######## fetch_unit_flat ########
fetch_unit_flat, placement density heat map:
Scale: 1.5 px per um. The die is cut into 17 by 17 equal tiles; black is low, pale yellow is high, 0 to 100% covered.
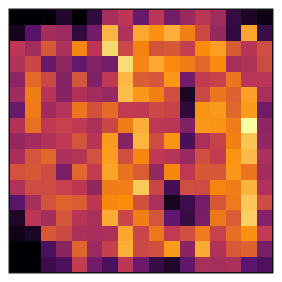

**config.mk**
```make
export PLATFORM = sky130hd
export DESIGN_NAME = fetch_unit_flat
export DESIGN_NICKNAME = d
export VERILOG_FILES = /design/src/rtl/fetch_unit_if.sv /design/src/rtl/fetch_unit.sv /design/src/flat_wrapper.sv
export SDC_FILE = /design/constraint.sdc
export NUM_CORES = 1
export LEC_CHECK = 0
export ABC_AREA = 1
export CELL_PAD_IN_SITES_DETAIL_PLACEMENT = 0
export CELL_PAD_IN_SITES_GLOBAL_PLACEMENT = 1
export CORE_UTILIZATION = 44
export CTS_CLUSTER_DIAMETER = 100
export DETAILED_ROUTE_END_ITERATION = 10
export GPL_ROUTABILITY_DRIVEN = 1
export MAX_ROUTING_LAYER = met4
export PLACE_DENSITY_LB_ADDON = 0.3
export SLEW_MARGIN = 20
export SYNTH_ARGS = -nofsm -noshare
export SYNTH_HDL_FRONTEND = slang
export SYNTH_SLANG_ARGS = --single-unit
```
**constraint.sdc**
```tcl
create_clock -name clk -period 5.2 [get_ports clk]
set_input_delay 0.52 -clock clk [delete_from_list [all_inputs] [get_ports clk]]
set_output_delay 0.52 -clock clk [all_outputs]
set_load 0.03 [all_outputs]
```
**src/rtl/fetch_unit_if.sv**
```systemverilog
// ----------------------------------------------------------------------------
// fetch_unit_if
//   Bundles the instruction-memory request channel, the redirect channel and
//   the instruction-queue output channel of fetch_unit.
//
//   master : the fetch unit side (drives requests and queue head)
//   slave  : the environment (memory, branch unit, decode stage)
//
//   Signals
//     imem_req_o / imem_addr_o      fetch request and address
//     imem_ack_i / imem_data_i      same-cycle accept with instruction word
//     redirect_i / redirect_pc_i    restart fetch at a new address
//     instr_valid_o / instr_o /
//     instr_pc_o / instr_ready_i    queue head and pop handshake
//     count_o                       queue occupancy
// ----------------------------------------------------------------------------
interface fetch_unit_if #(
    parameter int ADDR_W = 32,
    parameter int DEPTH  = 4
);
    localparam int CNT_W = $clog2(DEPTH) + 1;

    logic              imem_req_o;
    logic [ADDR_W-1:0] imem_addr_o;
    logic              imem_ack_i;
    logic [31:0]       imem_data_i;
    logic              redirect_i;
    logic [ADDR_W-1:0] redirect_pc_i;
    logic              instr_valid_o;
    logic [31:0]       instr_o;
    logic [ADDR_W-1:0] instr_pc_o;
    logic              instr_ready_i;
    logic [CNT_W-1:0]  count_o;

    modport master (
        output imem_req_o, imem_addr_o, instr_valid_o, instr_o, instr_pc_o, count_o,
        input  imem_ack_i, imem_data_i, redirect_i, redirect_pc_i, instr_ready_i
    );

    modport slave (
        input  imem_req_o, imem_addr_o, instr_valid_o, instr_o, instr_pc_o, count_o,
        output imem_ack_i, imem_data_i, redirect_i, redirect_pc_i, instr_ready_i
    );
endinterface

```
**src/rtl/fetch_unit.sv**
```systemverilog
// ----------------------------------------------------------------------------
// fetch_unit
//   Sequential instruction fetcher feeding a small instruction queue.
//   Issues one request per cycle while the queue has room, pushes returned
//   words with their address, and restarts on redirect. A redirect that
//   arrives while a request is outstanding parks the new address until the
//   stale request is acknowledged (FLUSH).
//
//   Ports
//     clk          single clock, rising edge
//     reset        synchronous, active-low
//     bus          fetch_unit_if.master (memory, redirect and queue channels)
//     align_err_o  one-cycle pulse on a misaligned redirect
//                  (only when FETCH_ALIGN_CHK_EN is defined)
//
//   Configuration macro
//     FETCH_ALIGN_CHK_EN : misaligned redirects halt fetch and raise
//                          align_err_o. Undefined: redirect_pc_i[1:0] are
//                          treated as zero.
// ----------------------------------------------------------------------------
module fetch_unit #(
    parameter int                ADDR_W   = 32,
    parameter int                DEPTH    = 4,
    parameter logic [ADDR_W-1:0] RESET_PC = '0
) (
    input  logic        clk,
    input  logic        reset,
    fetch_unit_if.master bus
`ifdef FETCH_ALIGN_CHK_EN
    ,
    output logic        align_err_o
`endif
);
    localparam int PTR_W = (DEPTH > 1) ? $clog2(DEPTH) : 1;
    localparam int CNT_W = $clog2(DEPTH) + 1;
    localparam logic [ADDR_W-1:0] WORD_MASK = {{(ADDR_W-2){1'b1}}, 2'b00};

`ifdef FETCH_ALIGN_CHK_EN
    typedef enum logic [1:0] {ST_RUN = 2'd0, ST_FLUSH = 2'd1, ST_HALT = 2'd2} state_t;
`else
    typedef enum logic [1:0] {ST_RUN = 2'd0, ST_FLUSH = 2'd1} state_t;
`endif

    state_t             state_reg;
    logic [ADDR_W-1:0]  fetch_pc_reg;
    logic [ADDR_W-1:0]  pend_pc_reg;
    logic [PTR_W-1:0]   wr_ptr_reg;
    logic [PTR_W-1:0]   rd_ptr_reg;
    logic [CNT_W-1:0]   count_reg;
`ifdef FETCH_ALIGN_CHK_EN
    logic               align_err_reg;
    logic               halt_hold_reg;   // request still outstanding while halted
    logic               misaligned;
`endif

    // Queue storage: small register file, read asynchronously so the head is
    // visible the cycle after it was written.
    logic [31:0]        instr_mem [DEPTH];
    logic [ADDR_W-1:0]  pc_mem    [DEPTH];

    logic               req_int;
    logic               pending;
    logic               push;
    logic               pop;
    logic               q_valid;
    logic [ADDR_W-1:0]  redir_pc;

    // Low address bits never reach the fetch PC; with the alignment check
    // enabled a misaligned target is diverted to HALT before it is used.
    assign redir_pc = bus.redirect_pc_i & WORD_MASK;
`ifdef FETCH_ALIGN_CHK_EN
    assign misaligned = (bus.redirect_pc_i[1:0] != 2'b00);
`endif

    // The request only drops by count reaching DEPTH, which cannot happen
    // while a request is outstanding (no push without ack), so an issued
    // request is held until acknowledged.
    always_comb begin
        req_int = 1'b0;
        case (state_reg)
            ST_RUN:   req_int = (count_reg < CNT_W'(DEPTH));
            ST_FLUSH: req_int = 1'b1;
`ifdef FETCH_ALIGN_CHK_EN
            ST_HALT:  req_int = halt_hold_reg;
`endif
            default:  req_int = 1'b0;
        endcase
    end

    assign q_valid = (count_reg != '0);
    assign pending = req_int & ~bus.imem_ack_i;
    assign push    = reset & (state_reg == ST_RUN) & req_int & bus.imem_ack_i & ~bus.redirect_i;
    assign pop     = reset & q_valid & bus.instr_ready_i & ~bus.redirect_i;

    // Outputs are forced low during the reset cycle itself.
    assign bus.imem_req_o    = reset & req_int;
    assign bus.imem_addr_o   = fetch_pc_reg;
    assign bus.instr_valid_o = reset & q_valid;
    assign bus.instr_o       = instr_mem[rd_ptr_reg];
    assign bus.instr_pc_o    = pc_mem[rd_ptr_reg];
    assign bus.count_o       = count_reg;
`ifdef FETCH_ALIGN_CHK_EN
    assign align_err_o       = align_err_reg;
`endif

    always_ff @(posedge clk) begin
        if (push) begin
            instr_mem[wr_ptr_reg] <= bus.imem_data_i;
            pc_mem[wr_ptr_reg]    <= fetch_pc_reg;
        end
    end

    always_ff @(posedge clk) begin
        if (!reset) begin
            state_reg     <= ST_RUN;
            fetch_pc_reg  <= RESET_PC;
            pend_pc_reg   <= '0;
            wr_ptr_reg    <= '0;
            rd_ptr_reg    <= '0;
            count_reg     <= '0;
`ifdef FETCH_ALIGN_CHK_EN
            align_err_reg <= 1'b0;
            halt_hold_reg <= 1'b0;
`endif
        end else begin
`ifdef FETCH_ALIGN_CHK_EN
            align_err_reg <= 1'b0;
`endif
            if (bus.redirect_i) begin
                // Flush wins over any push or pop in the same cycle.
                wr_ptr_reg <= '0;
                rd_ptr_reg <= '0;
                count_reg  <= '0;
`ifdef FETCH_ALIGN_CHK_EN
                if (misaligned) begin
                    align_err_reg <= 1'b1;
                    halt_hold_reg <= pending;
                    state_reg     <= ST_HALT;
                end else
`endif
                if (pending) begin
                    pend_pc_reg <= redir_pc;
                    state_reg   <= ST_FLUSH;
                end else begin
                    fetch_pc_reg <= redir_pc;
                    state_reg    <= ST_RUN;
                end
            end else begin
                case (state_reg)
                    ST_RUN: begin
                        if (push) begin
                            fetch_pc_reg <= fetch_pc_reg + ADDR_W'(4);
                            wr_ptr_reg   <= wr_ptr_reg + PTR_W'(1);
                        end
                        if (pop) begin
                            rd_ptr_reg <= rd_ptr_reg + PTR_W'(1);
                        end
                        if (push && !pop) begin
                            count_reg <= count_reg + CNT_W'(1);
                        end else if (pop && !push) begin
                            count_reg <= count_reg - CNT_W'(1);
                        end
                    end
                    ST_FLUSH: begin
                        // Stale word is dropped; resume at the parked target.
                        if (bus.imem_ack_i) begin
                            fetch_pc_reg <= pend_pc_reg;
                            state_reg    <= ST_RUN;
                        end
                    end
`ifdef FETCH_ALIGN_CHK_EN
                    ST_HALT: begin
                        if (bus.imem_ack_i) begin
                            halt_hold_reg <= 1'b0;
                        end
                    end
`endif
                    default: state_reg <= ST_RUN;
                endcase
            end
        end
    end
endmodule

```
**src/flat_wrapper.sv**
```systemverilog
// flat-port wrapper written by rule: the top's interface ports become plain ports
module fetch_unit_flat 
#(
    parameter int                ADDR_W   = 32,
    parameter int                DEPTH    = 4,
    parameter logic [ADDR_W-1:0] RESET_PC = '0
)
  (clk, reset, bus_imem_req_o, bus_imem_addr_o, bus_instr_valid_o, bus_instr_o, bus_instr_pc_o, bus_count_o, bus_imem_ack_i, bus_imem_data_i, bus_redirect_i, bus_redirect_pc_i, bus_instr_ready_i);
  fetch_unit_if #(.ADDR_W(ADDR_W), .DEPTH(DEPTH)) bus_i ();
  input  logic clk;
  input  logic reset;
  output wire logic [$bits(bus_i.imem_req_o)-1:0] bus_imem_req_o;
  output wire logic [$bits(bus_i.imem_addr_o)-1:0] bus_imem_addr_o;
  output wire logic [$bits(bus_i.instr_valid_o)-1:0] bus_instr_valid_o;
  output wire logic [$bits(bus_i.instr_o)-1:0] bus_instr_o;
  output wire logic [$bits(bus_i.instr_pc_o)-1:0] bus_instr_pc_o;
  output wire logic [$bits(bus_i.count_o)-1:0] bus_count_o;
  input wire logic [$bits(bus_i.imem_ack_i)-1:0] bus_imem_ack_i;
  input wire logic [$bits(bus_i.imem_data_i)-1:0] bus_imem_data_i;
  input wire logic [$bits(bus_i.redirect_i)-1:0] bus_redirect_i;
  input wire logic [$bits(bus_i.redirect_pc_i)-1:0] bus_redirect_pc_i;
  input wire logic [$bits(bus_i.instr_ready_i)-1:0] bus_instr_ready_i;
  assign bus_imem_req_o = bus_i.imem_req_o;
  assign bus_imem_addr_o = bus_i.imem_addr_o;
  assign bus_instr_valid_o = bus_i.instr_valid_o;
  assign bus_instr_o = bus_i.instr_o;
  assign bus_instr_pc_o = bus_i.instr_pc_o;
  assign bus_count_o = bus_i.count_o;
  assign bus_i.imem_ack_i = bus_imem_ack_i;
  assign bus_i.imem_data_i = bus_imem_data_i;
  assign bus_i.redirect_i = bus_redirect_i;
  assign bus_i.redirect_pc_i = bus_redirect_pc_i;
  assign bus_i.instr_ready_i = bus_instr_ready_i;
  fetch_unit #(.ADDR_W(ADDR_W), .DEPTH(DEPTH), .RESET_PC(RESET_PC)) u_core (.clk(clk), .reset(reset), .bus(bus_i));
endmodule
```
######## spi_wb_bridge ########
`config.mk`:
```
export PLATFORM = sky130hd
export DESIGN_NAME = spi_wb_bridge
export DESIGN_NICKNAME = d
export VERILOG_FILES = /design/src/rtl/spi_wb_bridge.sv
export SDC_FILE = /design/constraint.sdc
export NUM_CORES = 1
export LEC_CHECK = 0
export CORE_AREA = 2 2 169 171
export CTS_BUF_LIST = sky130_fd_sc_hd__clkbuf_16
export DETAILED_ROUTE_END_ITERATION = 10
export DIE_AREA = 0 0 171 173
export PLACE_DENSITY = 0.72
export SLEW_MARGIN = 40
export SYNTH_ARGS = -nofsm -noshare
export SYNTH_HDL_FRONTEND = slang
export SYNTH_SLANG_ARGS = --single-unit
```
`constraint.sdc`:
```
create_clock -name clk -period 3.1 [get_ports clk]
set_input_delay 0.775 -clock clk [delete_from_list [all_inputs] [get_ports clk]]
set_output_delay 0.775 -clock clk [all_outputs]
set_load 0.01 [all_outputs]
```
`src/rtl/spi_wb_bridge.sv`:
```
// SPI mode-0 responder that turns host frames into Wishbone master cycles.
// SPI pins are synchronised into clk; SCK never clocks any logic.
module spi_wb_bridge #(
  parameter int unsigned sync_stages = 2,
  parameter int unsigned wb_timeout  = 255
) (
  input  logic        clk,
  input  logic        reset,
  output logic [31:0] wb_adr_o,
  output logic [31:0] wb_dat_o,
  input  logic [31:0] wb_dat_i,
  output logic [3:0]  wb_sel_o,
  output logic        wb_we_o,
  output logic        wb_cyc_o,
  output logic        wb_stb_o,
  input  logic        wb_ack_i,
  input  logic        spi_sck,
  input  logic        spi_cs,
  input  logic        spi_mosi,
  output logic        spi_miso,
  output logic        busy,
  output logic        timeout
);

  typedef enum logic [2:0] {
    S_IDLE, S_CMD, S_ADDR, S_DATA_W, S_TURN, S_DATA_R, S_DONE
  } state_t;

  localparam int unsigned TopS    = sync_stages - 1;
  localparam logic [15:0] TmoLast = 16'(wb_timeout - 1);

  logic [sync_stages-1:0] sck_sq, cs_sq, mosi_sq;
  logic                   sck_prev_q, cs_prev_q;
  logic                   sck_s, cs_s, mosi_s;
  logic                   sck_rise, sck_fall, cs_rise, cs_fall;

  state_t      state_q;
  logic [2:0]  bit_cnt_q;
  logic [3:0]  byte_cnt_q;
  logic [7:0]  sh_q;
  logic        cmd_we_q;
  logic [3:0]  cmd_sel_q;
  logic [31:0] adr_sh_q, dat_sh_q, mosr_q;
  logic        skip_q;

  logic        cyc_q, stb_q, we_q, timeout_q;
  logic [31:0] adr_q, dat_q;
  logic [3:0]  sel_q;
  logic [15:0] tmo_cnt_q;
  logic        pend_q, pend_we_q, pend_own_q, cyc_own_q;
  logic [31:0] pend_adr_q, pend_dat_q, rdata_q;
  logic [3:0]  pend_sel_q;
  logic        rd_valid_q;

  logic        active, byte_done, req_rd, req_wr, req_new;
  logic [7:0]  byte_in;
  logic [31:0] req_adr, req_dat;

  // cs syncs reset high so releasing reset never looks like a frame start
  always_ff @(posedge clk or negedge reset) begin
    if (!reset) begin
      sck_sq     <= '0;
      cs_sq      <= '1;
      mosi_sq    <= '0;
      sck_prev_q <= 1'b0;
      cs_prev_q  <= 1'b1;
    end else begin
      sck_sq     <= {sck_sq[TopS-1:0], spi_sck};
      cs_sq      <= {cs_sq[TopS-1:0], spi_cs};
      mosi_sq    <= {mosi_sq[TopS-1:0], spi_mosi};
      sck_prev_q <= sck_sq[TopS];
      cs_prev_q  <= cs_sq[TopS];
    end
  end

  always_comb begin
    sck_s     = sck_sq[TopS];
    cs_s      = cs_sq[TopS];
    mosi_s    = mosi_sq[TopS];
    sck_rise  = sck_s & ~sck_prev_q;
    sck_fall  = ~sck_s & sck_prev_q;
    cs_rise   = cs_s & ~cs_prev_q;
    cs_fall   = ~cs_s & cs_prev_q;
    active    = (state_q != S_IDLE) && (state_q != S_DONE);
    byte_in   = {sh_q[6:0], mosi_s};
    byte_done = active && sck_rise && (bit_cnt_q == 3'd7) && !cs_rise && !cs_fall;
    req_rd    = byte_done && (state_q == S_ADDR) && (byte_cnt_q == 4'd4) && !cmd_we_q;
    req_wr    = byte_done && (state_q == S_DATA_W) && (byte_cnt_q == 4'd8);
    req_new   = req_rd | req_wr;
    req_adr   = req_rd ? {adr_sh_q[23:0], byte_in} : adr_sh_q;
    req_dat   = req_wr ? {dat_sh_q[23:0], byte_in} : '0;
  end

  always_ff @(posedge clk or negedge reset) begin
    if (!reset) begin
      state_q    <= S_IDLE;
      bit_cnt_q  <= '0;
      byte_cnt_q <= '0;
      sh_q       <= '0;
      cmd_we_q   <= 1'b0;
      cmd_sel_q  <= '0;
      adr_sh_q   <= '0;
      dat_sh_q   <= '0;
      mosr_q     <= '0;
      skip_q     <= 1'b0;
    end else if (cs_rise || cs_fall) begin
      state_q    <= cs_fall ? S_CMD : S_IDLE;
      bit_cnt_q  <= '0;
      byte_cnt_q <= '0;
      mosr_q     <= '0;
      skip_q     <= 1'b0;
    end else begin
      if (sck_rise && active) begin
        sh_q      <= byte_in;
        bit_cnt_q <= bit_cnt_q + 3'd1;
      end
      if (byte_done) begin
        byte_cnt_q <= byte_cnt_q + 4'd1;
        case (state_q)
          S_CMD: begin
            cmd_we_q  <= byte_in[7];
            cmd_sel_q <= byte_in[3:0];
            state_q   <= S_ADDR;
          end
          S_ADDR: begin
            adr_sh_q <= {adr_sh_q[23:0], byte_in};
            if (byte_cnt_q == 4'd4) state_q <= cmd_we_q ? S_DATA_W : S_TURN;
          end
          S_DATA_W: begin
            dat_sh_q <= {dat_sh_q[23:0], byte_in};
            if (byte_cnt_q == 4'd8) state_q <= S_DONE;
          end
          // The SCK fall that closes the turnaround byte must not shift out the MSB
          S_TURN: begin
            state_q <= S_DATA_R;
            mosr_q  <= rd_valid_q ? rdata_q : '1;
            skip_q  <= 1'b1;
          end
          S_DATA_R: begin
            if (byte_cnt_q == 4'd9) begin
              state_q <= S_DONE;
              mosr_q  <= '0;
            end
          end
          default: ;
        endcase
      end else if (sck_fall && (state_q == S_DATA_R)) begin
        if (skip_q) skip_q <= 1'b0;
        else        mosr_q <= {mosr_q[30:0], 1'b0};
      end
    end
  end

  // A request made while a cycle is outstanding waits in the pend_* registers
  always_ff @(posedge clk or negedge reset) begin
    if (!reset) begin
      cyc_q      <= 1'b0;
      stb_q      <= 1'b0;
      we_q       <= 1'b0;
      adr_q      <= '0;
      dat_q      <= '0;
      sel_q      <= '0;
      tmo_cnt_q  <= '0;
      timeout_q  <= 1'b0;
      pend_q     <= 1'b0;
      pend_we_q  <= 1'b0;
      pend_adr_q <= '0;
      pend_dat_q <= '0;
      pend_sel_q <= '0;
      pend_own_q <= 1'b0;
      cyc_own_q  <= 1'b0;
      rdata_q    <= '0;
      rd_valid_q <= 1'b0;
    end else begin
      timeout_q <= 1'b0;
      if (req_new) begin
        pend_we_q  <= req_wr;
        pend_adr_q <= req_adr;
        pend_dat_q <= req_dat;
        pend_sel_q <= cmd_sel_q;
        pend_own_q <= req_rd;
      end else if (cs_rise) begin
        pend_own_q <= 1'b0;
      end
      if (cs_rise) cyc_own_q <= 1'b0;
      if (req_rd) rd_valid_q <= 1'b0;
      if (cyc_q) begin
        if (req_new) pend_q <= 1'b1;
        if (wb_ack_i) begin
          cyc_q <= 1'b0;
          stb_q <= 1'b0;
          we_q  <= 1'b0;
          if (!we_q && cyc_own_q && !cs_rise) begin
            rdata_q    <= wb_dat_i;
            rd_valid_q <= 1'b1;
          end
        end else if (tmo_cnt_q == TmoLast) begin
          cyc_q     <= 1'b0;
          stb_q     <= 1'b0;
          we_q      <= 1'b0;
          timeout_q <= 1'b1;
        end else begin
          tmo_cnt_q <= tmo_cnt_q + 16'd1;
        end
      end else if (pend_q) begin
        cyc_q     <= 1'b1;
        stb_q     <= 1'b1;
        we_q      <= pend_we_q;
        adr_q     <= pend_adr_q;
        dat_q     <= pend_dat_q;
        sel_q     <= pend_sel_q;
        cyc_own_q <= pend_own_q & ~cs_rise;
        tmo_cnt_q <= '0;
        pend_q    <= req_new;
      end else if (req_new) begin
        cyc_q     <= 1'b1;
        stb_q     <= 1'b1;
        we_q      <= req_wr;
        adr_q     <= req_adr;
        dat_q     <= req_dat;
        sel_q     <= cmd_sel_q;
        cyc_own_q <= req_rd;
        tmo_cnt_q <= '0;
      end
    end
  end

  assign wb_adr_o = adr_q;
  assign wb_dat_o = dat_q;
  assign wb_sel_o = sel_q;
  assign wb_we_o  = we_q;
  assign wb_cyc_o = cyc_q;
  assign wb_stb_o = stb_q;
  assign busy     = cyc_q;
  assign timeout  = timeout_q;
  assign spi_miso = mosr_q[31];

endmodule

```
fetch_unit_flat, cell classes on the final placement:
Scale: 2 px per um. Fill, decap, tap and diode cells in gray.
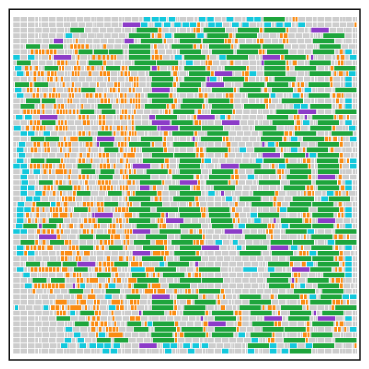
cyan -> remaining buffers and delay cells  # cells 176, share of their area 11%
purple -> clock drivers and dummy loads  # cells 60, share of their area 6.5%
orange -> remaining logic cells  # cells 818, share of their area 25%
green -> registers  # cells 318, share of their area 57%

Notes on 'placement density heat map' of fetch_unit_flat above:
tiles over 75% full = 14%
mean over tiles = 51%
fullest tile = 100%

==> run summary, fetch_unit_flat <==
Purpose: to document the outcome of synthesis and place and route.

Outcome
The flow ran to the end, and the final reports show no timing, DRC or antenna violations.

Synthesis
The synthesized area divided by synthesized cell count is 10.86 um2. Of the total synthesized cell area, the portion taken by full adders, half adders and majority gates is 0.7251%. The multiplexer share of the synthesized area is 0%.

After synthesis the cells add up to 13120 um2. Yosys mapped a number of flops with a built-in enable equal to 248. After synthesis, the largest family of logic cells by area is AND-OR/OR-AND gates. The post-synthesis register bit count is 318.

Global route
Recorded from the global router log, the overflow total was 0.

Floorplanning
In this run the standard cell core region covers 29010 um2. The floorplan step records an initial core utilization of 45.20%. The I/O pin count is 170.

Critical path
The cell sequence reported for the critical path is clkinv_2 -> buf_4 -> o21ai_0 -> o22ai_1 -> clkdlybuf4s50_1. The startpoint class of the critical path is a flip-flop. The highest cell delay on the worst timing path is 770 ps.

Cells and area
The largest register by flop count is u_core.instr_mem. Excluding fillers, the count of instances in the completed layout stands at 1756. The register with the most flip-flops in the layout has 128 of them.

Final timing
Setup repair after global routing left no endpoint under its margin. The summed negative setup slack over all endpoints is 0 ps. The setup violation total in the final timing report is 0.

Placed design
The half-perimeter wire length after detailed placement is 17690 um. The setup slack after placement is 1764 ps.

Flow run
The number of warnings reported in the stage logs is 31.

Clocking
Per the post-CTS timing run, clock transition at the registers of the reported paths is 60 ps.

Route
The routed wirelength on the met1 layer is recorded as 13970 um.

Power and ir drop
The maximum ir drop on the vdd rail is 0.1858 mV.
fetch_unit_flat: where the power goes:
group / internal, W / switching, W / total (W)
sequential: 0.00281 / 0.0000743 / 0.00288
combinational: 0.000173 / 0.000255 / 0.000427
clock: 0.00128 / 0.000929 / 0.00221
fetch_unit_flat: path summary, 6_finish.rpt:
check / slack, ps / startpoint / end
worst min register to register: 450 / u_core.pend_pc_reg[13] / u_core.pend_pc_reg[13]
worst max-delay path: 1280 / flip-flop / bus_instr_o[14]
worst max register to register: 2340 / u_core.state_reg[0] / u_core.pc_mem[2][22]
worst min-delay path: 370 / bus_redirect_i / u_core.state_reg[0]
spi_wb_bridge, clock wiring as the flow saved it:
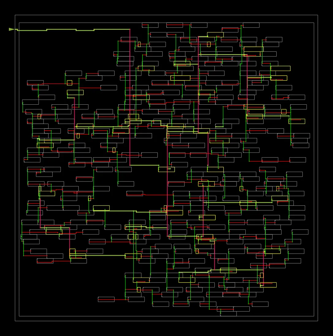
Num Clock Sinks: 312
flop count: 312
clock buffer count in the final layout: 36
total CTS buffers: 35
worst-skew pair later-pin latency: 520 ps

spi_wb_bridge, placement density heat map:
Scale: 1.5 px per um. The die is cut into 17 by 17 equal tiles; black is low, pale yellow is high, 0 to 100% covered.
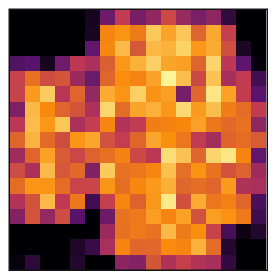
tiles over 75% full = 26%
nearly empty tiles = 14%
emptiest ninth of the die = top left
mean over tiles = 52%

==> run summary, spi_wb_bridge <==
Purpose: to document the outcome of synthesis and place and route.

Flow run
The report counts max-capacitance violations totalling 0.

Power and ir drop
Net switching is 21.57% of the power. Summed over all cells, the static leakage comes to 7.470 nW. Ranked by power, first place goes to registers. The clock network power reported by the tool is 0.00415 W. Registers are responsible for 49.1% of the overall power.

Placed design
In this run, placement finished with an instance count of 1527. Detailed placement reports a standard cell area of 14700 um2. The half-perimeter wire length after detailed placement is 17870 um.

Synthesis
The flip-flop cell with the highest count after synthesis is sky130_fd_sc_hd__dfrtp_1. Yosys printed 0 warnings. The number of flops mapped to enable cells by yosys is 0. The share of synthesized area in the top cell type comes to 58.94%. The share of the synthesized netlist area taken by xor and xnor gates is 1.202%. The arithmetic-cell share of the synthesized area counting full adders, half adders and majority gates is 0.8584%.

The net count entering floorplan is 1134.

Global route
Recorded from the global router log, the overflow total was 0. The first global-routing pass estimated 48690 um of wire. The total track usage is 20.17%.

Clocking
Looking at the clock tree report, the root buffer type is sky130_fd_sc_hd__clkbuf_16. The number of gates resized after CTS was 0. The clock tree from TritonCTS is done.

Final timing
The most critical hold endpoint after final layout shows a slack of 271.5 ps. The relative slew slack is 55.13%.

Critical path
The signal on the critical path passes through clkdlybuf4s50_1. Per STA, the worst path accumulates the most delay in the family flip-flops. The end of the critical path is wb_cyc_o. For reference, the critical path is launched at busy. STA classifies the critical path endpoint as a primary output.

Cells and area
The number of diodes added for antenna fixing is 0.

Outcome
The flow ran to the end, and the final reports show no timing, DRC or antenna violations.

Floorplanning
The initial cell density of the core is 47.48%.

Route
The count of nets left with antenna violations once routing finished came out at 0. The detail-routed net length per standard cell is 18.45 um. For this run, the detailed router reports a per-instance via density of 5.666.
-- spi_wb_bridge: final cells by class --
cell class	instances	area, um2	area share [%]
Multi-Input combinational cell	652	4832	30.46
Timing Repair Buffer	142	1424	8.976
Inverter	43	161.4	1.018
Clock buffer	36	900.9	5.679
Clock inverter	25	260.3	1.641
Tap cell	378	473.0	2.982
Sequential cell	312	7811	49.24

######## serial_add_ctrl_flat ########
serial_add_ctrl_flat, clock wiring as the flow saved it:
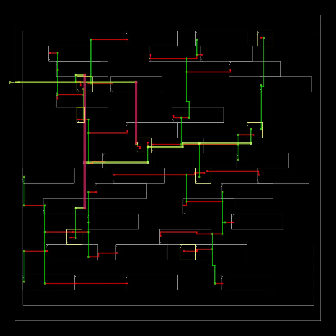

$ cat src/rtl/serial_add_ctrl_if.sv
`default_nettype none
// +----------------------------------------------------------------------------+
// | Module   : serial_add_ctrl_if                                              |
// | Brief    : start/operand request and busy/done/result response bundle      |
// | Revision : 1.0  initial release                                            |
// +----------------------------------------------------------------------------+
interface serial_add_ctrl_if #(
  parameter int N = 8
);
  logic         start;
  logic [N-1:0] a;
  logic [N-1:0] b;
  logic         cin;
  logic         busy;
  logic         done;
  logic [N-1:0] sum;
  logic         cout;

  modport master (
    output start, a, b, cin,
    input  busy, done, sum, cout
  );

  modport slave (
    input  start, a, b, cin,
    output busy, done, sum, cout
  );
endinterface
`default_nettype wire

$ cat src/rtl/serial_add_ctrl.sv
`default_nettype none
// +----------------------------------------------------------------------------+
// | Module   : serial_add_ctrl                                                 |
// | Brief    : bit-serial N-bit adder sequencer around a single full-adder     |
// | Revision : 1.0  initial release                                            |
// +----------------------------------------------------------------------------+
module serial_add_ctrl #(
  parameter int N = 8
) (
  input  wire                clk,
  input  wire                rst,
  serial_add_ctrl_if.slave   bus
);

  localparam int CW = $clog2(N) + 1;

  localparam logic [1:0] S_IDLE = 2'd0;
  localparam logic [1:0] S_RUN  = 2'd1;
  localparam logic [1:0] S_DONE = 2'd2;

  localparam logic [CW-1:0] C_LAST = CW'(N - 1);

  logic [1:0]    r_state;
  logic [1:0]    w_next;
  logic [N-1:0]  r_a;
  logic [N-1:0]  r_b;
  logic [N-1:0]  r_sum;
  logic          r_carry;
  logic          r_cout;
  logic [CW-1:0] r_count;

  logic          w_load;
  logic          w_step;
  logic          w_last;
  logic          w_busy;
  logic          w_done;
  logic          w_s;
  logic          w_c;

  // State register
  always_ff @(posedge clk or posedge rst) begin
    if (rst) begin
      r_state <= S_IDLE;
    end else begin
      r_state <= w_next;
    end
  end

  // Next-state logic; start is only honoured outside RUN
  always_comb begin
    w_next = r_state;
    case (r_state)
      S_IDLE:  w_next = bus.start ? S_RUN : S_IDLE;
      S_RUN:   w_next = (r_count == C_LAST) ? S_DONE : S_RUN;
      S_DONE:  w_next = bus.start ? S_RUN : S_IDLE;
      default: w_next = S_IDLE;
    endcase
  end

  // Output / control decode from the registered state
  always_comb begin
    w_busy = 1'b0;
    w_done = 1'b0;
    w_load = 1'b0;
    w_step = 1'b0;
    case (r_state)
      S_IDLE: w_load = bus.start;
      S_RUN: begin
        w_busy = 1'b1;
        w_step = 1'b1;
      end
      S_DONE: begin
        w_done = 1'b1;
        w_load = bus.start;
      end
      default: ;
    endcase
  end

  assign w_last = (r_count == C_LAST);
  assign w_s    = r_a[0] ^ r_b[0] ^ r_carry;
  assign w_c    = (r_a[0] & r_b[0]) | (r_b[0] & r_carry) | (r_a[0] & r_carry);

  // Datapath: the newest sum bit enters at the MSB so that after N shifts
  // the result is LSB-aligned.
  always_ff @(posedge clk or posedge rst) begin
    if (rst) begin
      r_a     <= '0;
      r_b     <= '0;
      r_sum   <= '0;
      r_carry <= 1'b0;
      r_cout  <= 1'b0;
      r_count <= '0;
    end else if (w_load) begin
      r_a     <= bus.a;
      r_b     <= bus.b;
      r_sum   <= '0;
      r_carry <= bus.cin;
      r_count <= '0;
    end else if (w_step) begin
      r_a     <= r_a >> 1;
      r_b     <= r_b >> 1;
      r_sum   <= (r_sum >> 1) | (N'(w_s) << (N - 1));
      r_carry <= w_c;
      r_count <= r_count + CW'(1);
      if (w_last) begin
        r_cout <= w_c;
      end
    end
  end

  assign bus.busy = w_busy;
  assign bus.done = w_done;
  assign bus.sum  = r_sum;
  assign bus.cout = r_cout;

endmodule
`default_nettype wire

$ cat src/flat_wrapper.sv
// flat-port wrapper written by rule: the top's interface ports become plain ports
module serial_add_ctrl_flat 
#(
  parameter int N = 8
)
  (clk, rst, bus_start, bus_a, bus_b, bus_cin, bus_busy, bus_done, bus_sum, bus_cout);
  serial_add_ctrl_if #(.N(N)) bus_i ();
  input  wire clk;
  input  wire rst;
  input wire logic [$bits(bus_i.start)-1:0] bus_start;
  input wire logic [$bits(bus_i.a)-1:0] bus_a;
  input wire logic [$bits(bus_i.b)-1:0] bus_b;
  input wire logic [$bits(bus_i.cin)-1:0] bus_cin;
  output wire logic [$bits(bus_i.busy)-1:0] bus_busy;
  output wire logic [$bits(bus_i.done)-1:0] bus_done;
  output wire logic [$bits(bus_i.sum)-1:0] bus_sum;
  output wire logic [$bits(bus_i.cout)-1:0] bus_cout;
  assign bus_i.start = bus_start;
  assign bus_i.a = bus_a;
  assign bus_i.b = bus_b;
  assign bus_i.cin = bus_cin;
  assign bus_busy = bus_i.busy;
  assign bus_done = bus_i.done;
  assign bus_sum = bus_i.sum;
  assign bus_cout = bus_i.cout;
  serial_add_ctrl #(.N(N)) u_core (.clk(clk), .rst(rst), .bus(bus_i));
endmodule
$ cat config.mk
export PLATFORM = sky130hd
export DESIGN_NAME = serial_add_ctrl_flat
export DESIGN_NICKNAME = d
export VERILOG_FILES = /design/src/rtl/serial_add_ctrl_if.sv /design/src/rtl/serial_add_ctrl.sv /design/src/flat_wrapper.sv
export SDC_FILE = /design/constraint.sdc
export NUM_CORES = 1
export LEC_CHECK = 0
export ABC_AREA = 1
export CORE_MARGIN = 1
export CORE_UTILIZATION = 51
export CTS_BUF_LIST = sky130_fd_sc_hd__clkbuf_4
export DETAILED_ROUTE_END_ITERATION = 10
export PLACE_DENSITY = 0.82
export SYNTH_ARGS = -nofsm -noshare
export SYNTH_HDL_FRONTEND = slang
export SYNTH_SLANG_ARGS = --single-unit
$ cat constraint.sdc
create_clock -name clk -period 1.5 [get_ports clk]
set_input_delay 0.45 -clock clk [delete_from_list [all_inputs] [get_ports clk]]
set_output_delay 0.45 -clock clk [all_outputs]
set_load 0.05 [all_outputs]
######## vinc_port_sched ########
[config.mk]
export PLATFORM = sky130hd
export DESIGN_NAME = vinc_port_sched
export DESIGN_NICKNAME = d
export VERILOG_FILES = /design/src/rtl/vinc_port_sched.sv
export SDC_FILE = /design/constraint.sdc
export NUM_CORES = 1
export LEC_CHECK = 0
export CORE_ASPECT_RATIO = 1.5
export CORE_MARGIN = 2
export CORE_UTILIZATION = 43
export CTS_BUF_LIST = sky130_fd_sc_hd__clkbuf_2
export DETAILED_ROUTE_END_ITERATION = 10
export GPL_ROUTABILITY_DRIVEN = 0
export PLACE_DENSITY = 0.86
export SLEW_MARGIN = 20
export SYNTH_ARGS = -nofsm -noshare
export SYNTH_HDL_FRONTEND = slang
export SYNTH_SLANG_ARGS = --single-unit
[constraint.sdc]
create_clock -name clk -period 4.4 [get_ports clk]
set_input_delay 0.44 -clock clk [delete_from_list [all_inputs] [get_ports clk]]
set_output_delay 0.44 -clock clk [all_outputs]
set_load 0.005 [all_outputs]
[src/rtl/vinc_port_sched.sv]
// vinc_port_sched: shares the inc register file read port (a) and write
// port (c) between two readers and two writers, with forwarding and inc0=0.
module vinc_port_sched #(
  parameter int WIDTH        = 32,
  parameter int NUMREGS      = 8,
  parameter int LOG2NUMREGS  = 3,
  parameter int STARVE_LIMIT = 4
) (
  input  logic                   clk,
  input  logic                   reset,
  input  logic                   rq0_valid,
  input  logic [LOG2NUMREGS-1:0] rq0_reg,
  output logic                   rq0_ready,
  input  logic                   rq1_valid,
  input  logic [LOG2NUMREGS-1:0] rq1_reg,
  output logic                   rq1_ready,
  output logic                   rs0_valid,
  output logic [WIDTH-1:0]       rs0_data,
  output logic                   rs1_valid,
  output logic [WIDTH-1:0]       rs1_data,
  input  logic                   wq0_valid,
  input  logic [LOG2NUMREGS-1:0] wq0_reg,
  input  logic [WIDTH-1:0]       wq0_data,
  output logic                   wq0_ready,
  input  logic                   wq1_valid,
  input  logic [LOG2NUMREGS-1:0] wq1_reg,
  input  logic [WIDTH-1:0]       wq1_data,
  output logic                   wq1_ready,
  output logic [LOG2NUMREGS-1:0] rf_a_reg,
  output logic                   rf_a_en,
  input  logic [WIDTH-1:0]       rf_a_readdataout,
  output logic [LOG2NUMREGS-1:0] rf_c_reg,
  output logic [WIDTH-1:0]       rf_c_writedatain,
  output logic                   rf_c_we
);

  localparam int SW = $clog2(STARVE_LIMIT + 1);
  localparam logic [SW-1:0] SLIM = SW'(STARVE_LIMIT);

  logic                   rd_ptr_q, rd_ptr_d;
  logic [SW-1:0]          starve_cnt_q, starve_cnt_d;
  logic                   pend_vld_q, pend_vld_d;
  logic                   pend_id_q, pend_id_d;
  logic [LOG2NUMREGS-1:0] pend_reg_q, pend_reg_d;
  logic                   fwd_hit_q, fwd_hit_d;
  logic [WIDTH-1:0]       fwd_data_q, fwd_data_d;
  logic [WIDTH-1:0]       rs0_hold_q, rs0_hold_d;
  logic [WIDTH-1:0]       rs1_hold_q, rs1_hold_d;

  logic                   rd_g0, rd_g1, rd_any;
  logic [LOG2NUMREGS-1:0] rd_reg;
  logic                   force_w1, wr_g0, wr_g1, wr_any;
  logic [LOG2NUMREGS-1:0] wr_reg;
  logic [WIDTH-1:0]       wr_data;
  logic [WIDTH-1:0]       resp_data;

  always_comb begin
    rd_g0    = rq0_valid & (~rq1_valid | ~rd_ptr_q);
    rd_g1    = rq1_valid & (~rq0_valid | rd_ptr_q);
    rd_any   = rd_g0 | rd_g1;
    rd_reg   = '0;
    if (rd_g1)      rd_reg = rq1_reg;
    else if (rd_g0) rd_reg = rq0_reg;
    rd_ptr_d = (rq0_valid & rq1_valid) ? ~rd_ptr_q : rd_ptr_q;

    // w1 wins outright once it has lost STARVE_LIMIT cycles in a row
    force_w1 = wq1_valid & (starve_cnt_q == SLIM);
    wr_g0    = wq0_valid & ~force_w1;
    wr_g1    = wq1_valid & ~wr_g0;
    wr_any   = wr_g0 | wr_g1;
    wr_reg   = '0;
    wr_data  = '0;
    if (wr_g1) begin
      wr_reg  = wq1_reg;
      wr_data = wq1_data;
    end else if (wr_g0) begin
      wr_reg  = wq0_reg;
      wr_data = wq0_data;
    end

    starve_cnt_d = starve_cnt_q;
    if (!wq1_valid || wr_g1)   starve_cnt_d = '0;
    else if (starve_cnt_q != SLIM) starve_cnt_d = starve_cnt_q + 1'b1;

    rq0_ready        = rd_g0;
    rq1_ready        = rd_g1;
    wq0_ready        = wr_g0;
    wq1_ready        = wr_g1;
    rf_a_en          = rd_any;
    rf_a_reg         = rd_reg;
    rf_c_reg         = wr_reg;
    rf_c_writedatain = wr_data;
    rf_c_we          = wr_any && (wr_reg != '0) && (int'(wr_reg) < NUMREGS);

    pend_vld_d = rd_any;
    pend_id_d  = rd_g1;
    pend_reg_d = rd_reg;
    // RAM returns old data on a same-address read/write; remember the new one
    fwd_hit_d  = rd_any & rf_c_we & (wr_reg == rd_reg);
    fwd_data_d = fwd_hit_d ? wr_data : fwd_data_q;

    resp_data = rf_a_readdataout;
    if (pend_reg_q == '0) resp_data = '0;
    else if (fwd_hit_q)   resp_data = fwd_data_q;

    rs0_valid  = pend_vld_q & ~pend_id_q;
    rs1_valid  = pend_vld_q & pend_id_q;
    rs0_data   = rs0_valid ? resp_data : rs0_hold_q;
    rs1_data   = rs1_valid ? resp_data : rs1_hold_q;
    rs0_hold_d = rs0_data;
    rs1_hold_d = rs1_data;
  end

  always_ff @(posedge clk or posedge reset) begin
    if (reset) begin
      rd_ptr_q     <= 1'b0;
      starve_cnt_q <= '0;
      pend_vld_q   <= 1'b0;
      pend_id_q    <= 1'b0;
      pend_reg_q   <= '0;
      fwd_hit_q    <= 1'b0;
      fwd_data_q   <= '0;
      rs0_hold_q   <= '0;
      rs1_hold_q   <= '0;
    end else begin
      rd_ptr_q     <= rd_ptr_d;
      starve_cnt_q <= starve_cnt_d;
      pend_vld_q   <= pend_vld_d;
      pend_id_q    <= pend_id_d;
      pend_reg_q   <= pend_reg_d;
      fwd_hit_q    <= fwd_hit_d;
      fwd_data_q   <= fwd_data_d;
      rs0_hold_q   <= rs0_hold_d;
      rs1_hold_q   <= rs1_hold_d;
    end
  end

endmodule

######## coffee_input_conditioner ########
--- config.mk ---
export PLATFORM = sky130hd
export DESIGN_NAME = coffee_input_conditioner
export DESIGN_NICKNAME = d
export VERILOG_FILES = /design/src/rtl/coffee_input_conditioner.sv
export SDC_FILE = /design/constraint.sdc
export NUM_CORES = 1
export LEC_CHECK = 0
export ABC_AREA = 1
export CAP_MARGIN = 20
export CORE_MARGIN = 3
export CORE_UTILIZATION = 46
export DETAILED_ROUTE_END_ITERATION = 6
export PLACE_DENSITY_LB_ADDON = 0.2
export SETUP_SLACK_MARGIN = 0.5
export SLEW_MARGIN = 20
export SYNTH_ARGS = -nofsm -noshare
export SYNTH_HDL_FRONTEND = slang
export SYNTH_SLANG_ARGS = --single-unit
--- constraint.sdc ---
create_clock -name CLK -period 2.2 [get_ports CLK]
set_input_delay 0.44 -clock CLK [delete_from_list [all_inputs] [get_ports CLK]]
set_output_delay 0.44 -clock CLK [all_outputs]
set_load 0.05 [all_outputs]
--- src/rtl/coffee_input_conditioner.sv ---
`timescale 1ns/1ps
// Input conditioner ahead of the coffee-machine control FSM: synchronises and debounces
// sensors and drink buttons, latches one accepted selection and handshakes it through BUSY.
module coffee_input_conditioner #(
  parameter int unsigned DEB_CYCLES     = 16'd50000,
  parameter int unsigned DEB_W          = 16,
  parameter int unsigned TIMEOUT_CYCLES = 24'd5000000,
  parameter int unsigned TO_W           = 24
) (
  input  logic       CLK,
  input  logic       RST_N,
  input  logic       SR_RAW,
  input  logic       SP_RAW,
  input  logic       SN_RAW,
  input  logic       A_RAW,
  input  logic       VL_RAW,
  input  logic [3:0] BTN_N,
  input  logic       BUSY,
  output logic       SR,
  output logic       SP,
  output logic       SN,
  output logic       A,
  output logic       VL,
  output logic       B0,
  output logic       B1,
  output logic       SEL_VALID,
  output logic       TIMEOUT
);

  localparam int unsigned NCH = 9;

  // A count that cannot be represented is never reached; the counter then parks at all-ones.
  localparam bit                DEB_REACH = (64'(DEB_CYCLES) < (64'd1 << DEB_W));
  localparam logic [DEB_W-1:0]  DEB_LAST  = DEB_W'(DEB_CYCLES - 1);
  localparam bit                TO_REACH  = (64'(TIMEOUT_CYCLES) < (64'd1 << TO_W));
  localparam logic [TO_W-1:0]   TO_LAST   = TO_W'(TIMEOUT_CYCLES - 1);

  typedef enum logic [1:0] {
    S_IDLE  = 2'd0,
    S_ARMED = 2'd1,
    S_RUN   = 2'd2
  } state_e;

  // Channel map: [8]=SR [7]=SP [6]=SN [5]=A [4]=VL [3:0]=buttons (pressed = 1 after sync).
  logic [NCH-1:0]   raw_in;
  logic [NCH-1:0]   sync1_q, sync2_q;
  logic [NCH-1:0]   sync_val;
  logic [NCH-1:0]   deb_q, deb_d;
  logic [DEB_W-1:0] deb_cnt_q [NCH];
  logic [DEB_W-1:0] deb_cnt_d [NCH];
  logic [3:0]       btn_prev_q;
  logic [3:0]       press_q;

  state_e           state_q, state_d;
  logic [1:0]       code_q, code_d;
  logic             sel_q, sel_d;
  logic             timeout_q, timeout_d;
  logic [TO_W-1:0]  to_cnt_q, to_cnt_d;

  assign raw_in   = {SR_RAW, SP_RAW, SN_RAW, A_RAW, VL_RAW, BTN_N};
  assign sync_val = {sync2_q[8:4], ~sync2_q[3:0]};

  always_comb begin
    // NOTE: every signal written here gets a default first, so no path can infer a latch.
    deb_d = deb_q;
    for (int i = 0; i < NCH; i++) begin
      deb_cnt_d[i] = '0;
      if (sync_val[i] != deb_q[i]) begin
        if (DEB_REACH && (deb_cnt_q[i] == DEB_LAST)) begin
          deb_d[i] = sync_val[i];
        end else if (!(&deb_cnt_q[i])) begin
          deb_cnt_d[i] = deb_cnt_q[i] + 1'b1;
        end else begin
          deb_cnt_d[i] = deb_cnt_q[i];
        end
      end
    end
  end

  always_ff @(posedge CLK or negedge RST_N) begin
    if (!RST_N) begin
      sync1_q    <= '0;
      sync2_q    <= '0;
      deb_q      <= '0;
      btn_prev_q <= '0;
      press_q    <= '0;
      // NOTE: this array is ordinary flops rather than a RAM, so every element takes the async reset.
      for (int i = 0; i < NCH; i++) deb_cnt_q[i] <= '0;
    end else begin
      // NOTE: non-blocking so each stage samples its pre-edge input; blocking would merge the two sync flops.
      sync1_q    <= raw_in;
      sync2_q    <= sync1_q;
      deb_q      <= deb_d;
      btn_prev_q <= deb_q[3:0];
      press_q    <= deb_q[3:0] & ~btn_prev_q;
      for (int i = 0; i < NCH; i++) deb_cnt_q[i] <= deb_cnt_d[i];
    end
  end

  always_comb begin
    state_d   = state_q;
    code_d    = code_q;
    sel_d     = sel_q;
    timeout_d = 1'b0;
    to_cnt_d  = to_cnt_q;
    unique case (state_q)
      S_IDLE: begin
        sel_d = 1'b0;
        // Accept only a lone press with every other button released.
        if ($onehot(press_q) && ((deb_q[3:0] & ~press_q) == 4'b0000)) begin
          code_d   = {press_q[3] | press_q[2], press_q[3] | press_q[1]};
          sel_d    = 1'b1;
          to_cnt_d = '0;
          state_d  = S_ARMED;
        end
      end
      S_ARMED: begin
        sel_d = 1'b1;
        if (BUSY) begin
          state_d = S_RUN;
        end else if (TO_REACH && (to_cnt_q == TO_LAST)) begin
          sel_d     = 1'b0;
          timeout_d = 1'b1;
          state_d   = S_IDLE;
        end else if (!(&to_cnt_q)) begin
          to_cnt_d = to_cnt_q + 1'b1;
        end
      end
      S_RUN: begin
        sel_d = 1'b1;
        if (!BUSY) begin
          sel_d   = 1'b0;
          state_d = S_IDLE;
        end
      end
      default: begin
        sel_d   = 1'b0;
        state_d = S_IDLE;
      end
    endcase
  end

  always_ff @(posedge CLK or negedge RST_N) begin
    if (!RST_N) begin
      state_q   <= S_IDLE;
      code_q    <= 2'b00;
      sel_q     <= 1'b0;
      timeout_q <= 1'b0;
      to_cnt_q  <= '0;
    end else begin
      state_q   <= state_d;
      code_q    <= code_d;
      sel_q     <= sel_d;
      timeout_q <= timeout_d;
      to_cnt_q  <= to_cnt_d;
    end
  end

  assign {SR, SP, SN, A, VL} = deb_q[8:4];
  assign B1        = code_q[1];
  assign B0        = code_q[0];
  assign SEL_VALID = sel_q;
  assign TIMEOUT   = timeout_q;

endmodule

######## mnacid_valve_sequencer ########
File: config.mk
export PLATFORM = sky130hd
export DESIGN_NAME = mnacid_valve_sequencer
export DESIGN_NICKNAME = d
export VERILOG_FILES = /design/src/rtl/mnacid_valve_sequencer.sv
export SDC_FILE = /design/constraint.sdc
export NUM_CORES = 1
export LEC_CHECK = 0
export ABC_AREA = 0
export ABC_CLOCK_PERIOD_IN_PS = 3750
export CORE_MARGIN = 4
export CORE_UTILIZATION = 31
export CTS_BUF_LIST = sky130_fd_sc_hd__clkbuf_4 sky130_fd_sc_hd__clkbuf_8
export DETAILED_ROUTE_END_ITERATION = 16
export PLACE_DENSITY = 0.45
export REMOVE_ABC_BUFFERS = 1
export SLEW_MARGIN = 25
export SYNTH_ARGS = -nofsm -noshare
export SYNTH_HDL_FRONTEND = slang
export SYNTH_SLANG_ARGS = --single-unit
File: constraint.sdc
create_clock -name clk -period 3.75 [get_ports clk]
set_clock_uncertainty 0.05 [all_clocks]
set_input_delay 0.9375 -clock clk [delete_from_list [all_inputs] [get_ports clk]]
set_output_delay 0.9375 -clock clk [all_outputs]
set_load 0.02 [all_outputs]
File: src/rtl/mnacid_valve_sequencer.sv
// Valve/pump sequencer for the three-lane nucleic-acid purification chip.
// Optional MNACID_SEQ_STEP_EN adds a `step` input that gates every SETTLE exit.
module mnacid_valve_sequencer #(
    parameter int PUMP_PHASE_CYCLES = 4,
    parameter int LOAD_CYCLES       = 64,
    parameter int LYSIS_STROKES     = 8,
    parameter int WASH_STROKES      = 8,
    parameter int ELUTE_STROKES     = 4,
    parameter int COLLECT_STROKES   = 4,
    parameter int SETTLE_CYCLES     = 16
) (
    input  logic       clk,
    input  logic       rst_n,
    input  logic       start,
    input  logic       abort,
`ifdef MNACID_SEQ_STEP_EN
    input  logic       step,
`endif
    output logic       lysis_ctl,
    output logic       wash_ctl,
    output logic       elute_ctl,
    output logic       horiz_ctl,
    output logic       dead_end_ctl,
    output logic       loop_exit_ctl,
    output logic       bead_vtl_ctl,
    output logic       collection_ctl,
    output logic       vertical_ctl,
    output logic       bead_trap_ctl,
    output logic       pump1,
    output logic       pump2,
    output logic       pump3,
    output logic       busy,
    output logic       done,
    output logic       aborted,
    output logic [2:0] state
);

    typedef enum logic [2:0] {
        S_IDLE    = 3'd0,
        S_LOAD    = 3'd1,
        S_LYSIS   = 3'd2,
        S_WASH    = 3'd3,
        S_ELUTE   = 3'd4,
        S_COLLECT = 3'd5,
        S_SETTLE  = 3'd6,
        S_ABORT   = 3'd7
    } state_t;

    localparam int V_LYSIS   = 9;
    localparam int V_WASH    = 8;
    localparam int V_ELUTE   = 7;
    localparam int V_HORIZ   = 6;
    localparam int V_DEAD    = 5;
    localparam int V_LOOPX   = 4;
    localparam int V_BEADVTL = 3;
    localparam int V_COLL    = 2;
    localparam int V_VERT    = 1;
    localparam int V_TRAP    = 0;

    localparam logic [15:0] PHASE_LAST  = 16'(PUMP_PHASE_CYCLES - 1);
    localparam logic [15:0] LOAD_LAST   = 16'(LOAD_CYCLES - 1);
    localparam logic [15:0] SETTLE_LAST = 16'(SETTLE_CYCLES - 1);

    state_t      state_q, state_d, next_q, next_d, tgt;
    logic [15:0] cyc_q, cyc_d, stroke_q, stroke_d;
    logic [2:0]  phase_q, phase_d;
    logic [9:0]  valves_q;
    logic [2:0]  pumps_q;
    logic        busy_q, done_q, done_d, aborted_q, aborted_d;
    logic        settle_go;

`ifdef MNACID_SEQ_STEP_EN
    assign settle_go = step;
`else
    assign settle_go = 1'b1;
`endif

    function automatic logic stage_en(input state_t s);
        case (s)
            S_LOAD:    return LOAD_CYCLES != 0;
            S_LYSIS:   return LYSIS_STROKES != 0;
            S_WASH:    return WASH_STROKES != 0;
            S_ELUTE:   return ELUTE_STROKES != 0;
            S_COLLECT: return COLLECT_STROKES != 0;
            default:   return 1'b0;
        endcase
    endfunction

    // First enabled stage at or after code s; IDLE when the protocol is exhausted.
    function automatic state_t first_from(input logic [2:0] s);
        state_t r;
        r = S_IDLE;
        for (int k = 5; k >= 1; k--) begin
            if (3'(k) >= s && stage_en(state_t'(3'(k))))
                r = state_t'(3'(k));
        end
        return r;
    endfunction

    function automatic logic [15:0] strokes_last(input state_t s);
        case (s)
            S_LYSIS:   return 16'(LYSIS_STROKES - 1);
            S_WASH:    return 16'(WASH_STROKES - 1);
            S_ELUTE:   return 16'(ELUTE_STROKES - 1);
            default:   return 16'(COLLECT_STROKES - 1);
        endcase
    endfunction

    function automatic logic [9:0] valve_mask(input state_t s);
        logic [9:0] v;
        v = '1;
        case (s)
            S_LOAD: begin
                v[V_HORIZ] = 1'b0; v[V_DEAD] = 1'b0;
            end
            S_LYSIS: begin
                v[V_LYSIS] = 1'b0; v[V_VERT] = 1'b0; v[V_LOOPX] = 1'b0;
            end
            S_WASH: begin
                v[V_WASH] = 1'b0; v[V_VERT] = 1'b0; v[V_BEADVTL] = 1'b0; v[V_TRAP] = 1'b0;
            end
            S_ELUTE: begin
                v[V_ELUTE] = 1'b0; v[V_VERT] = 1'b0; v[V_BEADVTL] = 1'b0; v[V_TRAP] = 1'b0;
            end
            S_COLLECT: begin
                v[V_BEADVTL] = 1'b0; v[V_TRAP] = 1'b0; v[V_COLL] = 1'b0;
            end
            default: v = '1;
        endcase
        return v;
    endfunction

    function automatic logic [2:0] pump_pat(input logic [2:0] p);
        case (p)
            3'd0:    return 3'b110;
            3'd1:    return 3'b010;
            3'd2:    return 3'b011;
            3'd3:    return 3'b001;
            3'd4:    return 3'b101;
            3'd5:    return 3'b100;
            default: return 3'b111;
        endcase
    endfunction

    function automatic logic is_pump(input state_t s);
        return (s >= S_LYSIS) && (s <= S_COLLECT);
    endfunction

    always_comb begin
        state_d   = state_q;
        next_d    = next_q;
        cyc_d     = cyc_q;
        stroke_d  = stroke_q;
        phase_d   = phase_q;
        done_d    = 1'b0;
        aborted_d = 1'b0;
        tgt       = first_from(3'(S_LOAD));
        case (state_q)
            S_IDLE: begin
                if (start) begin
                    if (tgt == S_IDLE) begin
                        done_d = 1'b1;
                    end else begin
                        state_d  = tgt;
                        cyc_d    = '0;
                        stroke_d = '0;
                        phase_d  = '0;
                    end
                end
            end
            S_LOAD: begin
                if (cyc_q == LOAD_LAST) begin
                    state_d = S_SETTLE;
                    next_d  = first_from(3'(S_LYSIS));
                    cyc_d   = '0;
                end else begin
                    cyc_d = cyc_q + 16'd1;
                end
            end
            S_LYSIS, S_WASH, S_ELUTE, S_COLLECT: begin
                if (cyc_q != PHASE_LAST) begin
                    cyc_d = cyc_q + 16'd1;
                end else begin
                    cyc_d = '0;
                    if (phase_q != 3'd5) begin
                        phase_d = phase_q + 3'd1;
                    end else begin
                        phase_d = '0;
                        if (stroke_q == strokes_last(state_q)) begin
                            state_d = S_SETTLE;
                            next_d  = first_from(state_q + 3'd1);
                        end else begin
                            stroke_d = stroke_q + 16'd1;
                        end
                    end
                end
            end
            S_SETTLE: begin
                if (cyc_q != SETTLE_LAST) begin
                    cyc_d = cyc_q + 16'd1;
                end else if (settle_go) begin
                    if (next_q == S_IDLE) begin
                        state_d = S_IDLE;
                        done_d  = 1'b1;
                    end else begin
                        state_d  = next_q;
                        cyc_d    = '0;
                        stroke_d = '0;
                        phase_d  = '0;
                    end
                end
            end
            S_ABORT: begin
                if (cyc_q != SETTLE_LAST) begin
                    cyc_d = cyc_q + 16'd1;
                end else begin
                    state_d   = S_IDLE;
                    aborted_d = 1'b1;
                end
            end
            default: state_d = S_IDLE;
        endcase
        // Abort overrides any same-cycle stage completion.
        if (abort && state_q != S_IDLE && state_q != S_ABORT) begin
            state_d = S_ABORT;
            cyc_d   = '0;
            done_d  = 1'b0;
        end
    end

    always_ff @(posedge clk or negedge rst_n) begin
        if (!rst_n) begin
            state_q   <= S_IDLE;
            next_q    <= S_IDLE;
            cyc_q     <= '0;
            stroke_q  <= '0;
            phase_q   <= '0;
            valves_q  <= '1;
            pumps_q   <= 3'b111;
            busy_q    <= 1'b0;
            done_q    <= 1'b0;
            aborted_q <= 1'b0;
        end else begin
            state_q   <= state_d;
            next_q    <= next_d;
            cyc_q     <= cyc_d;
            stroke_q  <= stroke_d;
            phase_q   <= phase_d;
            valves_q  <= valve_mask(state_d);
            pumps_q   <= is_pump(state_d) ? pump_pat(phase_d) : 3'b111;
            busy_q    <= (state_d != S_IDLE);
            done_q    <= done_d;
            aborted_q <= aborted_d;
        end
    end

    assign lysis_ctl      = valves_q[V_LYSIS];
    assign wash_ctl       = valves_q[V_WASH];
    assign elute_ctl      = valves_q[V_ELUTE];
    assign horiz_ctl      = valves_q[V_HORIZ];
    assign dead_end_ctl   = valves_q[V_DEAD];
    assign loop_exit_ctl  = valves_q[V_LOOPX];
    assign bead_vtl_ctl   = valves_q[V_BEADVTL];
    assign collection_ctl = valves_q[V_COLL];
    assign vertical_ctl   = valves_q[V_VERT];
    assign bead_trap_ctl  = valves_q[V_TRAP];
    assign pump1          = pumps_q[2];
    assign pump2          = pumps_q[1];
    assign pump3          = pumps_q[0];
    assign busy           = busy_q;
    assign done           = done_q;
    assign aborted        = aborted_q;
    assign state          = state_q;

endmodule

vinc_port_sched, placement density heat map:
Scale: 2 px per um. The die is cut into 9 by 14 equal tiles; black is low, pale yellow is high, 0 to 100% covered.
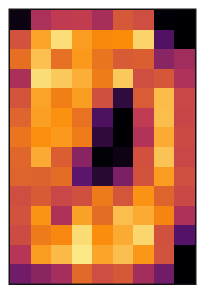
fullest tile = 95%
nearly empty tiles = 6.3%
tiles over 75% full = 29%

==> run summary, vinc_port_sched <==
Purpose: to document the outcome of synthesis and place and route.

Cells and area
The number of logic gates is 358. The cell class ranked first by area is sequential cells. The final core utilization is 65.48%.

The clock buffer instance count of the final layout is 9. The number of antenna diodes in the final layout is 1. The storage element area is 2653 um2. Of the total standard cell area in the layout, the sequential portion is 35.32%.

Route
The DRC marker count from the first detailed-route iteration is 121. Dividing the detail-routed via count by the number of cells gives 5.249. After detailed routing, the met3 layer carries 924 um of wire. After detailed routing, the met2 layer carries 8046 um of wire.

Per the post-route antenna check, the number of violating nets is 0.

Final timing
The summed negative setup slack over all endpoints is 0 ps. Max-slew check failures listed in the final report amount to 0. The relative slew slack is 51.24%. OpenROAD reports that the post-layout worst path occupies 82.33% of the period. The highest attainable clock frequency is 0.2761 GHz.

Hold is met by 255.0 ps.

Critical path
The longest incremental delay of any stage on the critical path is reported as 560 ps. The cell with the biggest individual delay on the critical path is sky130_fd_sc_hd__clkdlybuf4s50_1. Per STA, the worst path is made up of inv_1 -> ha_1 -> and3_4 -> nor2b_4 -> buf_4 -> nand2_1 -> o21ai_0 -> clkdlybuf4s50_1. The instance count on the critical path is 8. Counting cells, the worst reg-to-reg path comes to 8.

Placed design
STA on the placed design reports a worst setup slack of 1091 ps.

Floorplanning
The core area is 11470 um2. The number of placement rows is 48. In this run the count of I/O pins placed on the die edge is 224.

Synthesis
Yosys mapped the design onto 29 distinct sky130hd cell types. The number of flops mapped to enable cells by yosys is 0. The most repeated cell in the gate-level netlist after synthesis is sky130_fd_sc_hd__nand2_1.

Flow run
The OpenROAD warning count is 27.

Outcome
The flow ran to the end, and the final reports show no timing, DRC or antenna violations.

Global route
Entering global routing, the biggest net connects 84 pins. Per the GRT congestion report, total overflow comes to 0. The routing usage on met2 is 43.63%. The global-route layer with the greatest usage is met2.

Clocking
The number of setup buffers added after CTS is 0.
-- vinc_port_sched: cells by family after synthesis --
group	Yosys count	share of synthesized area (%)
simple gates	181	14.19
compound gates	107	11.96
flops	106	52.50
mux	64	16.42
buf+inv	44	3.739
xor+xnor	4	0.6933
fa+ha+maj	2	0.4952
-- vinc_port_sched: power by group --
group / total, W / internal (W) / leakage (nW) / switching, W
Combinational: 0.00141 / 0.000838 / 1.86 / 0.000569
Clock: 0.000458 / 0.0000970 / 0.0738 / 0.000361
Sequential: 0.00149 / 0.00132 / 1.34 / 0.000162
Total: 0.00335 / 0.00226 / 3.27 / 0.00109
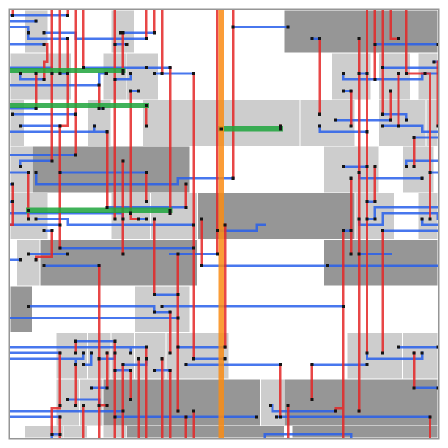
coffee_input_conditioner: a small window of the routed layout
Window x 70 to 95, y 70 to 95 um. Cells in gray, sequential cells in the stronger gray; small squares are vias.
orange -> M4
green -> M3
blue -> M1
red -> M2
netlist names of flops here include = `deb_cnt_q` (3), `to_cnt_q` (3)
cells with their middle in the window = 40
most frequent = dfrtp_1 (7), nand2_1 (6)
sequential cells in the window = 7

==> run summary, coffee_input_conditioner <==
Purpose: to document the outcome of synthesis and place and route.

Worst hold path
The cell count of the worst hold path is 0.

Outcome
The checks that failed: setup timing. The flow ran to the end, but the final reports show violations.

Synthesis
The share of the synthesized netlist area taken by xor and xnor gates is 2.771%. In this run the cell area of the synthesized design comes to 11700 um2. The synthesized instance count is 1552. Yosys attributes the largest share of cell area to sky130_fd_sc_hd__dfrtp_1, sky130_fd_sc_hd__nand2_1, sky130_fd_sc_hd__nor2_1. The proportion of synthesized flip-flops having asynchronous set or reset is 100.0%. Summing the areas of all fa, ha and maj instances in the mapped netlist gives 1.455% of the synthesized area. The cell-mix breakdown from Yosys lists the compound-gate area share as 8.376%.

Floorplanning
The die is 165.5 um wide. In this run the count of I/O pins placed on the die edge is 21. The number of placement rows is 57.

Critical path
The cell with the most instances on the worst path is sky130_fd_sc_hd__nand2_1. The end of the critical path is to_cnt_q[17]. In this run the critical register-to-register path is captured at to_cnt_q[17].

The critical path maximum fanout is 12. Per the OpenROAD timing report, the critical path contains 13 cells. The critical path contains buffers and inverters numbering 3 combined.

Route
The script logs the ratio of routed vias to standard cells as 5.303. Detailed-route iteration 0 reported a violation count of 612. The first-pass iteration count of the detailed router is 5.

The routed design shows a wire length per standard cell of 13.58 um.

Final timing
The setup violation total in the final timing report is 26. Setup repair after global routing could not meet its margin everywhere. In the post-route analysis, the smallest setup slack over all paths is -84.94 ps.

Clocking
The number of gates resized after cts is 86.

Power and ir drop
In the power breakdown, the biggest contributor is the clock network. The combinational cell fraction of total power is 4.1%. Per report_power, the Clock row totals 0.00440 W. The net switching power is 0.001902 W.

Global route
The global-route congestion overflow total is 0. The global-route wire length before repair is 47020 um.

Placed design
The setup slack after placement is -153.4 ps. The placer congestion estimate is 0.8833. The half-perimeter wire length after detailed placement is 18480 um.

Cells and area
The combinational gate area is 6267 um2. In the layout the commonest cells are sky130_fd_sc_hd__nand2_1, sky130_fd_sc_hd__dfrtp_1, sky130_fd_sc_hd__nor2_1. The final core utilization is 58.26%.
==> coffee_input_conditioner: layout make-up <==
cell class	count	share of cell area [%]
clock buffers	34	5.074
clock inverters	10	1.088
inverters	187	4.935
multi-input cells	1147	43.59
flip-flops and latches	209	36.41
well taps	324	2.820
repair buffers	105	6.084
==> coffee_input_conditioner: layer usage <==
layer  track usage (%)  vias to the layer above  share of wire, %
met3             2.869                       44               4.3
met5                 0                        -                 0
met1             28.41                     5069                47
met4             5.104                        0               1.8
li1                  -                     5382                 -
met2             33.28                      195                47
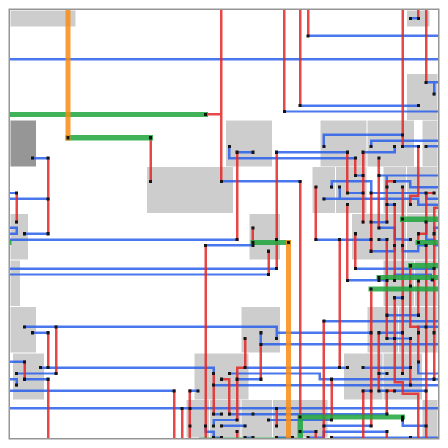
mnacid_valve_sequencer: a small window of the routed layout
Window x 44 to 69, y 44 to 69 um. Cells in gray, sequential cells in the stronger gray; small squares are vias.
orange -> M4
red -> M2
blue -> M1
green -> M3
most frequent = nor3_1 (5)
cells with their middle in the window = 25
sequential cells in the window = 0

mnacid_valve_sequencer, placement density heat map:
Scale: 2 px per um. The die is cut into 11 by 11 equal tiles; black is low, pale yellow is high, 0 to 100% covered.
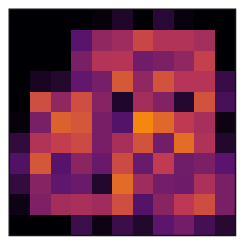
mean over tiles = 29%
nearly empty tiles = 18%
emptiest ninth of the die = top left
fullest tile = 73%
densest ninth of the die = middle
floorplan core area: 10460 um2
starting utilization of the core area: 32.28%

==> run summary, mnacid_valve_sequencer <==
Purpose: to document the outcome of synthesis and place and route.

Final timing
The highest attainable clock frequency is 0.3172 GHz. The final worst setup slack is 597.4 ps. The share of the cycle needed by the critical path after routing is 84.07%.

Flow run
The logs give a warning total of 30.

Outcome
The flow ran to the end, and the final reports show no timing, DRC or antenna violations.

Clocking
In this run, post-CTS repair resized a total of 0 instances.

Cells and area
In the final layout, the registers with the most flip-flops are cyc_q (16), stroke_q (16), valves_q (7). The commonest non-fill, non-tap cell in the layout is sky130_fd_sc_hd__dfrtp_1. The synthesis-to-finish area growth is 14.08%.

Floorplanning
Tap insertion was completed with 136 tapcells.

Critical path
The origin of the critical flop-to-flop path is state[0]. The data required time of the worst path is 3920 ps.

Route
In this run the top signal layer used is met4.

Synthesis
Summing the areas of all xor and xnor instances in the mapped netlist gives 0.5187% of the synthesized area.

Worst hold path
Along the worst hold path, the cell count comes to 1.
[mnacid_valve_sequencer: worst max-delay path: stages, from the launching register on]
cell                       delay, ps
sky130_fd_sc_hd__dfrtp_1         490
sky130_fd_sc_hd__ha_1            270
sky130_fd_sc_hd__ha_1            290
sky130_fd_sc_hd__or2_2           350
sky130_fd_sc_hd__or3_1           380
sky130_fd_sc_hd__o221a_2         290
sky130_fd_sc_hd__o32ai_1         310
sky130_fd_sc_hd__nor3b_4         440
sky130_fd_sc_hd__o221ai_1        180
serial_add_ctrl_flat, clock distribution:
Scale: 10 px per um.
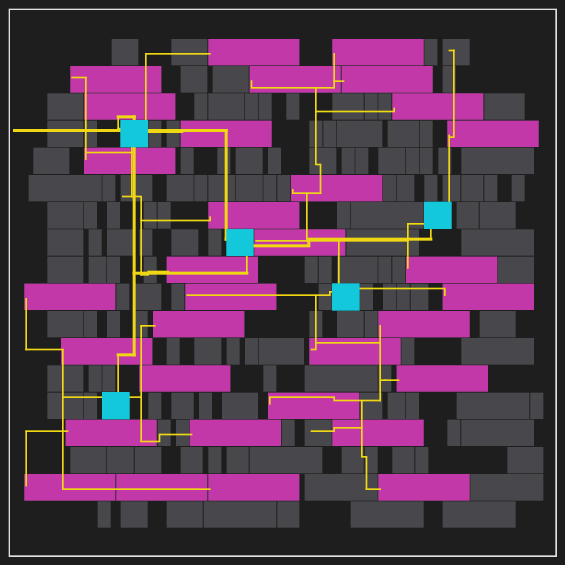
magenta -> flip-flops  # count 32
cyan -> clock-net drivers  # count 5
yellow -> clock wires  # length 400 um
flops lie = all over the die

Notes on 'clock wiring as the flow saved it' of serial_add_ctrl_flat above:
worst-case clock skew: 8.372 ps
Num Clock Sinks: 32
total CTS buffers: 5
flop count: 32
clock buffer count in the final layout: 7

==> run summary, serial_add_ctrl_flat <==
Purpose: to document the outcome of synthesis and place and route.

Final timing
The hold violation count in the final report is 0. Per the finish-stage timing summary, setup violations number 2. Across all setup checks in the final design, the least slack found is -31.13 ps.

Synthesis
A synthesized cell averages 9.447 um2. The area fraction in compound gates is 12.62%.

Clocking
The H-tree depth is 2.

Global route
Recorded from the global router log, the overflow total was 0. The first global-routing pass estimated 4719 um of wire.

Critical path
The highest cell delay on the worst timing path is 390 ps.

Route
The first detailed-routing pass took 4 iterations.

Cells and area
With fillers left out, the area of the finished cells amounts to 1942 um2. The multi-input logic portion of the cell area is 24.48%. The number of logic gates is 89.

Power and ir drop
The power report attributes to the combinational group a share of 54.2%.

Outcome
The flow ran to the end, but the final reports show violations. The checks that failed: setup timing.

Placed design
The setup slack after placement is -94.51 ps.
## serial_add_ctrl_flat: worst paths after layout
check | start | slack (ps) | cells after the start | end
max reg2reg | u_core.r_state[0] | 170 | 6 | u_core.r_b[3]
min reg2reg | u_core.r_b[1] | 490 | 2 | u_core.r_b[0]
max | u_core.r_state[1] | -30 | 4 | bus_busy
min | rst | 450 | 3 | u_core.bus.sum[0]
max in group asynchronous | rst | 870 | 3 | u_core.r_a[2]
min in group clk | u_core.r_b[1] | 490 | 2 | u_core.r_b[0]

==> notes/layouts.md <==
Pictures saved along the way, in no particular order.

Clock wiring as the flow saved it.
(a)
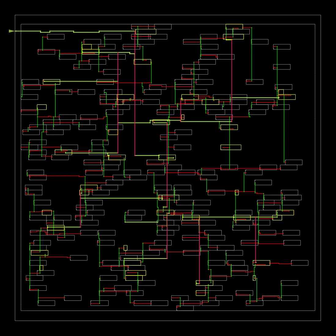
(b)
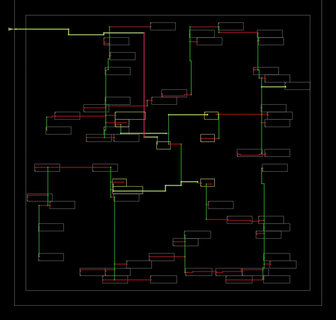
(c)
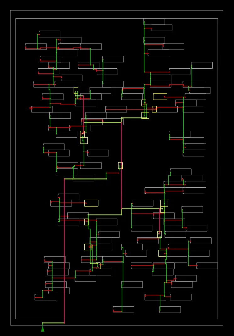
Of these, fewest clock buffers: (b)
mnacid_valve_sequencer is (b).
coffee_input_conditioner is (a).
vinc_port_sched is (c).


######## sprite_frame_scheduler ########
sprite_frame_scheduler, clock distribution:
Scale: 4 px per um.
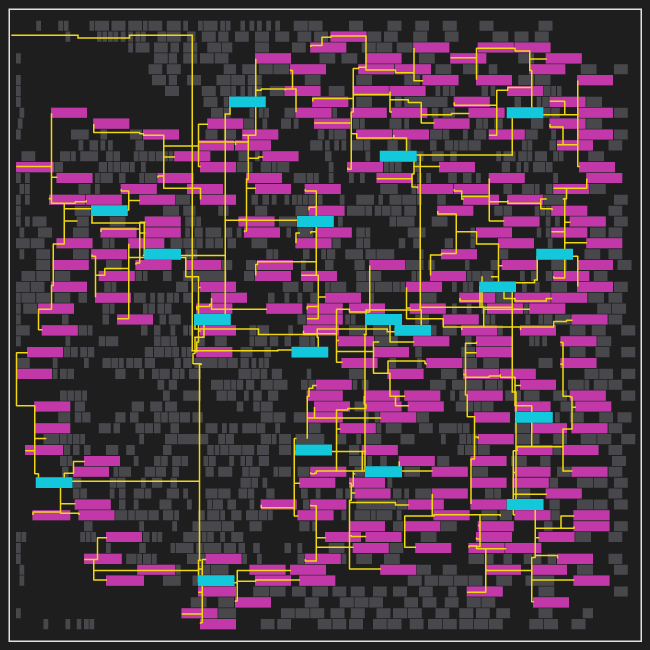

File: src/rtl/sprite_frame_scheduler.sv
`timescale 1ns/1ps
// sprite_frame_scheduler
// Purpose: per-frame game-state sequencer for the VGA sprite path. Counts
// falling vsync edges and, every FRAME_DIV frames, runs a five-step update:
// latch/clamp the bird height, scroll/respawn the pipe pair, build bounding
// boxes, test collision and scoring, then publish all results in one cycle.
//
// Ports:
//   iVGA_CLK      in   1   pixel clock (only clock)
//   rst           in   1   asynchronous active-high reset
//   iVS           in   1   active-low vsync
//   bird_y_long   in  32   processor bird top, two's complement
//   iRun          in   1   1 = pipes scroll
//   oBird_*       out 19   bird box (left/right/top/bottom)
//   oUpper_*      out 19   upper pipe box (left/right/bottom), top is 0
//   oLower_*      out 19   lower pipe box (left/right/top), bottom is SCREEN_H-1
//   oPipe_vis     out  1   pipe pair intersects the screen
//   oUpdate       out  1   one-cycle pulse on the publish edge
//   oCollide      out  1   sticky collision flag
//   oScore        out  8   pipes passed, wraps 255->0
//
// Build option: define PIPE_RANDOM_GAP_EN to draw respawn gap heights from a
// 16-bit LFSR; otherwise respawn uses GAP_Y_DEFAULT and no LFSR is built.

module sprite_frame_scheduler #(
    parameter int unsigned SCREEN_W      = 640,
    parameter int unsigned SCREEN_H      = 480,
    parameter int unsigned BIRD_X        = 320,
    parameter int unsigned BIRD_W        = 45,
    parameter int unsigned BIRD_H        = 35,
    parameter int unsigned PIPE_W        = 54,
    parameter int unsigned GAP           = 50,
    parameter int unsigned FRAME_DIV     = 30,
    parameter int unsigned SCROLL_STEP   = 2,
    parameter int unsigned GAP_Y_DEFAULT = 200,
    parameter int unsigned GAP_Y_MIN     = 80,
    parameter int unsigned GAP_Y_MAX     = 400
) (
    input  logic        iVGA_CLK,
    input  logic        rst,
    input  logic        iVS,
    input  logic [31:0] bird_y_long,
    input  logic        iRun,
    output logic [18:0] oBird_left,
    output logic [18:0] oBird_right,
    output logic [18:0] oBird_top,
    output logic [18:0] oBird_bottom,
    output logic [18:0] oUpper_left,
    output logic [18:0] oUpper_right,
    output logic [18:0] oUpper_bottom,
    output logic [18:0] oLower_left,
    output logic [18:0] oLower_right,
    output logic [18:0] oLower_top,
    output logic        oPipe_vis,
    output logic        oUpdate,
    output logic        oCollide,
    output logic [7:0]  oScore
);

    localparam int unsigned W = 19;

    localparam logic [W-1:0] X_BIRD_L    = W'(BIRD_X);
    localparam logic [W-1:0] X_BIRD_R    = W'(BIRD_X + BIRD_W);
    localparam logic [W-1:0] H_BIRD      = W'(BIRD_H);
    localparam logic [W-1:0] Y_TOP_MAX   = W'(SCREEN_H - 1 - BIRD_H);
    localparam logic [W-1:0] Y_GROUND    = W'(SCREEN_H - 1);
    localparam logic [W-1:0] X_RIGHT_MAX = W'(SCREEN_W - 1);
    localparam logic [W-1:0] X_SCREEN    = W'(SCREEN_W);
    localparam logic [W-1:0] HALF_PIPE   = W'(PIPE_W / 2);
    localparam logic [W-1:0] HALF_GAP    = W'(GAP / 2);
    localparam logic [W-1:0] STEP        = W'(SCROLL_STEP);
    localparam logic [W-1:0] RESPAWN_LIM = W'(SCROLL_STEP + PIPE_W / 2);
    localparam logic [W-1:0] SPAWN_X     = W'(SCREEN_W + PIPE_W / 2);
    localparam logic [7:0]   DIV_LAST    = 8'(FRAME_DIV - 1);
    // Reset gap is held inside the random gap range so both builds share it.
    localparam int unsigned  GAP_RESET_I = (GAP_Y_DEFAULT < GAP_Y_MIN) ? GAP_Y_MIN :
                                           (GAP_Y_DEFAULT > GAP_Y_MAX) ? GAP_Y_MAX :
                                           GAP_Y_DEFAULT;
    localparam logic [W-1:0] GAP_RESET   = W'(GAP_RESET_I);

    typedef enum logic [2:0] {
        S_IDLE, S_LATCH, S_MOVE, S_BOX, S_CHECK, S_PUBLISH
    } state_t;

    state_t       state_q;
    logic         ivs_d_q;
    logic         start_q;
    logic [7:0]   frame_cnt_q;
    logic [W-1:0] y_q;
    logic [W-1:0] pipe_x_q;
    logic [W-1:0] gap_y_q;
    logic [7:0]   score_q;
    logic         collide_q;
    logic [W-1:0] bird_top_q;
    logic [W-1:0] bird_bottom_q;
    logic [W-1:0] pipe_left_q;
    logic [W-1:0] pipe_right_q;
    logic [W-1:0] upper_bottom_q;
    logic [W-1:0] lower_top_q;
    logic         pipe_vis_q;

    logic         vs_fall_c;
    logic [W-1:0] y_d;
    logic [W-1:0] step_x_c;
    logic [W-1:0] pipe_x_d;
    logic [W-1:0] gap_y_d;
    logic [7:0]   score_d;
    logic [W-1:0] right_sum_c;
    logic [W-1:0] pipe_left_d;
    logic [W-1:0] pipe_right_d;
    logic [W-1:0] upper_bottom_d;
    logic [W-1:0] lower_top_d;
    logic [W-1:0] bird_bottom_d;
    logic         pipe_vis_d;
    logic         hit_c;
    logic [W-1:0] gap_new_c;

    assign vs_fall_c = ivs_d_q & ~iVS;

`ifdef PIPE_RANDOM_GAP_EN
    localparam logic [8:0] GAP_SPAN = 9'(GAP_Y_MAX - GAP_Y_MIN);

    logic [15:0] lfsr_q;
    logic [8:0]  gap_r_c;

    // Free-running Fibonacci LFSR, x^16+x^14+x^13+x^11+1.
    always_ff @(posedge iVGA_CLK or posedge rst) begin
        if (rst) begin
            lfsr_q <= 16'hACE1;
        end else begin
            lfsr_q <= {lfsr_q[14:0], lfsr_q[15] ^ lfsr_q[13] ^ lfsr_q[12] ^ lfsr_q[10]};
        end
    end

    // Single fold of a 9-bit draw into the gap span; span+1 > 255 keeps it in range.
    always_comb begin
        gap_r_c = lfsr_q[8:0];
        if (gap_r_c > GAP_SPAN) begin
            gap_r_c = gap_r_c - (GAP_SPAN + 9'd1);
        end
        gap_new_c = W'(GAP_Y_MIN) + W'(gap_r_c);
    end
`else
    assign gap_new_c = GAP_RESET;
`endif

    // Bird height clamp: negative -> 0, below the ground line -> last legal row.
    always_comb begin
        if (bird_y_long[31]) begin
            y_d = '0;
        end else if (bird_y_long[30:0] > 31'(Y_TOP_MAX)) begin
            y_d = Y_TOP_MAX;
        end else begin
            y_d = bird_y_long[18:0];
        end
    end

    // Pipe scroll, score on crossing the bird's left edge, respawn near the left border.
    always_comb begin
        step_x_c = pipe_x_q - STEP;
        pipe_x_d = pipe_x_q;
        gap_y_d  = gap_y_q;
        score_d  = score_q;
        if (iRun && !oCollide) begin
            if (pipe_x_q < RESPAWN_LIM) begin
                pipe_x_d = SPAWN_X;
                gap_y_d  = gap_new_c;
            end else begin
                pipe_x_d = step_x_c;
                if ((pipe_x_q >= X_BIRD_L) && (step_x_c < X_BIRD_L)) begin
                    score_d = score_q + 8'd1;
                end
            end
        end
    end

    // Bounding boxes, saturated before any subtraction can wrap.
    always_comb begin
        right_sum_c    = pipe_x_q + HALF_PIPE;
        pipe_left_d    = (pipe_x_q < HALF_PIPE) ? '0 : (pipe_x_q - HALF_PIPE);
        pipe_right_d   = (right_sum_c > X_RIGHT_MAX) ? X_RIGHT_MAX : right_sum_c;
        upper_bottom_d = (gap_y_q < HALF_GAP) ? '0 : (gap_y_q - HALF_GAP);
        lower_top_d    = gap_y_q + HALF_GAP;
        bird_bottom_d  = y_q + H_BIRD;
        pipe_vis_d     = (pipe_left_d < X_SCREEN);
    end

    // Pipe hit or ground hit, evaluated on the registered boxes.
    always_comb begin
        hit_c = (pipe_vis_q && (X_BIRD_R >= pipe_left_q) && (X_BIRD_L <= pipe_right_q) &&
                 ((bird_top_q <= upper_bottom_q) || (bird_bottom_q >= lower_top_q))) ||
                (bird_bottom_q >= Y_GROUND);
    end

    // Frame counter, update sequencer and published outputs.
    always_ff @(posedge iVGA_CLK or posedge rst) begin
        if (rst) begin
            state_q        <= S_IDLE;
            ivs_d_q        <= 1'b1;
            start_q        <= 1'b0;
            frame_cnt_q    <= '0;
            y_q            <= '0;
            pipe_x_q       <= SPAWN_X;
            gap_y_q        <= GAP_RESET;
            score_q        <= '0;
            collide_q      <= 1'b0;
            bird_top_q     <= '0;
            bird_bottom_q  <= '0;
            pipe_left_q    <= '0;
            pipe_right_q   <= '0;
            upper_bottom_q <= '0;
            lower_top_q    <= '0;
            pipe_vis_q     <= 1'b0;
            oBird_left     <= '0;
            oBird_right    <= '0;
            oBird_top      <= '0;
            oBird_bottom   <= '0;
            oUpper_left    <= '0;
            oUpper_right   <= '0;
            oUpper_bottom  <= '0;
            oLower_left    <= '0;
            oLower_right   <= '0;
            oLower_top     <= '0;
            oPipe_vis      <= 1'b0;
            oUpdate        <= 1'b0;
            oCollide       <= 1'b0;
            oScore         <= '0;
        end else begin
            ivs_d_q <= iVS;
            start_q <= 1'b0;
            oUpdate <= 1'b0;

            // Frames are always counted; a wrap only starts an idle sequencer.
            if (vs_fall_c) begin
                if (frame_cnt_q == DIV_LAST) begin
                    frame_cnt_q <= '0;
                    start_q     <= (state_q == S_IDLE);
                end else begin
                    frame_cnt_q <= frame_cnt_q + 8'd1;
                end
            end

            case (state_q)
                S_IDLE: begin
                    if (start_q) begin
                        state_q <= S_LATCH;
                    end
                end
                S_LATCH: begin
                    y_q     <= y_d;
                    state_q <= S_MOVE;
                end
                S_MOVE: begin
                    pipe_x_q <= pipe_x_d;
                    gap_y_q  <= gap_y_d;
                    score_q  <= score_d;
                    state_q  <= S_BOX;
                end
                S_BOX: begin
                    bird_top_q     <= y_q;
                    bird_bottom_q  <= bird_bottom_d;
                    pipe_left_q    <= pipe_left_d;
                    pipe_right_q   <= pipe_right_d;
                    upper_bottom_q <= upper_bottom_d;
                    lower_top_q    <= lower_top_d;
                    pipe_vis_q     <= pipe_vis_d;
                    state_q        <= S_CHECK;
                end
                S_CHECK: begin
                    collide_q <= collide_q | hit_c;
                    state_q   <= S_PUBLISH;
                end
                S_PUBLISH: begin
                    oBird_left    <= X_BIRD_L;
                    oBird_right   <= X_BIRD_R;
                    oBird_top     <= bird_top_q;
                    oBird_bottom  <= bird_bottom_q;
                    oUpper_left   <= pipe_left_q;
                    oUpper_right  <= pipe_right_q;
                    oUpper_bottom <= upper_bottom_q;
                    oLower_left   <= pipe_left_q;
                    oLower_right  <= pipe_right_q;
                    oLower_top    <= lower_top_q;
                    oPipe_vis     <= pipe_vis_q;
                    oCollide      <= collide_q;
                    oScore        <= score_q;
                    oUpdate       <= 1'b1;
                    state_q       <= S_IDLE;
                end
                default: begin
                    state_q <= S_IDLE;
                end
            endcase
        end
    end

endmodule

File: config.mk
export PLATFORM = sky130hd
export DESIGN_NAME = sprite_frame_scheduler
export DESIGN_NICKNAME = d
export VERILOG_FILES = /design/src/rtl/sprite_frame_scheduler.sv
export SDC_FILE = /design/constraint.sdc
export NUM_CORES = 1
export LEC_CHECK = 0
export ABC_CLOCK_PERIOD_IN_PS = 6400
export CAP_MARGIN = 20
export CORE_MARGIN = 1
export CORE_UTILIZATION = 47
export CTS_CLUSTER_DIAMETER = 60
export CTS_CLUSTER_SIZE = 28
export DETAILED_ROUTE_END_ITERATION = 12
export PLACE_DENSITY_LB_ADDON = 0.12
export SKIP_LAST_GASP = 1
export SLEW_MARGIN = 20
export SYNTH_ARGS = -nofsm -noshare
export SYNTH_HDL_FRONTEND = slang
export SYNTH_SLANG_ARGS = --single-unit
File: constraint.sdc
create_clock -name iVGA_CLK -period 6.4 [get_ports iVGA_CLK]
set_input_delay 0.64 -clock iVGA_CLK [delete_from_list [all_inputs] [get_ports iVGA_CLK]]
set_output_delay 0.64 -clock iVGA_CLK [all_outputs]
set_load 0.02 [all_outputs]
######## complex_int_mult_axis ########
### src/rtl/axis_pkg.sv
// Shared constants and types for the AXI-stream style datapath blocks.
// Holds the complex multiplier defaults and its internal mode encoding.
package axis_pkg;

  // Shortest pipeline the complex multiplier can be built with:
  // products, sum/difference, round/narrow.
  localparam int CMULT_MIN_PIPE = 3;

  // Default geometry of complex_int_mult_axis (Q1.15 x Q1.15 -> Q1.15).
  localparam int CMULT_A_W      = 16;
  localparam int CMULT_B_W      = 16;
  localparam int CMULT_OUT_W    = 16;
  localparam int CMULT_SHIFT    = 15;
  localparam int CMULT_PIPE_NUM = 4;

  // Per-sample multiply mode, decoded from s_conj.
  typedef enum logic {
    CMULT_NORM = 1'b0,
    CMULT_CONJ = 1'b1
  } cmult_mode_t;

endpackage

### src/rtl/cmult_round_sat.sv
// Round-half-up scaling and narrowing of one complex component.
// Purely combinational. With COMPLEX_MULT_SAT_EN defined the result
// saturates and o_sat reports clipping; otherwise the low OUT_W bits are
// kept (wrap) and the o_sat port does not exist.
module cmult_round_sat #(
  parameter int IN_W  = 33,
  parameter int OUT_W = 16,
  parameter int SHIFT = 15
) (
  input  logic signed [IN_W-1:0]  i_x,
  output logic signed [OUT_W-1:0] o_y
`ifdef COMPLEX_MULT_SAT_EN
  ,
  output logic                    o_sat
`endif
);

  // One guard bit so the rounding add can never overflow.
  localparam int RW = IN_W + 1;

  logic signed [RW-1:0] w_ext;
  logic signed [RW-1:0] w_rnd;

  assign w_ext = {i_x[IN_W-1], i_x};

  generate
    if (SHIFT > 0) begin : g_rnd
      localparam logic signed [RW-1:0] HALF = RW'(1) << (SHIFT - 1);
      // Add half an LSB of the output, then floor: ties go toward +inf.
      assign w_rnd = (w_ext + HALF) >>> SHIFT;
    end else begin : g_pass
      assign w_rnd = w_ext;
    end

    if (OUT_W >= RW) begin : g_widen
      // Output is wide enough for any rounded value: sign-extend only.
      assign o_y = OUT_W'(w_rnd);
`ifdef COMPLEX_MULT_SAT_EN
      assign o_sat = 1'b0;
`endif
    end else begin : g_narrow
`ifdef COMPLEX_MULT_SAT_EN
      localparam logic signed [OUT_W-1:0] Y_MAX = {1'b0, {(OUT_W-1){1'b1}}};
      localparam logic signed [OUT_W-1:0] Y_MIN = {1'b1, {(OUT_W-1){1'b0}}};
      logic w_ovf;
      // Fits only if every dropped bit equals the new sign bit.
      assign w_ovf = ~((&w_rnd[RW-1:OUT_W-1]) | ~(|w_rnd[RW-1:OUT_W-1]));
      assign o_y   = w_ovf ? (w_rnd[RW-1] ? Y_MIN : Y_MAX) : w_rnd[OUT_W-1:0];
      assign o_sat = w_ovf;
`else
      logic w_unused_hi;
      // Wrap: upper bits are intentionally discarded.
      assign w_unused_hi = ^w_rnd[RW-1:OUT_W];
      assign o_y         = w_rnd[OUT_W-1:0];
`endif
    end
  endgenerate

endmodule

### src/rtl/complex_int_mult_axis.sv
// Pipelined complex integer multiplier z = a*b or a*conj(b) with
// valid/ready flow control and a sideband last flag.
// Stage 1: four products. Stage 2: sum/difference. Stage 3: round and
// narrow. Stages 4..PIPE_NUM: delay. Whole pipe advances together.
// Optional: COMPLEX_MULT_SAT_EN selects saturation and adds sat_flag.
module complex_int_mult_axis
  import axis_pkg::*;
#(
  parameter int A_W      = CMULT_A_W,
  parameter int B_W      = CMULT_B_W,
  parameter int OUT_W    = CMULT_OUT_W,
  parameter int SHIFT    = CMULT_SHIFT,
  parameter int PIPE_NUM = CMULT_PIPE_NUM   // must be >= CMULT_MIN_PIPE
) (
  input  logic                    clk,
  input  logic                    rst,
  input  logic                    s_valid,
  output logic                    s_ready,
  input  logic                    s_last,
  input  logic                    s_conj,
  input  logic signed [A_W-1:0]   a_re,
  input  logic signed [A_W-1:0]   a_im,
  input  logic signed [B_W-1:0]   b_re,
  input  logic signed [B_W-1:0]   b_im,
  output logic                    m_valid,
  input  logic                    m_ready,
  output logic                    m_last,
  output logic signed [OUT_W-1:0] z_re,
  output logic signed [OUT_W-1:0] z_im
`ifdef COMPLEX_MULT_SAT_EN
  ,
  output logic                    sat_flag
`endif
);

  localparam int PR_W = A_W + B_W;
  localparam int P_W  = PR_W + 1;

  logic                    w_adv;
  logic                    w_acc;
  cmult_mode_t             w_mode_in;

  logic [PIPE_NUM:1]       r_vld_pipe;
  logic [PIPE_NUM:1]       r_last_pipe;

  cmult_mode_t             r_mode1;
  logic signed [PR_W-1:0]  r_p_rr, r_p_ii, r_p_ri, r_p_ir;

  logic signed [P_W-1:0]   w_re2, w_im2;
  logic signed [P_W-1:0]   r_re2, r_im2;

  logic signed [OUT_W-1:0] w_zre3, w_zim3;
  logic signed [OUT_W-1:0] r_zre [PIPE_NUM:3];
  logic signed [OUT_W-1:0] r_zim [PIPE_NUM:3];

  // Pipe moves when the output slot is empty or being drained; s_ready
  // depends only on the output side, never on s_valid.
  assign w_adv     = ~m_valid | m_ready;
  assign s_ready   = w_adv;
  assign w_acc     = s_valid & s_ready;
  assign w_mode_in = s_conj ? CMULT_CONJ : CMULT_NORM;

  // Valid and last shift registers; reset drops every in-flight sample.
  always_ff @(posedge clk) begin
    if (rst) begin
      r_vld_pipe  <= '0;
      r_last_pipe <= '0;
    end else if (w_adv) begin
      r_vld_pipe  <= {r_vld_pipe[PIPE_NUM-1:1], w_acc};
      r_last_pipe <= {r_last_pipe[PIPE_NUM-1:1], s_last};
    end
  end

  // Stage 1: full-precision partial products plus the sample's mode.
  always_ff @(posedge clk) begin
    if (rst) begin
      r_p_rr  <= '0;
      r_p_ii  <= '0;
      r_p_ri  <= '0;
      r_p_ir  <= '0;
      r_mode1 <= CMULT_NORM;
    end else if (w_adv) begin
      r_p_rr  <= PR_W'(a_re) * PR_W'(b_re);
      r_p_ii  <= PR_W'(a_im) * PR_W'(b_im);
      r_p_ri  <= PR_W'(a_re) * PR_W'(b_im);
      r_p_ir  <= PR_W'(a_im) * PR_W'(b_re);
      r_mode1 <= w_mode_in;
    end
  end

  // Stage 2 combine: conj(b) flips the sign of the bi terms.
  always_comb begin
    w_re2 = '0;
    w_im2 = '0;
    if (r_mode1 == CMULT_CONJ) begin
      w_re2 = P_W'(r_p_rr) + P_W'(r_p_ii);
      w_im2 = P_W'(r_p_ir) - P_W'(r_p_ri);
    end else begin
      w_re2 = P_W'(r_p_rr) - P_W'(r_p_ii);
      w_im2 = P_W'(r_p_ri) + P_W'(r_p_ir);
    end
  end

  // Stage 2 register: one extra bit so sum/difference cannot overflow.
  always_ff @(posedge clk) begin
    if (rst) begin
      r_re2 <= '0;
      r_im2 <= '0;
    end else if (w_adv) begin
      r_re2 <= w_re2;
      r_im2 <= w_im2;
    end
  end

`ifdef COMPLEX_MULT_SAT_EN
  logic                w_sat_re, w_sat_im;
  logic [PIPE_NUM:3]   r_sat_pipe;
`endif

  cmult_round_sat #(.IN_W(P_W), .OUT_W(OUT_W), .SHIFT(SHIFT)) u_rs_re (
    .i_x   (r_re2),
    .o_y   (w_zre3)
`ifdef COMPLEX_MULT_SAT_EN
    ,
    .o_sat (w_sat_re)
`endif
  );

  cmult_round_sat #(.IN_W(P_W), .OUT_W(OUT_W), .SHIFT(SHIFT)) u_rs_im (
    .i_x   (r_im2),
    .o_y   (w_zim3)
`ifdef COMPLEX_MULT_SAT_EN
    ,
    .o_sat (w_sat_im)
`endif
  );

  // Stage 3 result register followed by pure delay up to PIPE_NUM.
  always_ff @(posedge clk) begin
    if (rst) begin
      for (int k = 3; k <= PIPE_NUM; k++) begin
        r_zre[k] <= '0;
        r_zim[k] <= '0;
      end
    end else if (w_adv) begin
      r_zre[3] <= w_zre3;
      r_zim[3] <= w_zim3;
      for (int k = 4; k <= PIPE_NUM; k++) begin
        r_zre[k] <= r_zre[k-1];
        r_zim[k] <= r_zim[k-1];
      end
    end
  end

`ifdef COMPLEX_MULT_SAT_EN
  // Clip indication delayed alongside its result.
  always_ff @(posedge clk) begin
    if (rst) begin
      r_sat_pipe <= '0;
    end else if (w_adv) begin
      r_sat_pipe <= {r_sat_pipe[PIPE_NUM-1:3], w_sat_re | w_sat_im};
    end
  end

  assign sat_flag = r_sat_pipe[PIPE_NUM];
`endif

  assign m_valid = r_vld_pipe[PIPE_NUM];
  assign m_last  = r_last_pipe[PIPE_NUM];
  assign z_re    = r_zre[PIPE_NUM];
  assign z_im    = r_zim[PIPE_NUM];

endmodule

### config.mk
export PLATFORM = sky130hd
export DESIGN_NAME = complex_int_mult_axis
export DESIGN_NICKNAME = d
export VERILOG_FILES = /design/src/rtl/axis_pkg.sv /design/src/rtl/cmult_round_sat.sv /design/src/rtl/complex_int_mult_axis.sv
export SDC_FILE = /design/constraint.sdc
export NUM_CORES = 2
export LEC_CHECK = 0
export CORE_MARGIN = 4
export CORE_UTILIZATION = 45
export DETAILED_ROUTE_END_ITERATION = 8
export PLACE_DENSITY_LB_ADDON = 0.15
export SLEW_MARGIN = 40
export SYNTH_ARGS = -nofsm -noshare
export SYNTH_HDL_FRONTEND = slang
export SYNTH_SLANG_ARGS = --single-unit
### constraint.sdc
create_clock -name clk -period 9.95 [get_ports clk]
set_clock_uncertainty 0.15 [all_clocks]
set_input_delay 1.4925 -clock clk [delete_from_list [all_inputs] [get_ports clk]]
set_output_delay 1.4925 -clock clk [all_outputs]
set_load 0.005 [all_outputs]
######## scalar_mul_ctrl ########
[src/rtl/scalar_mul_ctrl.sv]
// Sequencer issuing the ALU job stream for one Edwards-curve scalar multiplication.
// Latency: first alu_valid one cycle after start; each job or chain element advances the cycle after alu_ready.
// Backpressure: waits on alu_ready for every element; a watchdog aborts with err if the ALU stalls past TIMEOUT.
//
// Ports:
//   clk, rst              : clock, synchronous active-high reset
//   start, scalar         : request and multiplier k (sampled in IDLE only)
//   alu_ready             : ALU end-of-element pulse
//   alu_valid, alu_state  : job start pulse and job code (0 PRE, 1 DOUBLE, 2 DIV-INV, 3 DIV-MUL)
//   alu_keep_flag         : chain continues after the current element
//   alu_consecutive_flag  : DOUBLE appends ADD / DIV-INV multiplies by Z
//   busy, done, err       : status; err qualifies done
//   phase                 : current FSM state for debug
module scalar_mul_ctrl #(
  parameter logic [254:0] EXP     = {{250{1'b1}}, 5'b01011},
  parameter int unsigned  TIMEOUT = 31
) (
  input  logic         clk,
  input  logic         rst,
  input  logic         start,
  input  logic [254:0] scalar,
  input  logic         alu_ready,
  output logic         alu_valid,
  output logic [1:0]   alu_state,
  output logic         alu_keep_flag,
  output logic         alu_consecutive_flag,
  output logic         busy,
  output logic         done,
  output logic         err,
  output logic [2:0]   phase
);

  typedef enum logic [2:0] {
    S_IDLE = 3'd0,
    S_PRE  = 3'd1,
    S_DBL  = 3'd2,
    S_INV  = 3'd3,
    S_MUL  = 3'd4,
    S_FIN  = 3'd5
  } state_t;

  state_t         state;
  logic [254:0]   k;
  logic [7:0]     m;
  logic [7:0]     i;
  logic [7:0]     j;
  logic [4:0]     wd;
  logic [7:0]     msb;
  logic           active;
  logic [4:0]     wd_inc;
  logic           wd_expire;

  // Priority encode of the highest set bit of the incoming scalar.
  always_comb begin
    msb = 8'd0;
    for (int b = 0; b < 255; b++) begin
      if (scalar[b]) msb = 8'(b);
    end
  end

  assign active = (state == S_PRE) || (state == S_DBL) ||
                  (state == S_INV) || (state == S_MUL);
  assign wd_inc = wd + 5'd1;
  // A ready in the same cycle wins over an expiring count.
  assign wd_expire = active && !alu_valid && !alu_ready && (wd_inc == 5'(TIMEOUT));
  assign phase = state;

  always_ff @(posedge clk) begin
    if (rst) begin
      state                <= S_IDLE;
      k                    <= '0;
      m                    <= 8'd0;
      i                    <= 8'd0;
      j                    <= 8'd0;
      wd                   <= 5'd0;
      alu_valid            <= 1'b0;
      alu_state            <= 2'd0;
      alu_keep_flag        <= 1'b0;
      alu_consecutive_flag <= 1'b0;
      busy                 <= 1'b0;
      done                 <= 1'b0;
      err                  <= 1'b0;
    end else begin
      alu_valid <= 1'b0;
      done      <= 1'b0;
      err       <= 1'b0;

      if (active) wd <= (alu_valid || alu_ready) ? 5'd0 : wd_inc;
      else        wd <= 5'd0;

      case (state)
        S_IDLE: begin
          if (start) begin
            k <= scalar;
            m <= msb;
            if (scalar == '0) begin
              state <= S_FIN;
              done  <= 1'b1;
              err   <= 1'b1;
            end else begin
              state     <= S_PRE;
              busy      <= 1'b1;
              alu_valid <= 1'b1;
              alu_state <= 2'd0;
            end
          end
        end

        S_PRE: begin
          if (alu_ready) begin
            if (m == 8'd0) begin
              // k == 1: no doubling needed, go straight to inversion.
              state                <= S_INV;
              j                    <= 8'd254;
              alu_valid            <= 1'b1;
              alu_state            <= 2'd2;
              alu_keep_flag        <= 1'b1;
              alu_consecutive_flag <= EXP[254];
            end else begin
              state                <= S_DBL;
              i                    <= m - 8'd1;
              alu_valid            <= 1'b1;
              alu_state            <= 2'd1;
              alu_keep_flag        <= (m != 8'd1);
              alu_consecutive_flag <= k[m - 8'd1];
            end
          end else if (wd_expire) begin
            state <= S_FIN;
            done  <= 1'b1;
            err   <= 1'b1;
            busy  <= 1'b0;
          end
        end

        S_DBL: begin
          if (alu_ready) begin
            if (i != 8'd0) begin
              // Next chain element: flags describe bit i-1.
              i                    <= i - 8'd1;
              alu_keep_flag        <= (i != 8'd1);
              alu_consecutive_flag <= k[i - 8'd1];
            end else begin
              state                <= S_INV;
              j                    <= 8'd254;
              alu_valid            <= 1'b1;
              alu_state            <= 2'd2;
              alu_keep_flag        <= 1'b1;
              alu_consecutive_flag <= EXP[254];
            end
          end else if (wd_expire) begin
            state                <= S_FIN;
            done                 <= 1'b1;
            err                  <= 1'b1;
            busy                 <= 1'b0;
            alu_keep_flag        <= 1'b0;
            alu_consecutive_flag <= 1'b0;
          end
        end

        S_INV: begin
          if (alu_ready) begin
            if (j != 8'd0) begin
              j                    <= j - 8'd1;
              alu_keep_flag        <= (j != 8'd1);
              alu_consecutive_flag <= EXP[j - 8'd1];
            end else begin
              state                <= S_MUL;
              alu_valid            <= 1'b1;
              alu_state            <= 2'd3;
              alu_keep_flag        <= 1'b0;
              alu_consecutive_flag <= 1'b0;
            end
          end else if (wd_expire) begin
            state                <= S_FIN;
            done                 <= 1'b1;
            err                  <= 1'b1;
            busy                 <= 1'b0;
            alu_keep_flag        <= 1'b0;
            alu_consecutive_flag <= 1'b0;
          end
        end

        S_MUL: begin
          if (alu_ready) begin
            state <= S_FIN;
            done  <= 1'b1;
            busy  <= 1'b0;
          end else if (wd_expire) begin
            state <= S_FIN;
            done  <= 1'b1;
            err   <= 1'b1;
            busy  <= 1'b0;
          end
        end

        S_FIN: begin
          state <= S_IDLE;
        end

        default: begin
          state <= S_IDLE;
          busy  <= 1'b0;
        end
      endcase
    end
  end

endmodule

[config.mk]
export PLATFORM = sky130hd
export DESIGN_NAME = scalar_mul_ctrl
export DESIGN_NICKNAME = d
export VERILOG_FILES = /design/src/rtl/scalar_mul_ctrl.sv
export SDC_FILE = /design/constraint.sdc
export NUM_CORES = 1
export LEC_CHECK = 0
export ABC_AREA = 1
export CAP_MARGIN = 20
export CORE_ASPECT_RATIO = 1.75
export CORE_MARGIN = 4
export CORE_UTILIZATION = 55
export DETAILED_ROUTE_END_ITERATION = 16
export PLACE_DENSITY = 0.78
export SLEW_MARGIN = 20
export SYNTH_ARGS = -nofsm -noshare
export SYNTH_HDL_FRONTEND = slang
export SYNTH_SLANG_ARGS = --single-unit
[constraint.sdc]
create_clock -name clk -period 26.9 [get_ports clk]
set_clock_uncertainty 0.1 [all_clocks]
set_input_delay 4.035 -clock clk [delete_from_list [all_inputs] [get_ports clk]]
set_output_delay 4.035 -clock clk [all_outputs]
set_load 0.05 [all_outputs]
######## alarm_controller ########
--- src/rtl/alarm_controller.sv ---
// Alarm clock controller: keeps time of day, holds an alarm setting, and runs
// the set / ring / snooze state machine. All outputs come straight from flops.
module alarm_controller (
  input  logic       clock,
  input  logic       reset,
  input  logic       one_second,
  input  logic       one_minute,
  input  logic       set_time,
  input  logic       set_alarm,
  input  logic       hour_inc,
  input  logic       min_inc,
  input  logic       alarm_en,
  input  logic       snooze,
  input  logic       stop,
  output logic [4:0] time_hour,
  output logic [5:0] time_min,
  output logic [4:0] alarm_hour,
  output logic [5:0] alarm_min,
  output logic       alarm_sound,
  output logic       snooze_active
);

  typedef enum logic [2:0] {
    RUN, SET_TIME, SET_ALARM, RING, SNOOZE
  } state_t;

  localparam logic [5:0] RING_LAST   = 6'd59;
  localparam logic [2:0] SNOOZE_MINS = 3'd5;

  state_t     state, next_state;
  logic [5:0] ring_cnt;
  logic [2:0] snooze_cnt;
  logic [4:0] tick_hour;
  logic [5:0] tick_min;
  logic       alarm_hit;
  logic       ring_done;
  logic       sound_d;
  logic       snooze_d;

  function automatic logic [4:0] inc_hour(input logic [4:0] h);
    return (h == 5'd23) ? 5'd0 : h + 5'd1;
  endfunction

  function automatic logic [5:0] inc_min(input logic [5:0] m);
    return (m == 6'd59) ? 6'd0 : m + 6'd1;
  endfunction

  // Time after one minute elapses, with carry into the hour.
  always_comb begin
    tick_min  = inc_min(time_min);
    tick_hour = (time_min == 6'd59) ? inc_hour(time_hour) : time_hour;
  end

  // Match is taken on the advanced time, so setting time onto the alarm never rings.
  assign alarm_hit = one_minute && alarm_en &&
                     (tick_hour == alarm_hour) && (tick_min == alarm_min);
  assign ring_done = one_second && (ring_cnt == RING_LAST);

  // State and output register.
  // NOTE: sequential state uses non-blocking assignments so every flop samples pre-edge values.
  always_ff @(posedge clock or posedge reset) begin
    if (reset) begin
      state         <= RUN;
      alarm_sound   <= 1'b0;
      snooze_active <= 1'b0;
    end else begin
      state         <= next_state;
      alarm_sound   <= sound_d;
      snooze_active <= snooze_d;
    end
  end

  // Next-state logic.
  // NOTE: the default assignment first keeps this combinational block latch-free.
  always_comb begin
    next_state = state;
    unique case (state)
      RUN: begin
        if (alarm_hit)                   next_state = RING;
        else if (set_time && !set_alarm) next_state = SET_TIME;
        else if (set_alarm && !set_time) next_state = SET_ALARM;
      end
      SET_TIME:  if (!set_time)  next_state = RUN;
      SET_ALARM: if (!set_alarm) next_state = RUN;
      RING: begin
        if (stop || !alarm_en) next_state = RUN;
        else if (snooze)       next_state = SNOOZE;
        else if (ring_done)    next_state = RUN;
      end
      SNOOZE: begin
        if (stop || !alarm_en)                            next_state = RUN;
        else if (one_minute && (snooze_cnt == 3'd1))      next_state = RING;
      end
      default: next_state = RUN;
    endcase
  end

  // Output decode, registered above so it tracks the state being entered.
  always_comb begin
    sound_d  = (next_state == RING);
    snooze_d = (next_state == SNOOZE);
  end

  // Time, alarm setting and the ring/snooze counters.
  always_ff @(posedge clock or posedge reset) begin
    if (reset) begin
      time_hour  <= 5'd0;
      time_min   <= 6'd0;
      alarm_hour <= 5'd0;
      alarm_min  <= 6'd0;
      ring_cnt   <= 6'd0;
      snooze_cnt <= 3'd0;
    end else begin
      if (state == SET_TIME) begin
        if (hour_inc) time_hour <= inc_hour(time_hour);
        if (min_inc)  time_min  <= inc_min(time_min);
      end else if (one_minute) begin
        time_hour <= tick_hour;
        time_min  <= tick_min;
      end

      if (state == SET_ALARM) begin
        if (hour_inc) alarm_hour <= inc_hour(alarm_hour);
        if (min_inc)  alarm_min  <= inc_min(alarm_min);
      end

      if ((next_state == RING) && (state != RING))
        ring_cnt <= 6'd0;
      else if ((state == RING) && one_second)
        ring_cnt <= ring_cnt + 6'd1;

      if ((next_state == SNOOZE) && (state != SNOOZE))
        snooze_cnt <= SNOOZE_MINS;
      else if ((state == SNOOZE) && one_minute)
        snooze_cnt <= snooze_cnt - 3'd1;
    end
  end

endmodule

--- config.mk ---
export PLATFORM = sky130hd
export DESIGN_NAME = alarm_controller
export DESIGN_NICKNAME = d
export VERILOG_FILES = /design/src/rtl/alarm_controller.sv
export SDC_FILE = /design/constraint.sdc
export NUM_CORES = 1
export LEC_CHECK = 0
export CORE_ASPECT_RATIO = 1.75
export CORE_MARGIN = 5
export CORE_UTILIZATION = 54
export DETAILED_ROUTE_END_ITERATION = 8
export GPL_TIMING_DRIVEN = 0
export PLACE_DENSITY_LB_ADDON = 0.15
export SLEW_MARGIN = 20
export SYNTH_ARGS = -nofsm -noshare
export SYNTH_HDL_FRONTEND = slang
export SYNTH_SLANG_ARGS = --single-unit
--- constraint.sdc ---
create_clock -name clock -period 3.1 [get_ports clock]
set_input_delay 0.62 -clock clock [delete_from_list [all_inputs] [get_ports clock]]
set_output_delay 0.62 -clock clock [all_outputs]
set_load 0.01 [all_outputs]

==> gallery <==
Cell classes on the final placement.
picture 1
Scale: 2 px per um. Fill, decap, tap and diode cells in gray.
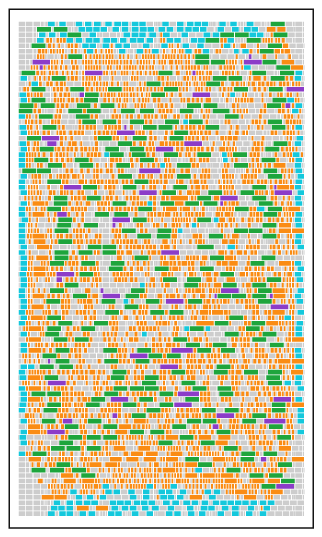
picture 2
Scale: 1 px per um. Fill, decap, tap and diode cells in gray.
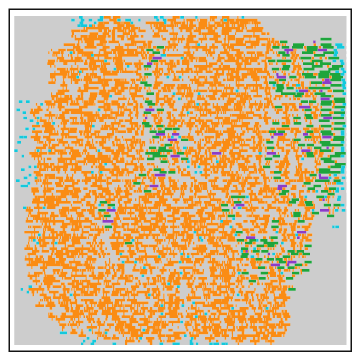
picture 3
Scale: 2 px per um. Fill, decap, tap and diode cells in gray.
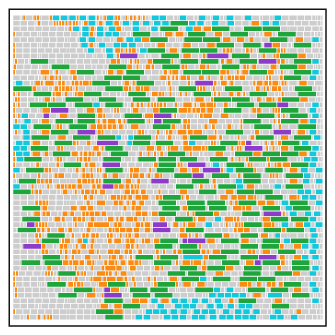
picture 4
Scale: 4 px per um. Fill, decap, tap and diode cells in gray.
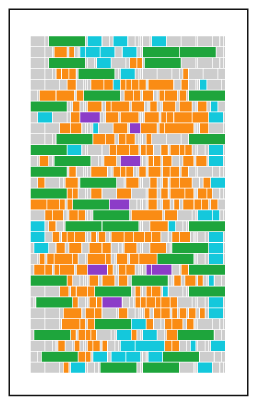
| picture | from |
|---|---|
| picture 3 | sprite_frame_scheduler |
| picture 1 | scalar_mul_ctrl |
| picture 4 | alarm_controller |
| picture 2 | complex_int_mult_axis |
The one with the lowest utilization is picture 2.
The one with the fewest cells is picture 4.

sprite_frame_scheduler, a small window of the routed layout:
Window x 66 to 91, y 66 to 91 um. Cells in gray, sequential cells in the stronger gray; small squares are vias.
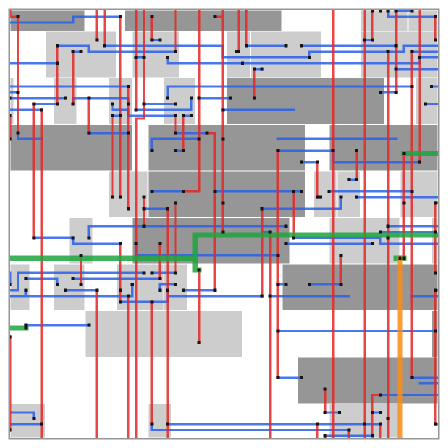
red -> M2
orange -> M4
blue -> M1
green -> M3
cells with their middle in the window = 30
netlist names of flops here include = `pipe_left_q` (2)
sequential cells in the window = 8
most frequent = dfrtp_1 (8), nand2_1 (5), mux2_2 (4)

Notes on 'clock distribution' of sprite_frame_scheduler above:
magenta -> flip-flops  # count 227
yellow -> clock wires  # length 2610 um
cyan -> clock-net drivers  # count 18
flops lie = all over the die

==> run summary, sprite_frame_scheduler <==
Purpose: to document the outcome of synthesis and place and route.

Outcome
The flow ran to the end, and the final reports show no timing, DRC or antenna violations.

Critical path
The flop-to-flop setup slack is 2920 ps. The arrival time of data at the worst endpoint is listed as 3920 ps. In this design, the stage delay of the slowest critical-path cell is 810 ps.

Final timing
Setup repair after global routing left no endpoint under its margin. The final worst setup slack is 2923 ps. Static timing analysis puts the maximum clock frequency at 0.2876 GHz. The summed negative setup slack over all endpoints is 0 ps.

Synthesis
The chip area in the Yosys report is 11380 um2. The arithmetic-cell share of the synthesized area counting full adders, half adders and majority gates is 2.309%.

Global route
The number of antenna violations at the first check in global routing is 0.

Placed design
The cell area reported after detailed placement is 12770 um2.

Cells and area
In the final design, more cell area goes to sequential cells than to any other class.

Route
The first-pass iteration count of the detailed router is 5.
[sprite_frame_scheduler: worst min path at each step]
stage                        start                to  slack (ps)  cells after the start
floorplan           frame_cnt_q[7]    frame_cnt_q[7]         440                      1
global placement        score_q[7]        score_q[7]         460                      1
detailed placement  frame_cnt_q[7]    frame_cnt_q[7]         460                      1
CTS                            rst  pipe_right_q[16]         440                      2
global route                   rst  pipe_right_q[17]         480                      2
finish                         rst  pipe_right_q[17]         450                      2
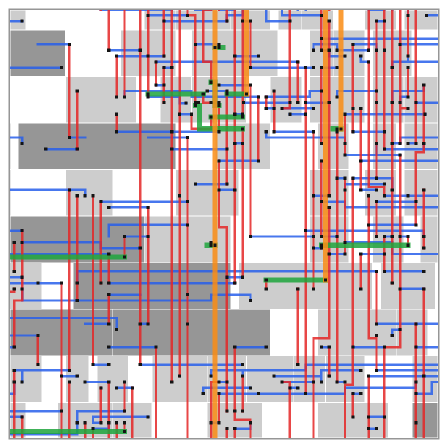
alarm_controller: a small window of the routed layout
Window x 17 to 42, y 36 to 61 um. Cells in gray, sequential cells in the stronger gray; small squares are vias.
orange -> M4
green -> M3
blue -> M1
red -> M2
most frequent = a21oi_1 (6), dfrtp_1 (5)
cells with their middle in the window = 49
sequential cells in the window = 5
netlist names of flops here include = `state` (2), `time_hour` (2)

==> run summary, alarm_controller <==
Purpose: to document the outcome of synthesis and place and route.

Route
The DRC marker count from the first detailed-route iteration is 72. The routed length on met3 is 184 um. Routed signal wires occupy layers up through met4.

Outcome
The run finished with clean final reports.

Critical path
Counting stages on the worst path, the most repeated cell is sky130_fd_sc_hd__a31oi_1. The worst setup path is of the reg2reg kind. The startpoint class of the critical path is a flip-flop.

Cells and area
For the completed layout, the total cell area is recorded as 2809 um2. Non-clock buffers in the final layout number 45. The cell class ranked first by area is logic gates.

Final timing
Endpoints with negative setup slack in the final report add up to 0. Checking max transition, the worst relative margin is 46.55%. The tightest hold path in the finished design has a slack of 495.7 ps. Setup repair after global routing left no endpoint under its margin.

Synthesis
In the synthesis report, Yosys lists the chip area as 2293 um2. A synthesized cell averages 8.889 um2. Yosys mapped the design onto 49 distinct sky130hd cell types.

Summing the sequential cell areas from Yosys gives 39.28% of the chip area.

Placed design
The cell area reported after detailed placement is 2715 um2.

Floorplanning
From bottom edge to top edge, the die measures 96.21 um.

Global route
The layer flagged by global routing as most heavily used is met2.
alarm_controller: logic make-up after synthesis:
group,share of synthesized area [%]
xor gates and xnor gates,5.346
AOI/OAI and AO/OA,17.19
buffers and inverters,3.873
DFF,39.28
and+or+nand+nor,25.86
adders and majority gates,3.819
muxes,4.637
alarm_controller: path summary, 6_finish.rpt:
path                       slack (ps)  cells after the start           end
hold reg to reg                   500                      1   ring_cnt[4]
hold / removal                    500                      1   ring_cnt[4]
setup reg to reg                  280                      9   ring_cnt[4]
max in group asynchronous        2180                      3  time_hour[2]
setup / recovery                  280                      9   ring_cnt[4]
min in group asynchronous         520                      2  alarm_min[0]
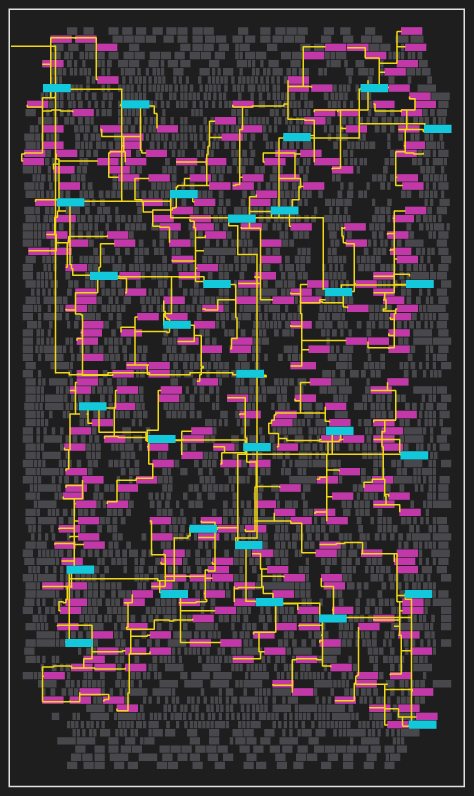
scalar_mul_ctrl: clock distribution
Scale: 3 px per um.
cyan -> clock-net drivers  # count 29
yellow -> clock wires  # length 3800 um
magenta -> flip-flops  # count 295
routed clock nets = 30
flops lie = all over the die
worst-skew pair later-pin latency: 570 ps

scalar_mul_ctrl, placement density heat map:
Scale: 1.5 px per um. The die is cut into 15 by 26 equal tiles; black is low, pale yellow is high, 0 to 100% covered.
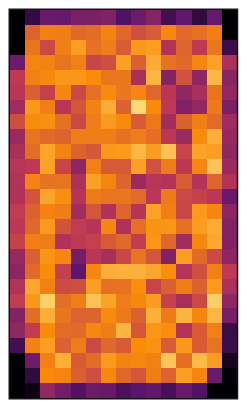
fullest tile = 92%
nearly empty tiles = 2.8%
mean over tiles = 59%
tiles over 75% full = 19%
floorplan core area: 35410 um2
starting utilization of the core area: 55.74%

==> run summary, scalar_mul_ctrl <==
Purpose: to document the outcome of synthesis and place and route.

Route
The detail-routed net length per standard cell is 17.61 um. Once detail routing completed, the nets flagged for antenna violations numbered 0. The final route contains 21.92k vias. The routed length on met3 is 4497 um.

Cells and area
The final core utilization is 66.33%. The final design was reported to hold multi-input combinational gates totalling 2277. The count of plain and timing-repair buffers in the layout is 287. The commonest non-fill, non-tap cell in the layout is sky130_fd_sc_hd__o21ai_0. In the final layout, the fill cell count is 3350. The clock network takes up 4.198% of total cell area after layout. Leaving out fill and tap cells, the most frequent cells in the layout are sky130_fd_sc_hd__o21ai_0, sky130_fd_sc_hd__nand2_1, sky130_fd_sc_hd__nor2_1. The finished cells cover 23490 um2.

Synthesis
The proportion of synthesized flip-flops having asynchronous set or reset is 0%. The cell type with the largest total area after synthesis is sky130_fd_sc_hd__dfxtp_1. The post-synthesis instance area is 19740 um2. The multiplexer share of the synthesized area is 0.05071%. Per Yosys stat, the portion of area used by sequential elements is 29.92%. The synthesized area divided by synthesized cell count is 6.246 um2. Of the combinational cells, the family taking the most area is AND-OR/OR-AND gates. By count the netlist is led by sky130_fd_sc_hd__o21ai_0, sky130_fd_sc_hd__nand2_1, sky130_fd_sc_hd__nor2_1.

Final timing
Static timing analysis puts the maximum clock frequency at 0.06082 GHz. The final timing report counts setup violations totalling 0. The summed negative setup slack over all endpoints is 0 ps. Final hold analysis gives a worst-case slack of 376.3 ps. The time the final worst path needs with I/O delays and setup is 16440 ps.

Outcome
The flow ran to the end, and the final reports show no timing, DRC or antenna violations.

Critical path
The worst reg-to-reg path cell count is 14. The end of the critical path is m[0]. Per the timing report, the most critical flop-to-flop path originates at i[0]. The most numerous cell type found on the critical path is sky130_fd_sc_hd__nand2_1.

Clocking
After clock tree synthesis, the setup repair step added 0 buffers. The number of hold buffers added after CTS was 0. In this run, post-CTS repair resized a total of 0 instances. The clock net sink count is 295.

Worst hold path
STA shows the worst min-delay path finishing at wd[0]. The cell count of the worst hold path is 1.

Floorplanning
In this run the count of I/O pins placed on the die edge is 270. The die is 258.6 um tall.
-- scalar_mul_ctrl: layer usage --
metal	up-vias	track usage, %
li1	10640	-
met1	9985	32.81
met2	1001	59.88
met3	297	3.709
met4	0	22.89
met5	-	0
-- scalar_mul_ctrl: flip-flops by register name, summed over array words and instances (netlist names) --
register / flops
phase: 3
alu_valid: 1
err: 1
k: 255
m: 8
i: 8
done: 1
busy: 1
alu_keep_flag: 1
alu_state: 2
alu_consecutive_flag: 1
j: 8
wd: 5
complex_int_mult_axis, clock distribution:
Scale: 1.5 px per um.
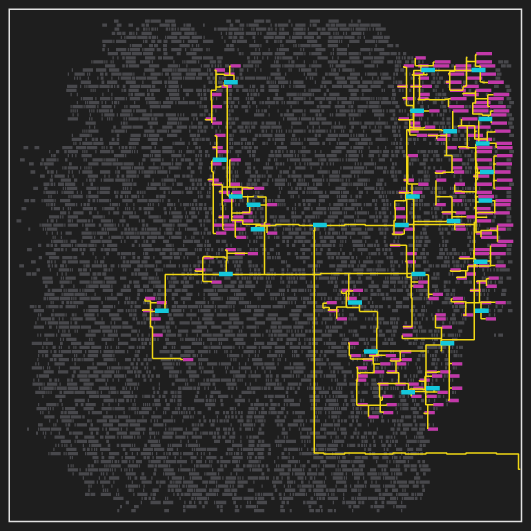
yellow -> clock wires  # length 3550 um
cyan -> clock-net drivers  # count 27
magenta -> flip-flops  # count 231
routed clock nets = 28
worst-skew pair later-pin latency: 570 ps

complex_int_mult_axis, clock wiring as the flow saved it:
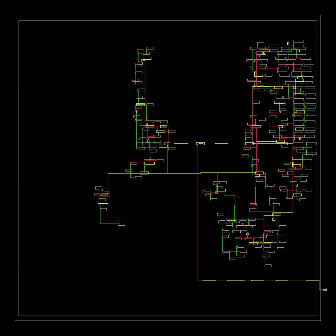
total CTS buffers: 27
clock buffer count in the final layout: 36
Num Clock Sinks: 231
flop count: 231

==> run summary, complex_int_mult_axis <==
Purpose: to document the outcome of synthesis and place and route.

Placed design
The half-perimeter wire length after detailed placement is 113400 um. The placer congestion estimate is 0.8844.

Synthesis
Synthesis produced 5573 cells. Yosys reported that registers with async set or reset make up 0%. The synthesized netlist occupies a cell area of 49770 um2. The main combinational cell family by area after synthesis is adder cells.

The net count entering floorplan is 7049. The area fraction in and, or, nand and nor cells is 16.43%. In the synthesis report, Yosys lists the chip area as 49770 um2. For reference, the top cells by count after synthesis are sky130_fd_sc_hd__inv_1, sky130_fd_sc_hd__fa_1, sky130_fd_sc_hd__nand2_1.

Floorplanning
The number of placement rows is 121. The core area is 109300 um2. The die width is 340.6 um.

The area of the die is 116000 um2.

Global route
met1 track demand over resource after global routing is 33.84%. The global router reports that the layer with the highest usage is met2. The number of antenna violations at the first check in global routing is 9.

Cells and area
The storage element area is 5266 um2. For this run, combinational gates with multiple inputs come to 3897. Leaving out fill and tap cells, the most frequent cells in the layout are sky130_fd_sc_hd__inv_1, sky130_fd_sc_hd__fa_1, sky130_fd_sc_hd__nand2_1.

Critical path
The critical path ends at r_p_rr[30]. The worst register-to-register path has a depth of 18. The cell family contributing the most delay on the critical path is adder cells.

Route
The post-route DRC violation count is 0. The first detailed-routing pass ran for 8 iterations.

Final timing
Subtracting the final worst setup slack from the clock period gives 8533 ps. The final worst setup slack is 1417 ps. The slew check shows that the tightest pin keeps a relative margin of 42.70%.

Flow run
In this run the maximum-capacitance check reported violations numbering 0.

Worst hold path
Note that the worst hold path type here is reg2reg.

Outcome
The flow ran to the end, and the final reports show no timing, DRC or antenna violations.

Clocking
The number of gates resized after cts is 0. The clock tree buffer depth is 3. The count of hold-fix buffers inserted at cts is 0.
## complex_int_mult_axis: stage by stage
| step | area, um2 |
|---|---|
| finish | 53420 |
| global route | 53420 |
| CTS | 53440 |
| detailed placement | 52540 |
| global placement | 52580 |
| floorplan | 49770 |
## complex_int_mult_axis: sequential cells by signal, summed over array words and instances (netlist names)
name,count
r_zim,32
r_zre,32
r_p_ii,31
r_p_ir,31
r_p_ri,31
r_p_rr,31
r_im2,17
r_re2,17
r_last_pipe,4
r_vld_pipe,4
r_mode1,1


==> screenshots <==
Clock distribution.
panel A
Scale: 3 px per um.
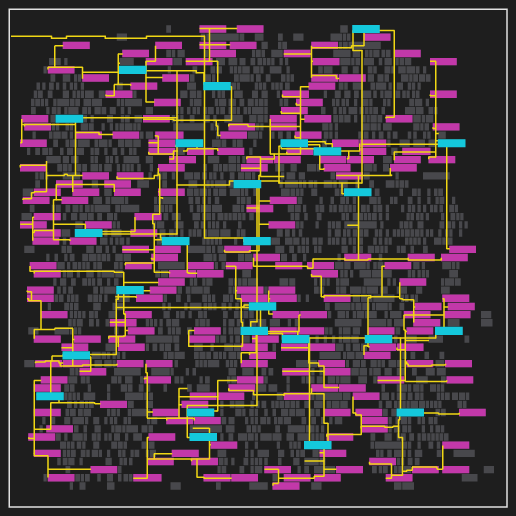
panel B
Scale: 4 px per um.
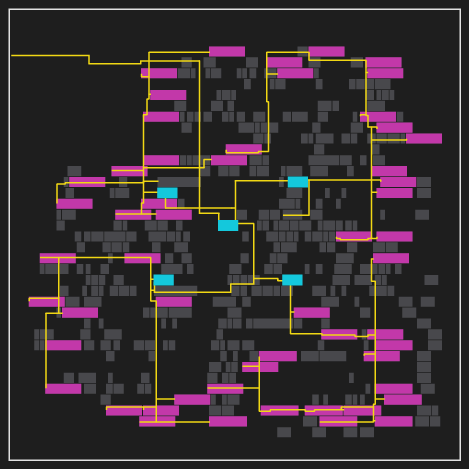
panel C
Scale: 4 px per um.
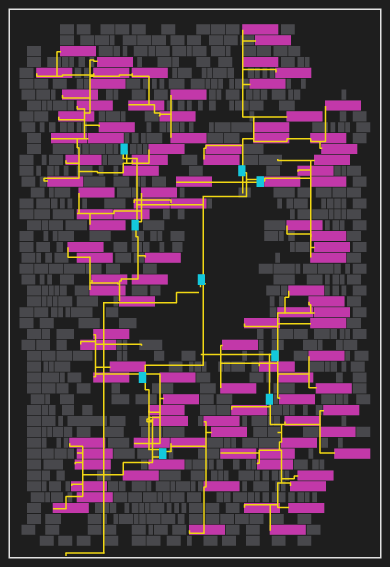
panel D
Scale: 3 px per um.
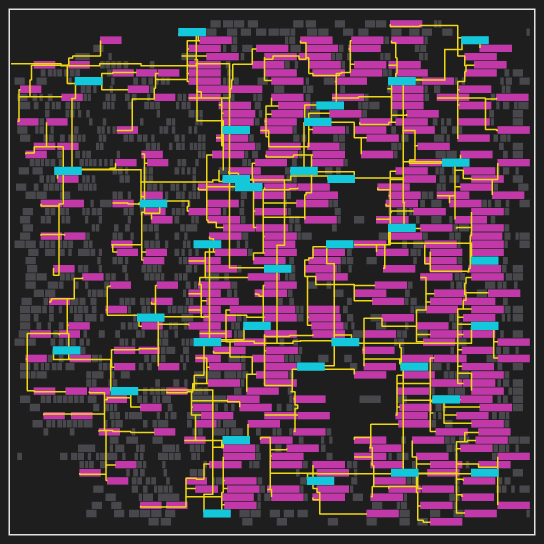
panel E
Scale: 8 px per um.
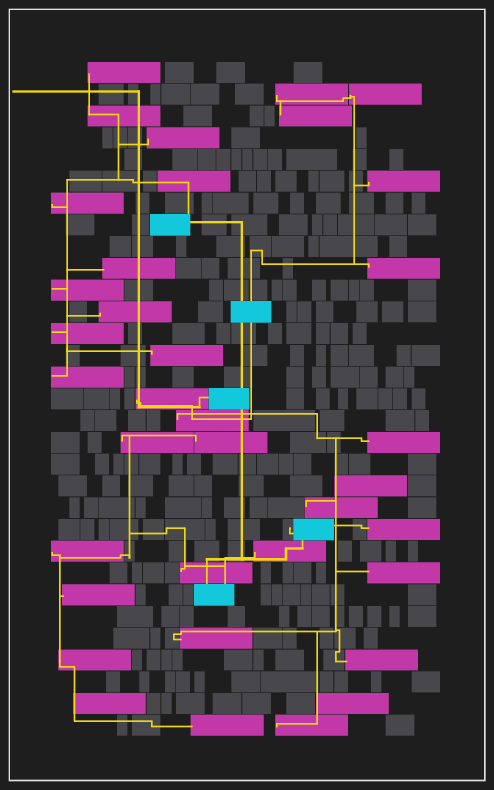
panel F
Scale: 3 px per um.
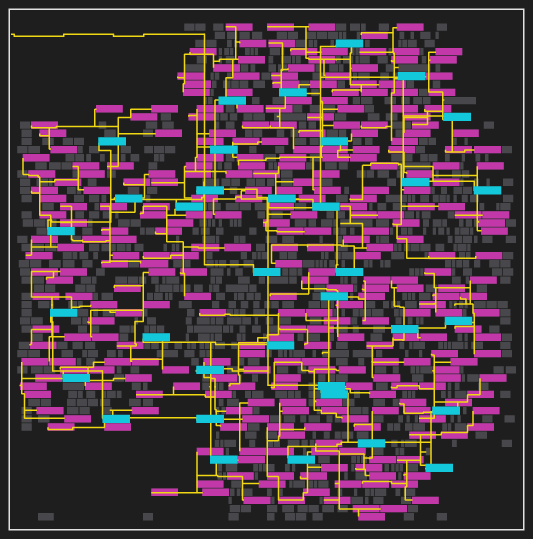
vinc_port_sched: panel C
spi_wb_bridge: panel F
coffee_input_conditioner: panel A
mnacid_valve_sequencer: panel B
alarm_controller: panel E
fetch_unit_flat: panel D

Key to panel A:
cyan -> clock-net drivers  # count 25
magenta -> flip-flops  # count 209
yellow -> clock wires  # length 2990 um
routed clock nets = 26


==> gallery <==
Placement density heat map.
shot_01.png
Scale: 4 px per um. The die is cut into 11 by 11 equal tiles; black is low, pale yellow is high, 0 to 100% covered.
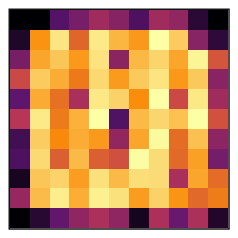
shot_02.png
Scale: 1.5 px per um. The die is cut into 17 by 17 equal tiles; black is low, pale yellow is high, 0 to 100% covered.
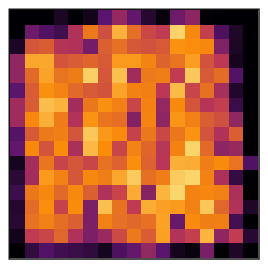
shot_03.png
Scale: 4 px per um. The die is cut into 6 by 10 equal tiles; black is low, pale yellow is high, 0 to 100% covered.
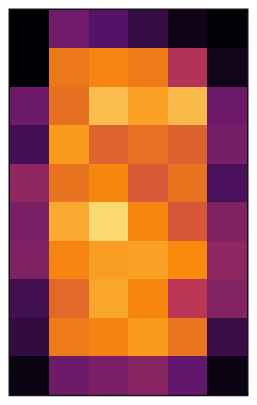
shot_04.png
The die is cut into 34 by 34 equal tiles; black is low, pale yellow is high, 0 to 100% covered.
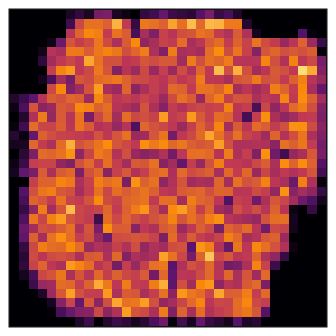
shot_05.png
Scale: 2 px per um. The die is cut into 16 by 16 equal tiles; black is low, pale yellow is high, 0 to 100% covered.
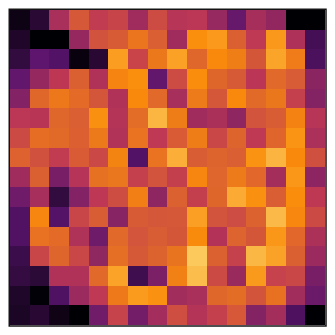
complex_int_mult_axis is shot_04.png.
sprite_frame_scheduler is shot_05.png.
alarm_controller is shot_03.png.
coffee_input_conditioner is shot_02.png.
serial_add_ctrl_flat is shot_01.png.
Of these, smallest die: shot_01.png

Key to shot_01.png:
nearly empty tiles = 3.3%
mean over tiles = 64%
tiles over 75% full = 52%

Power is estimated from default activity; no workload was simulated.
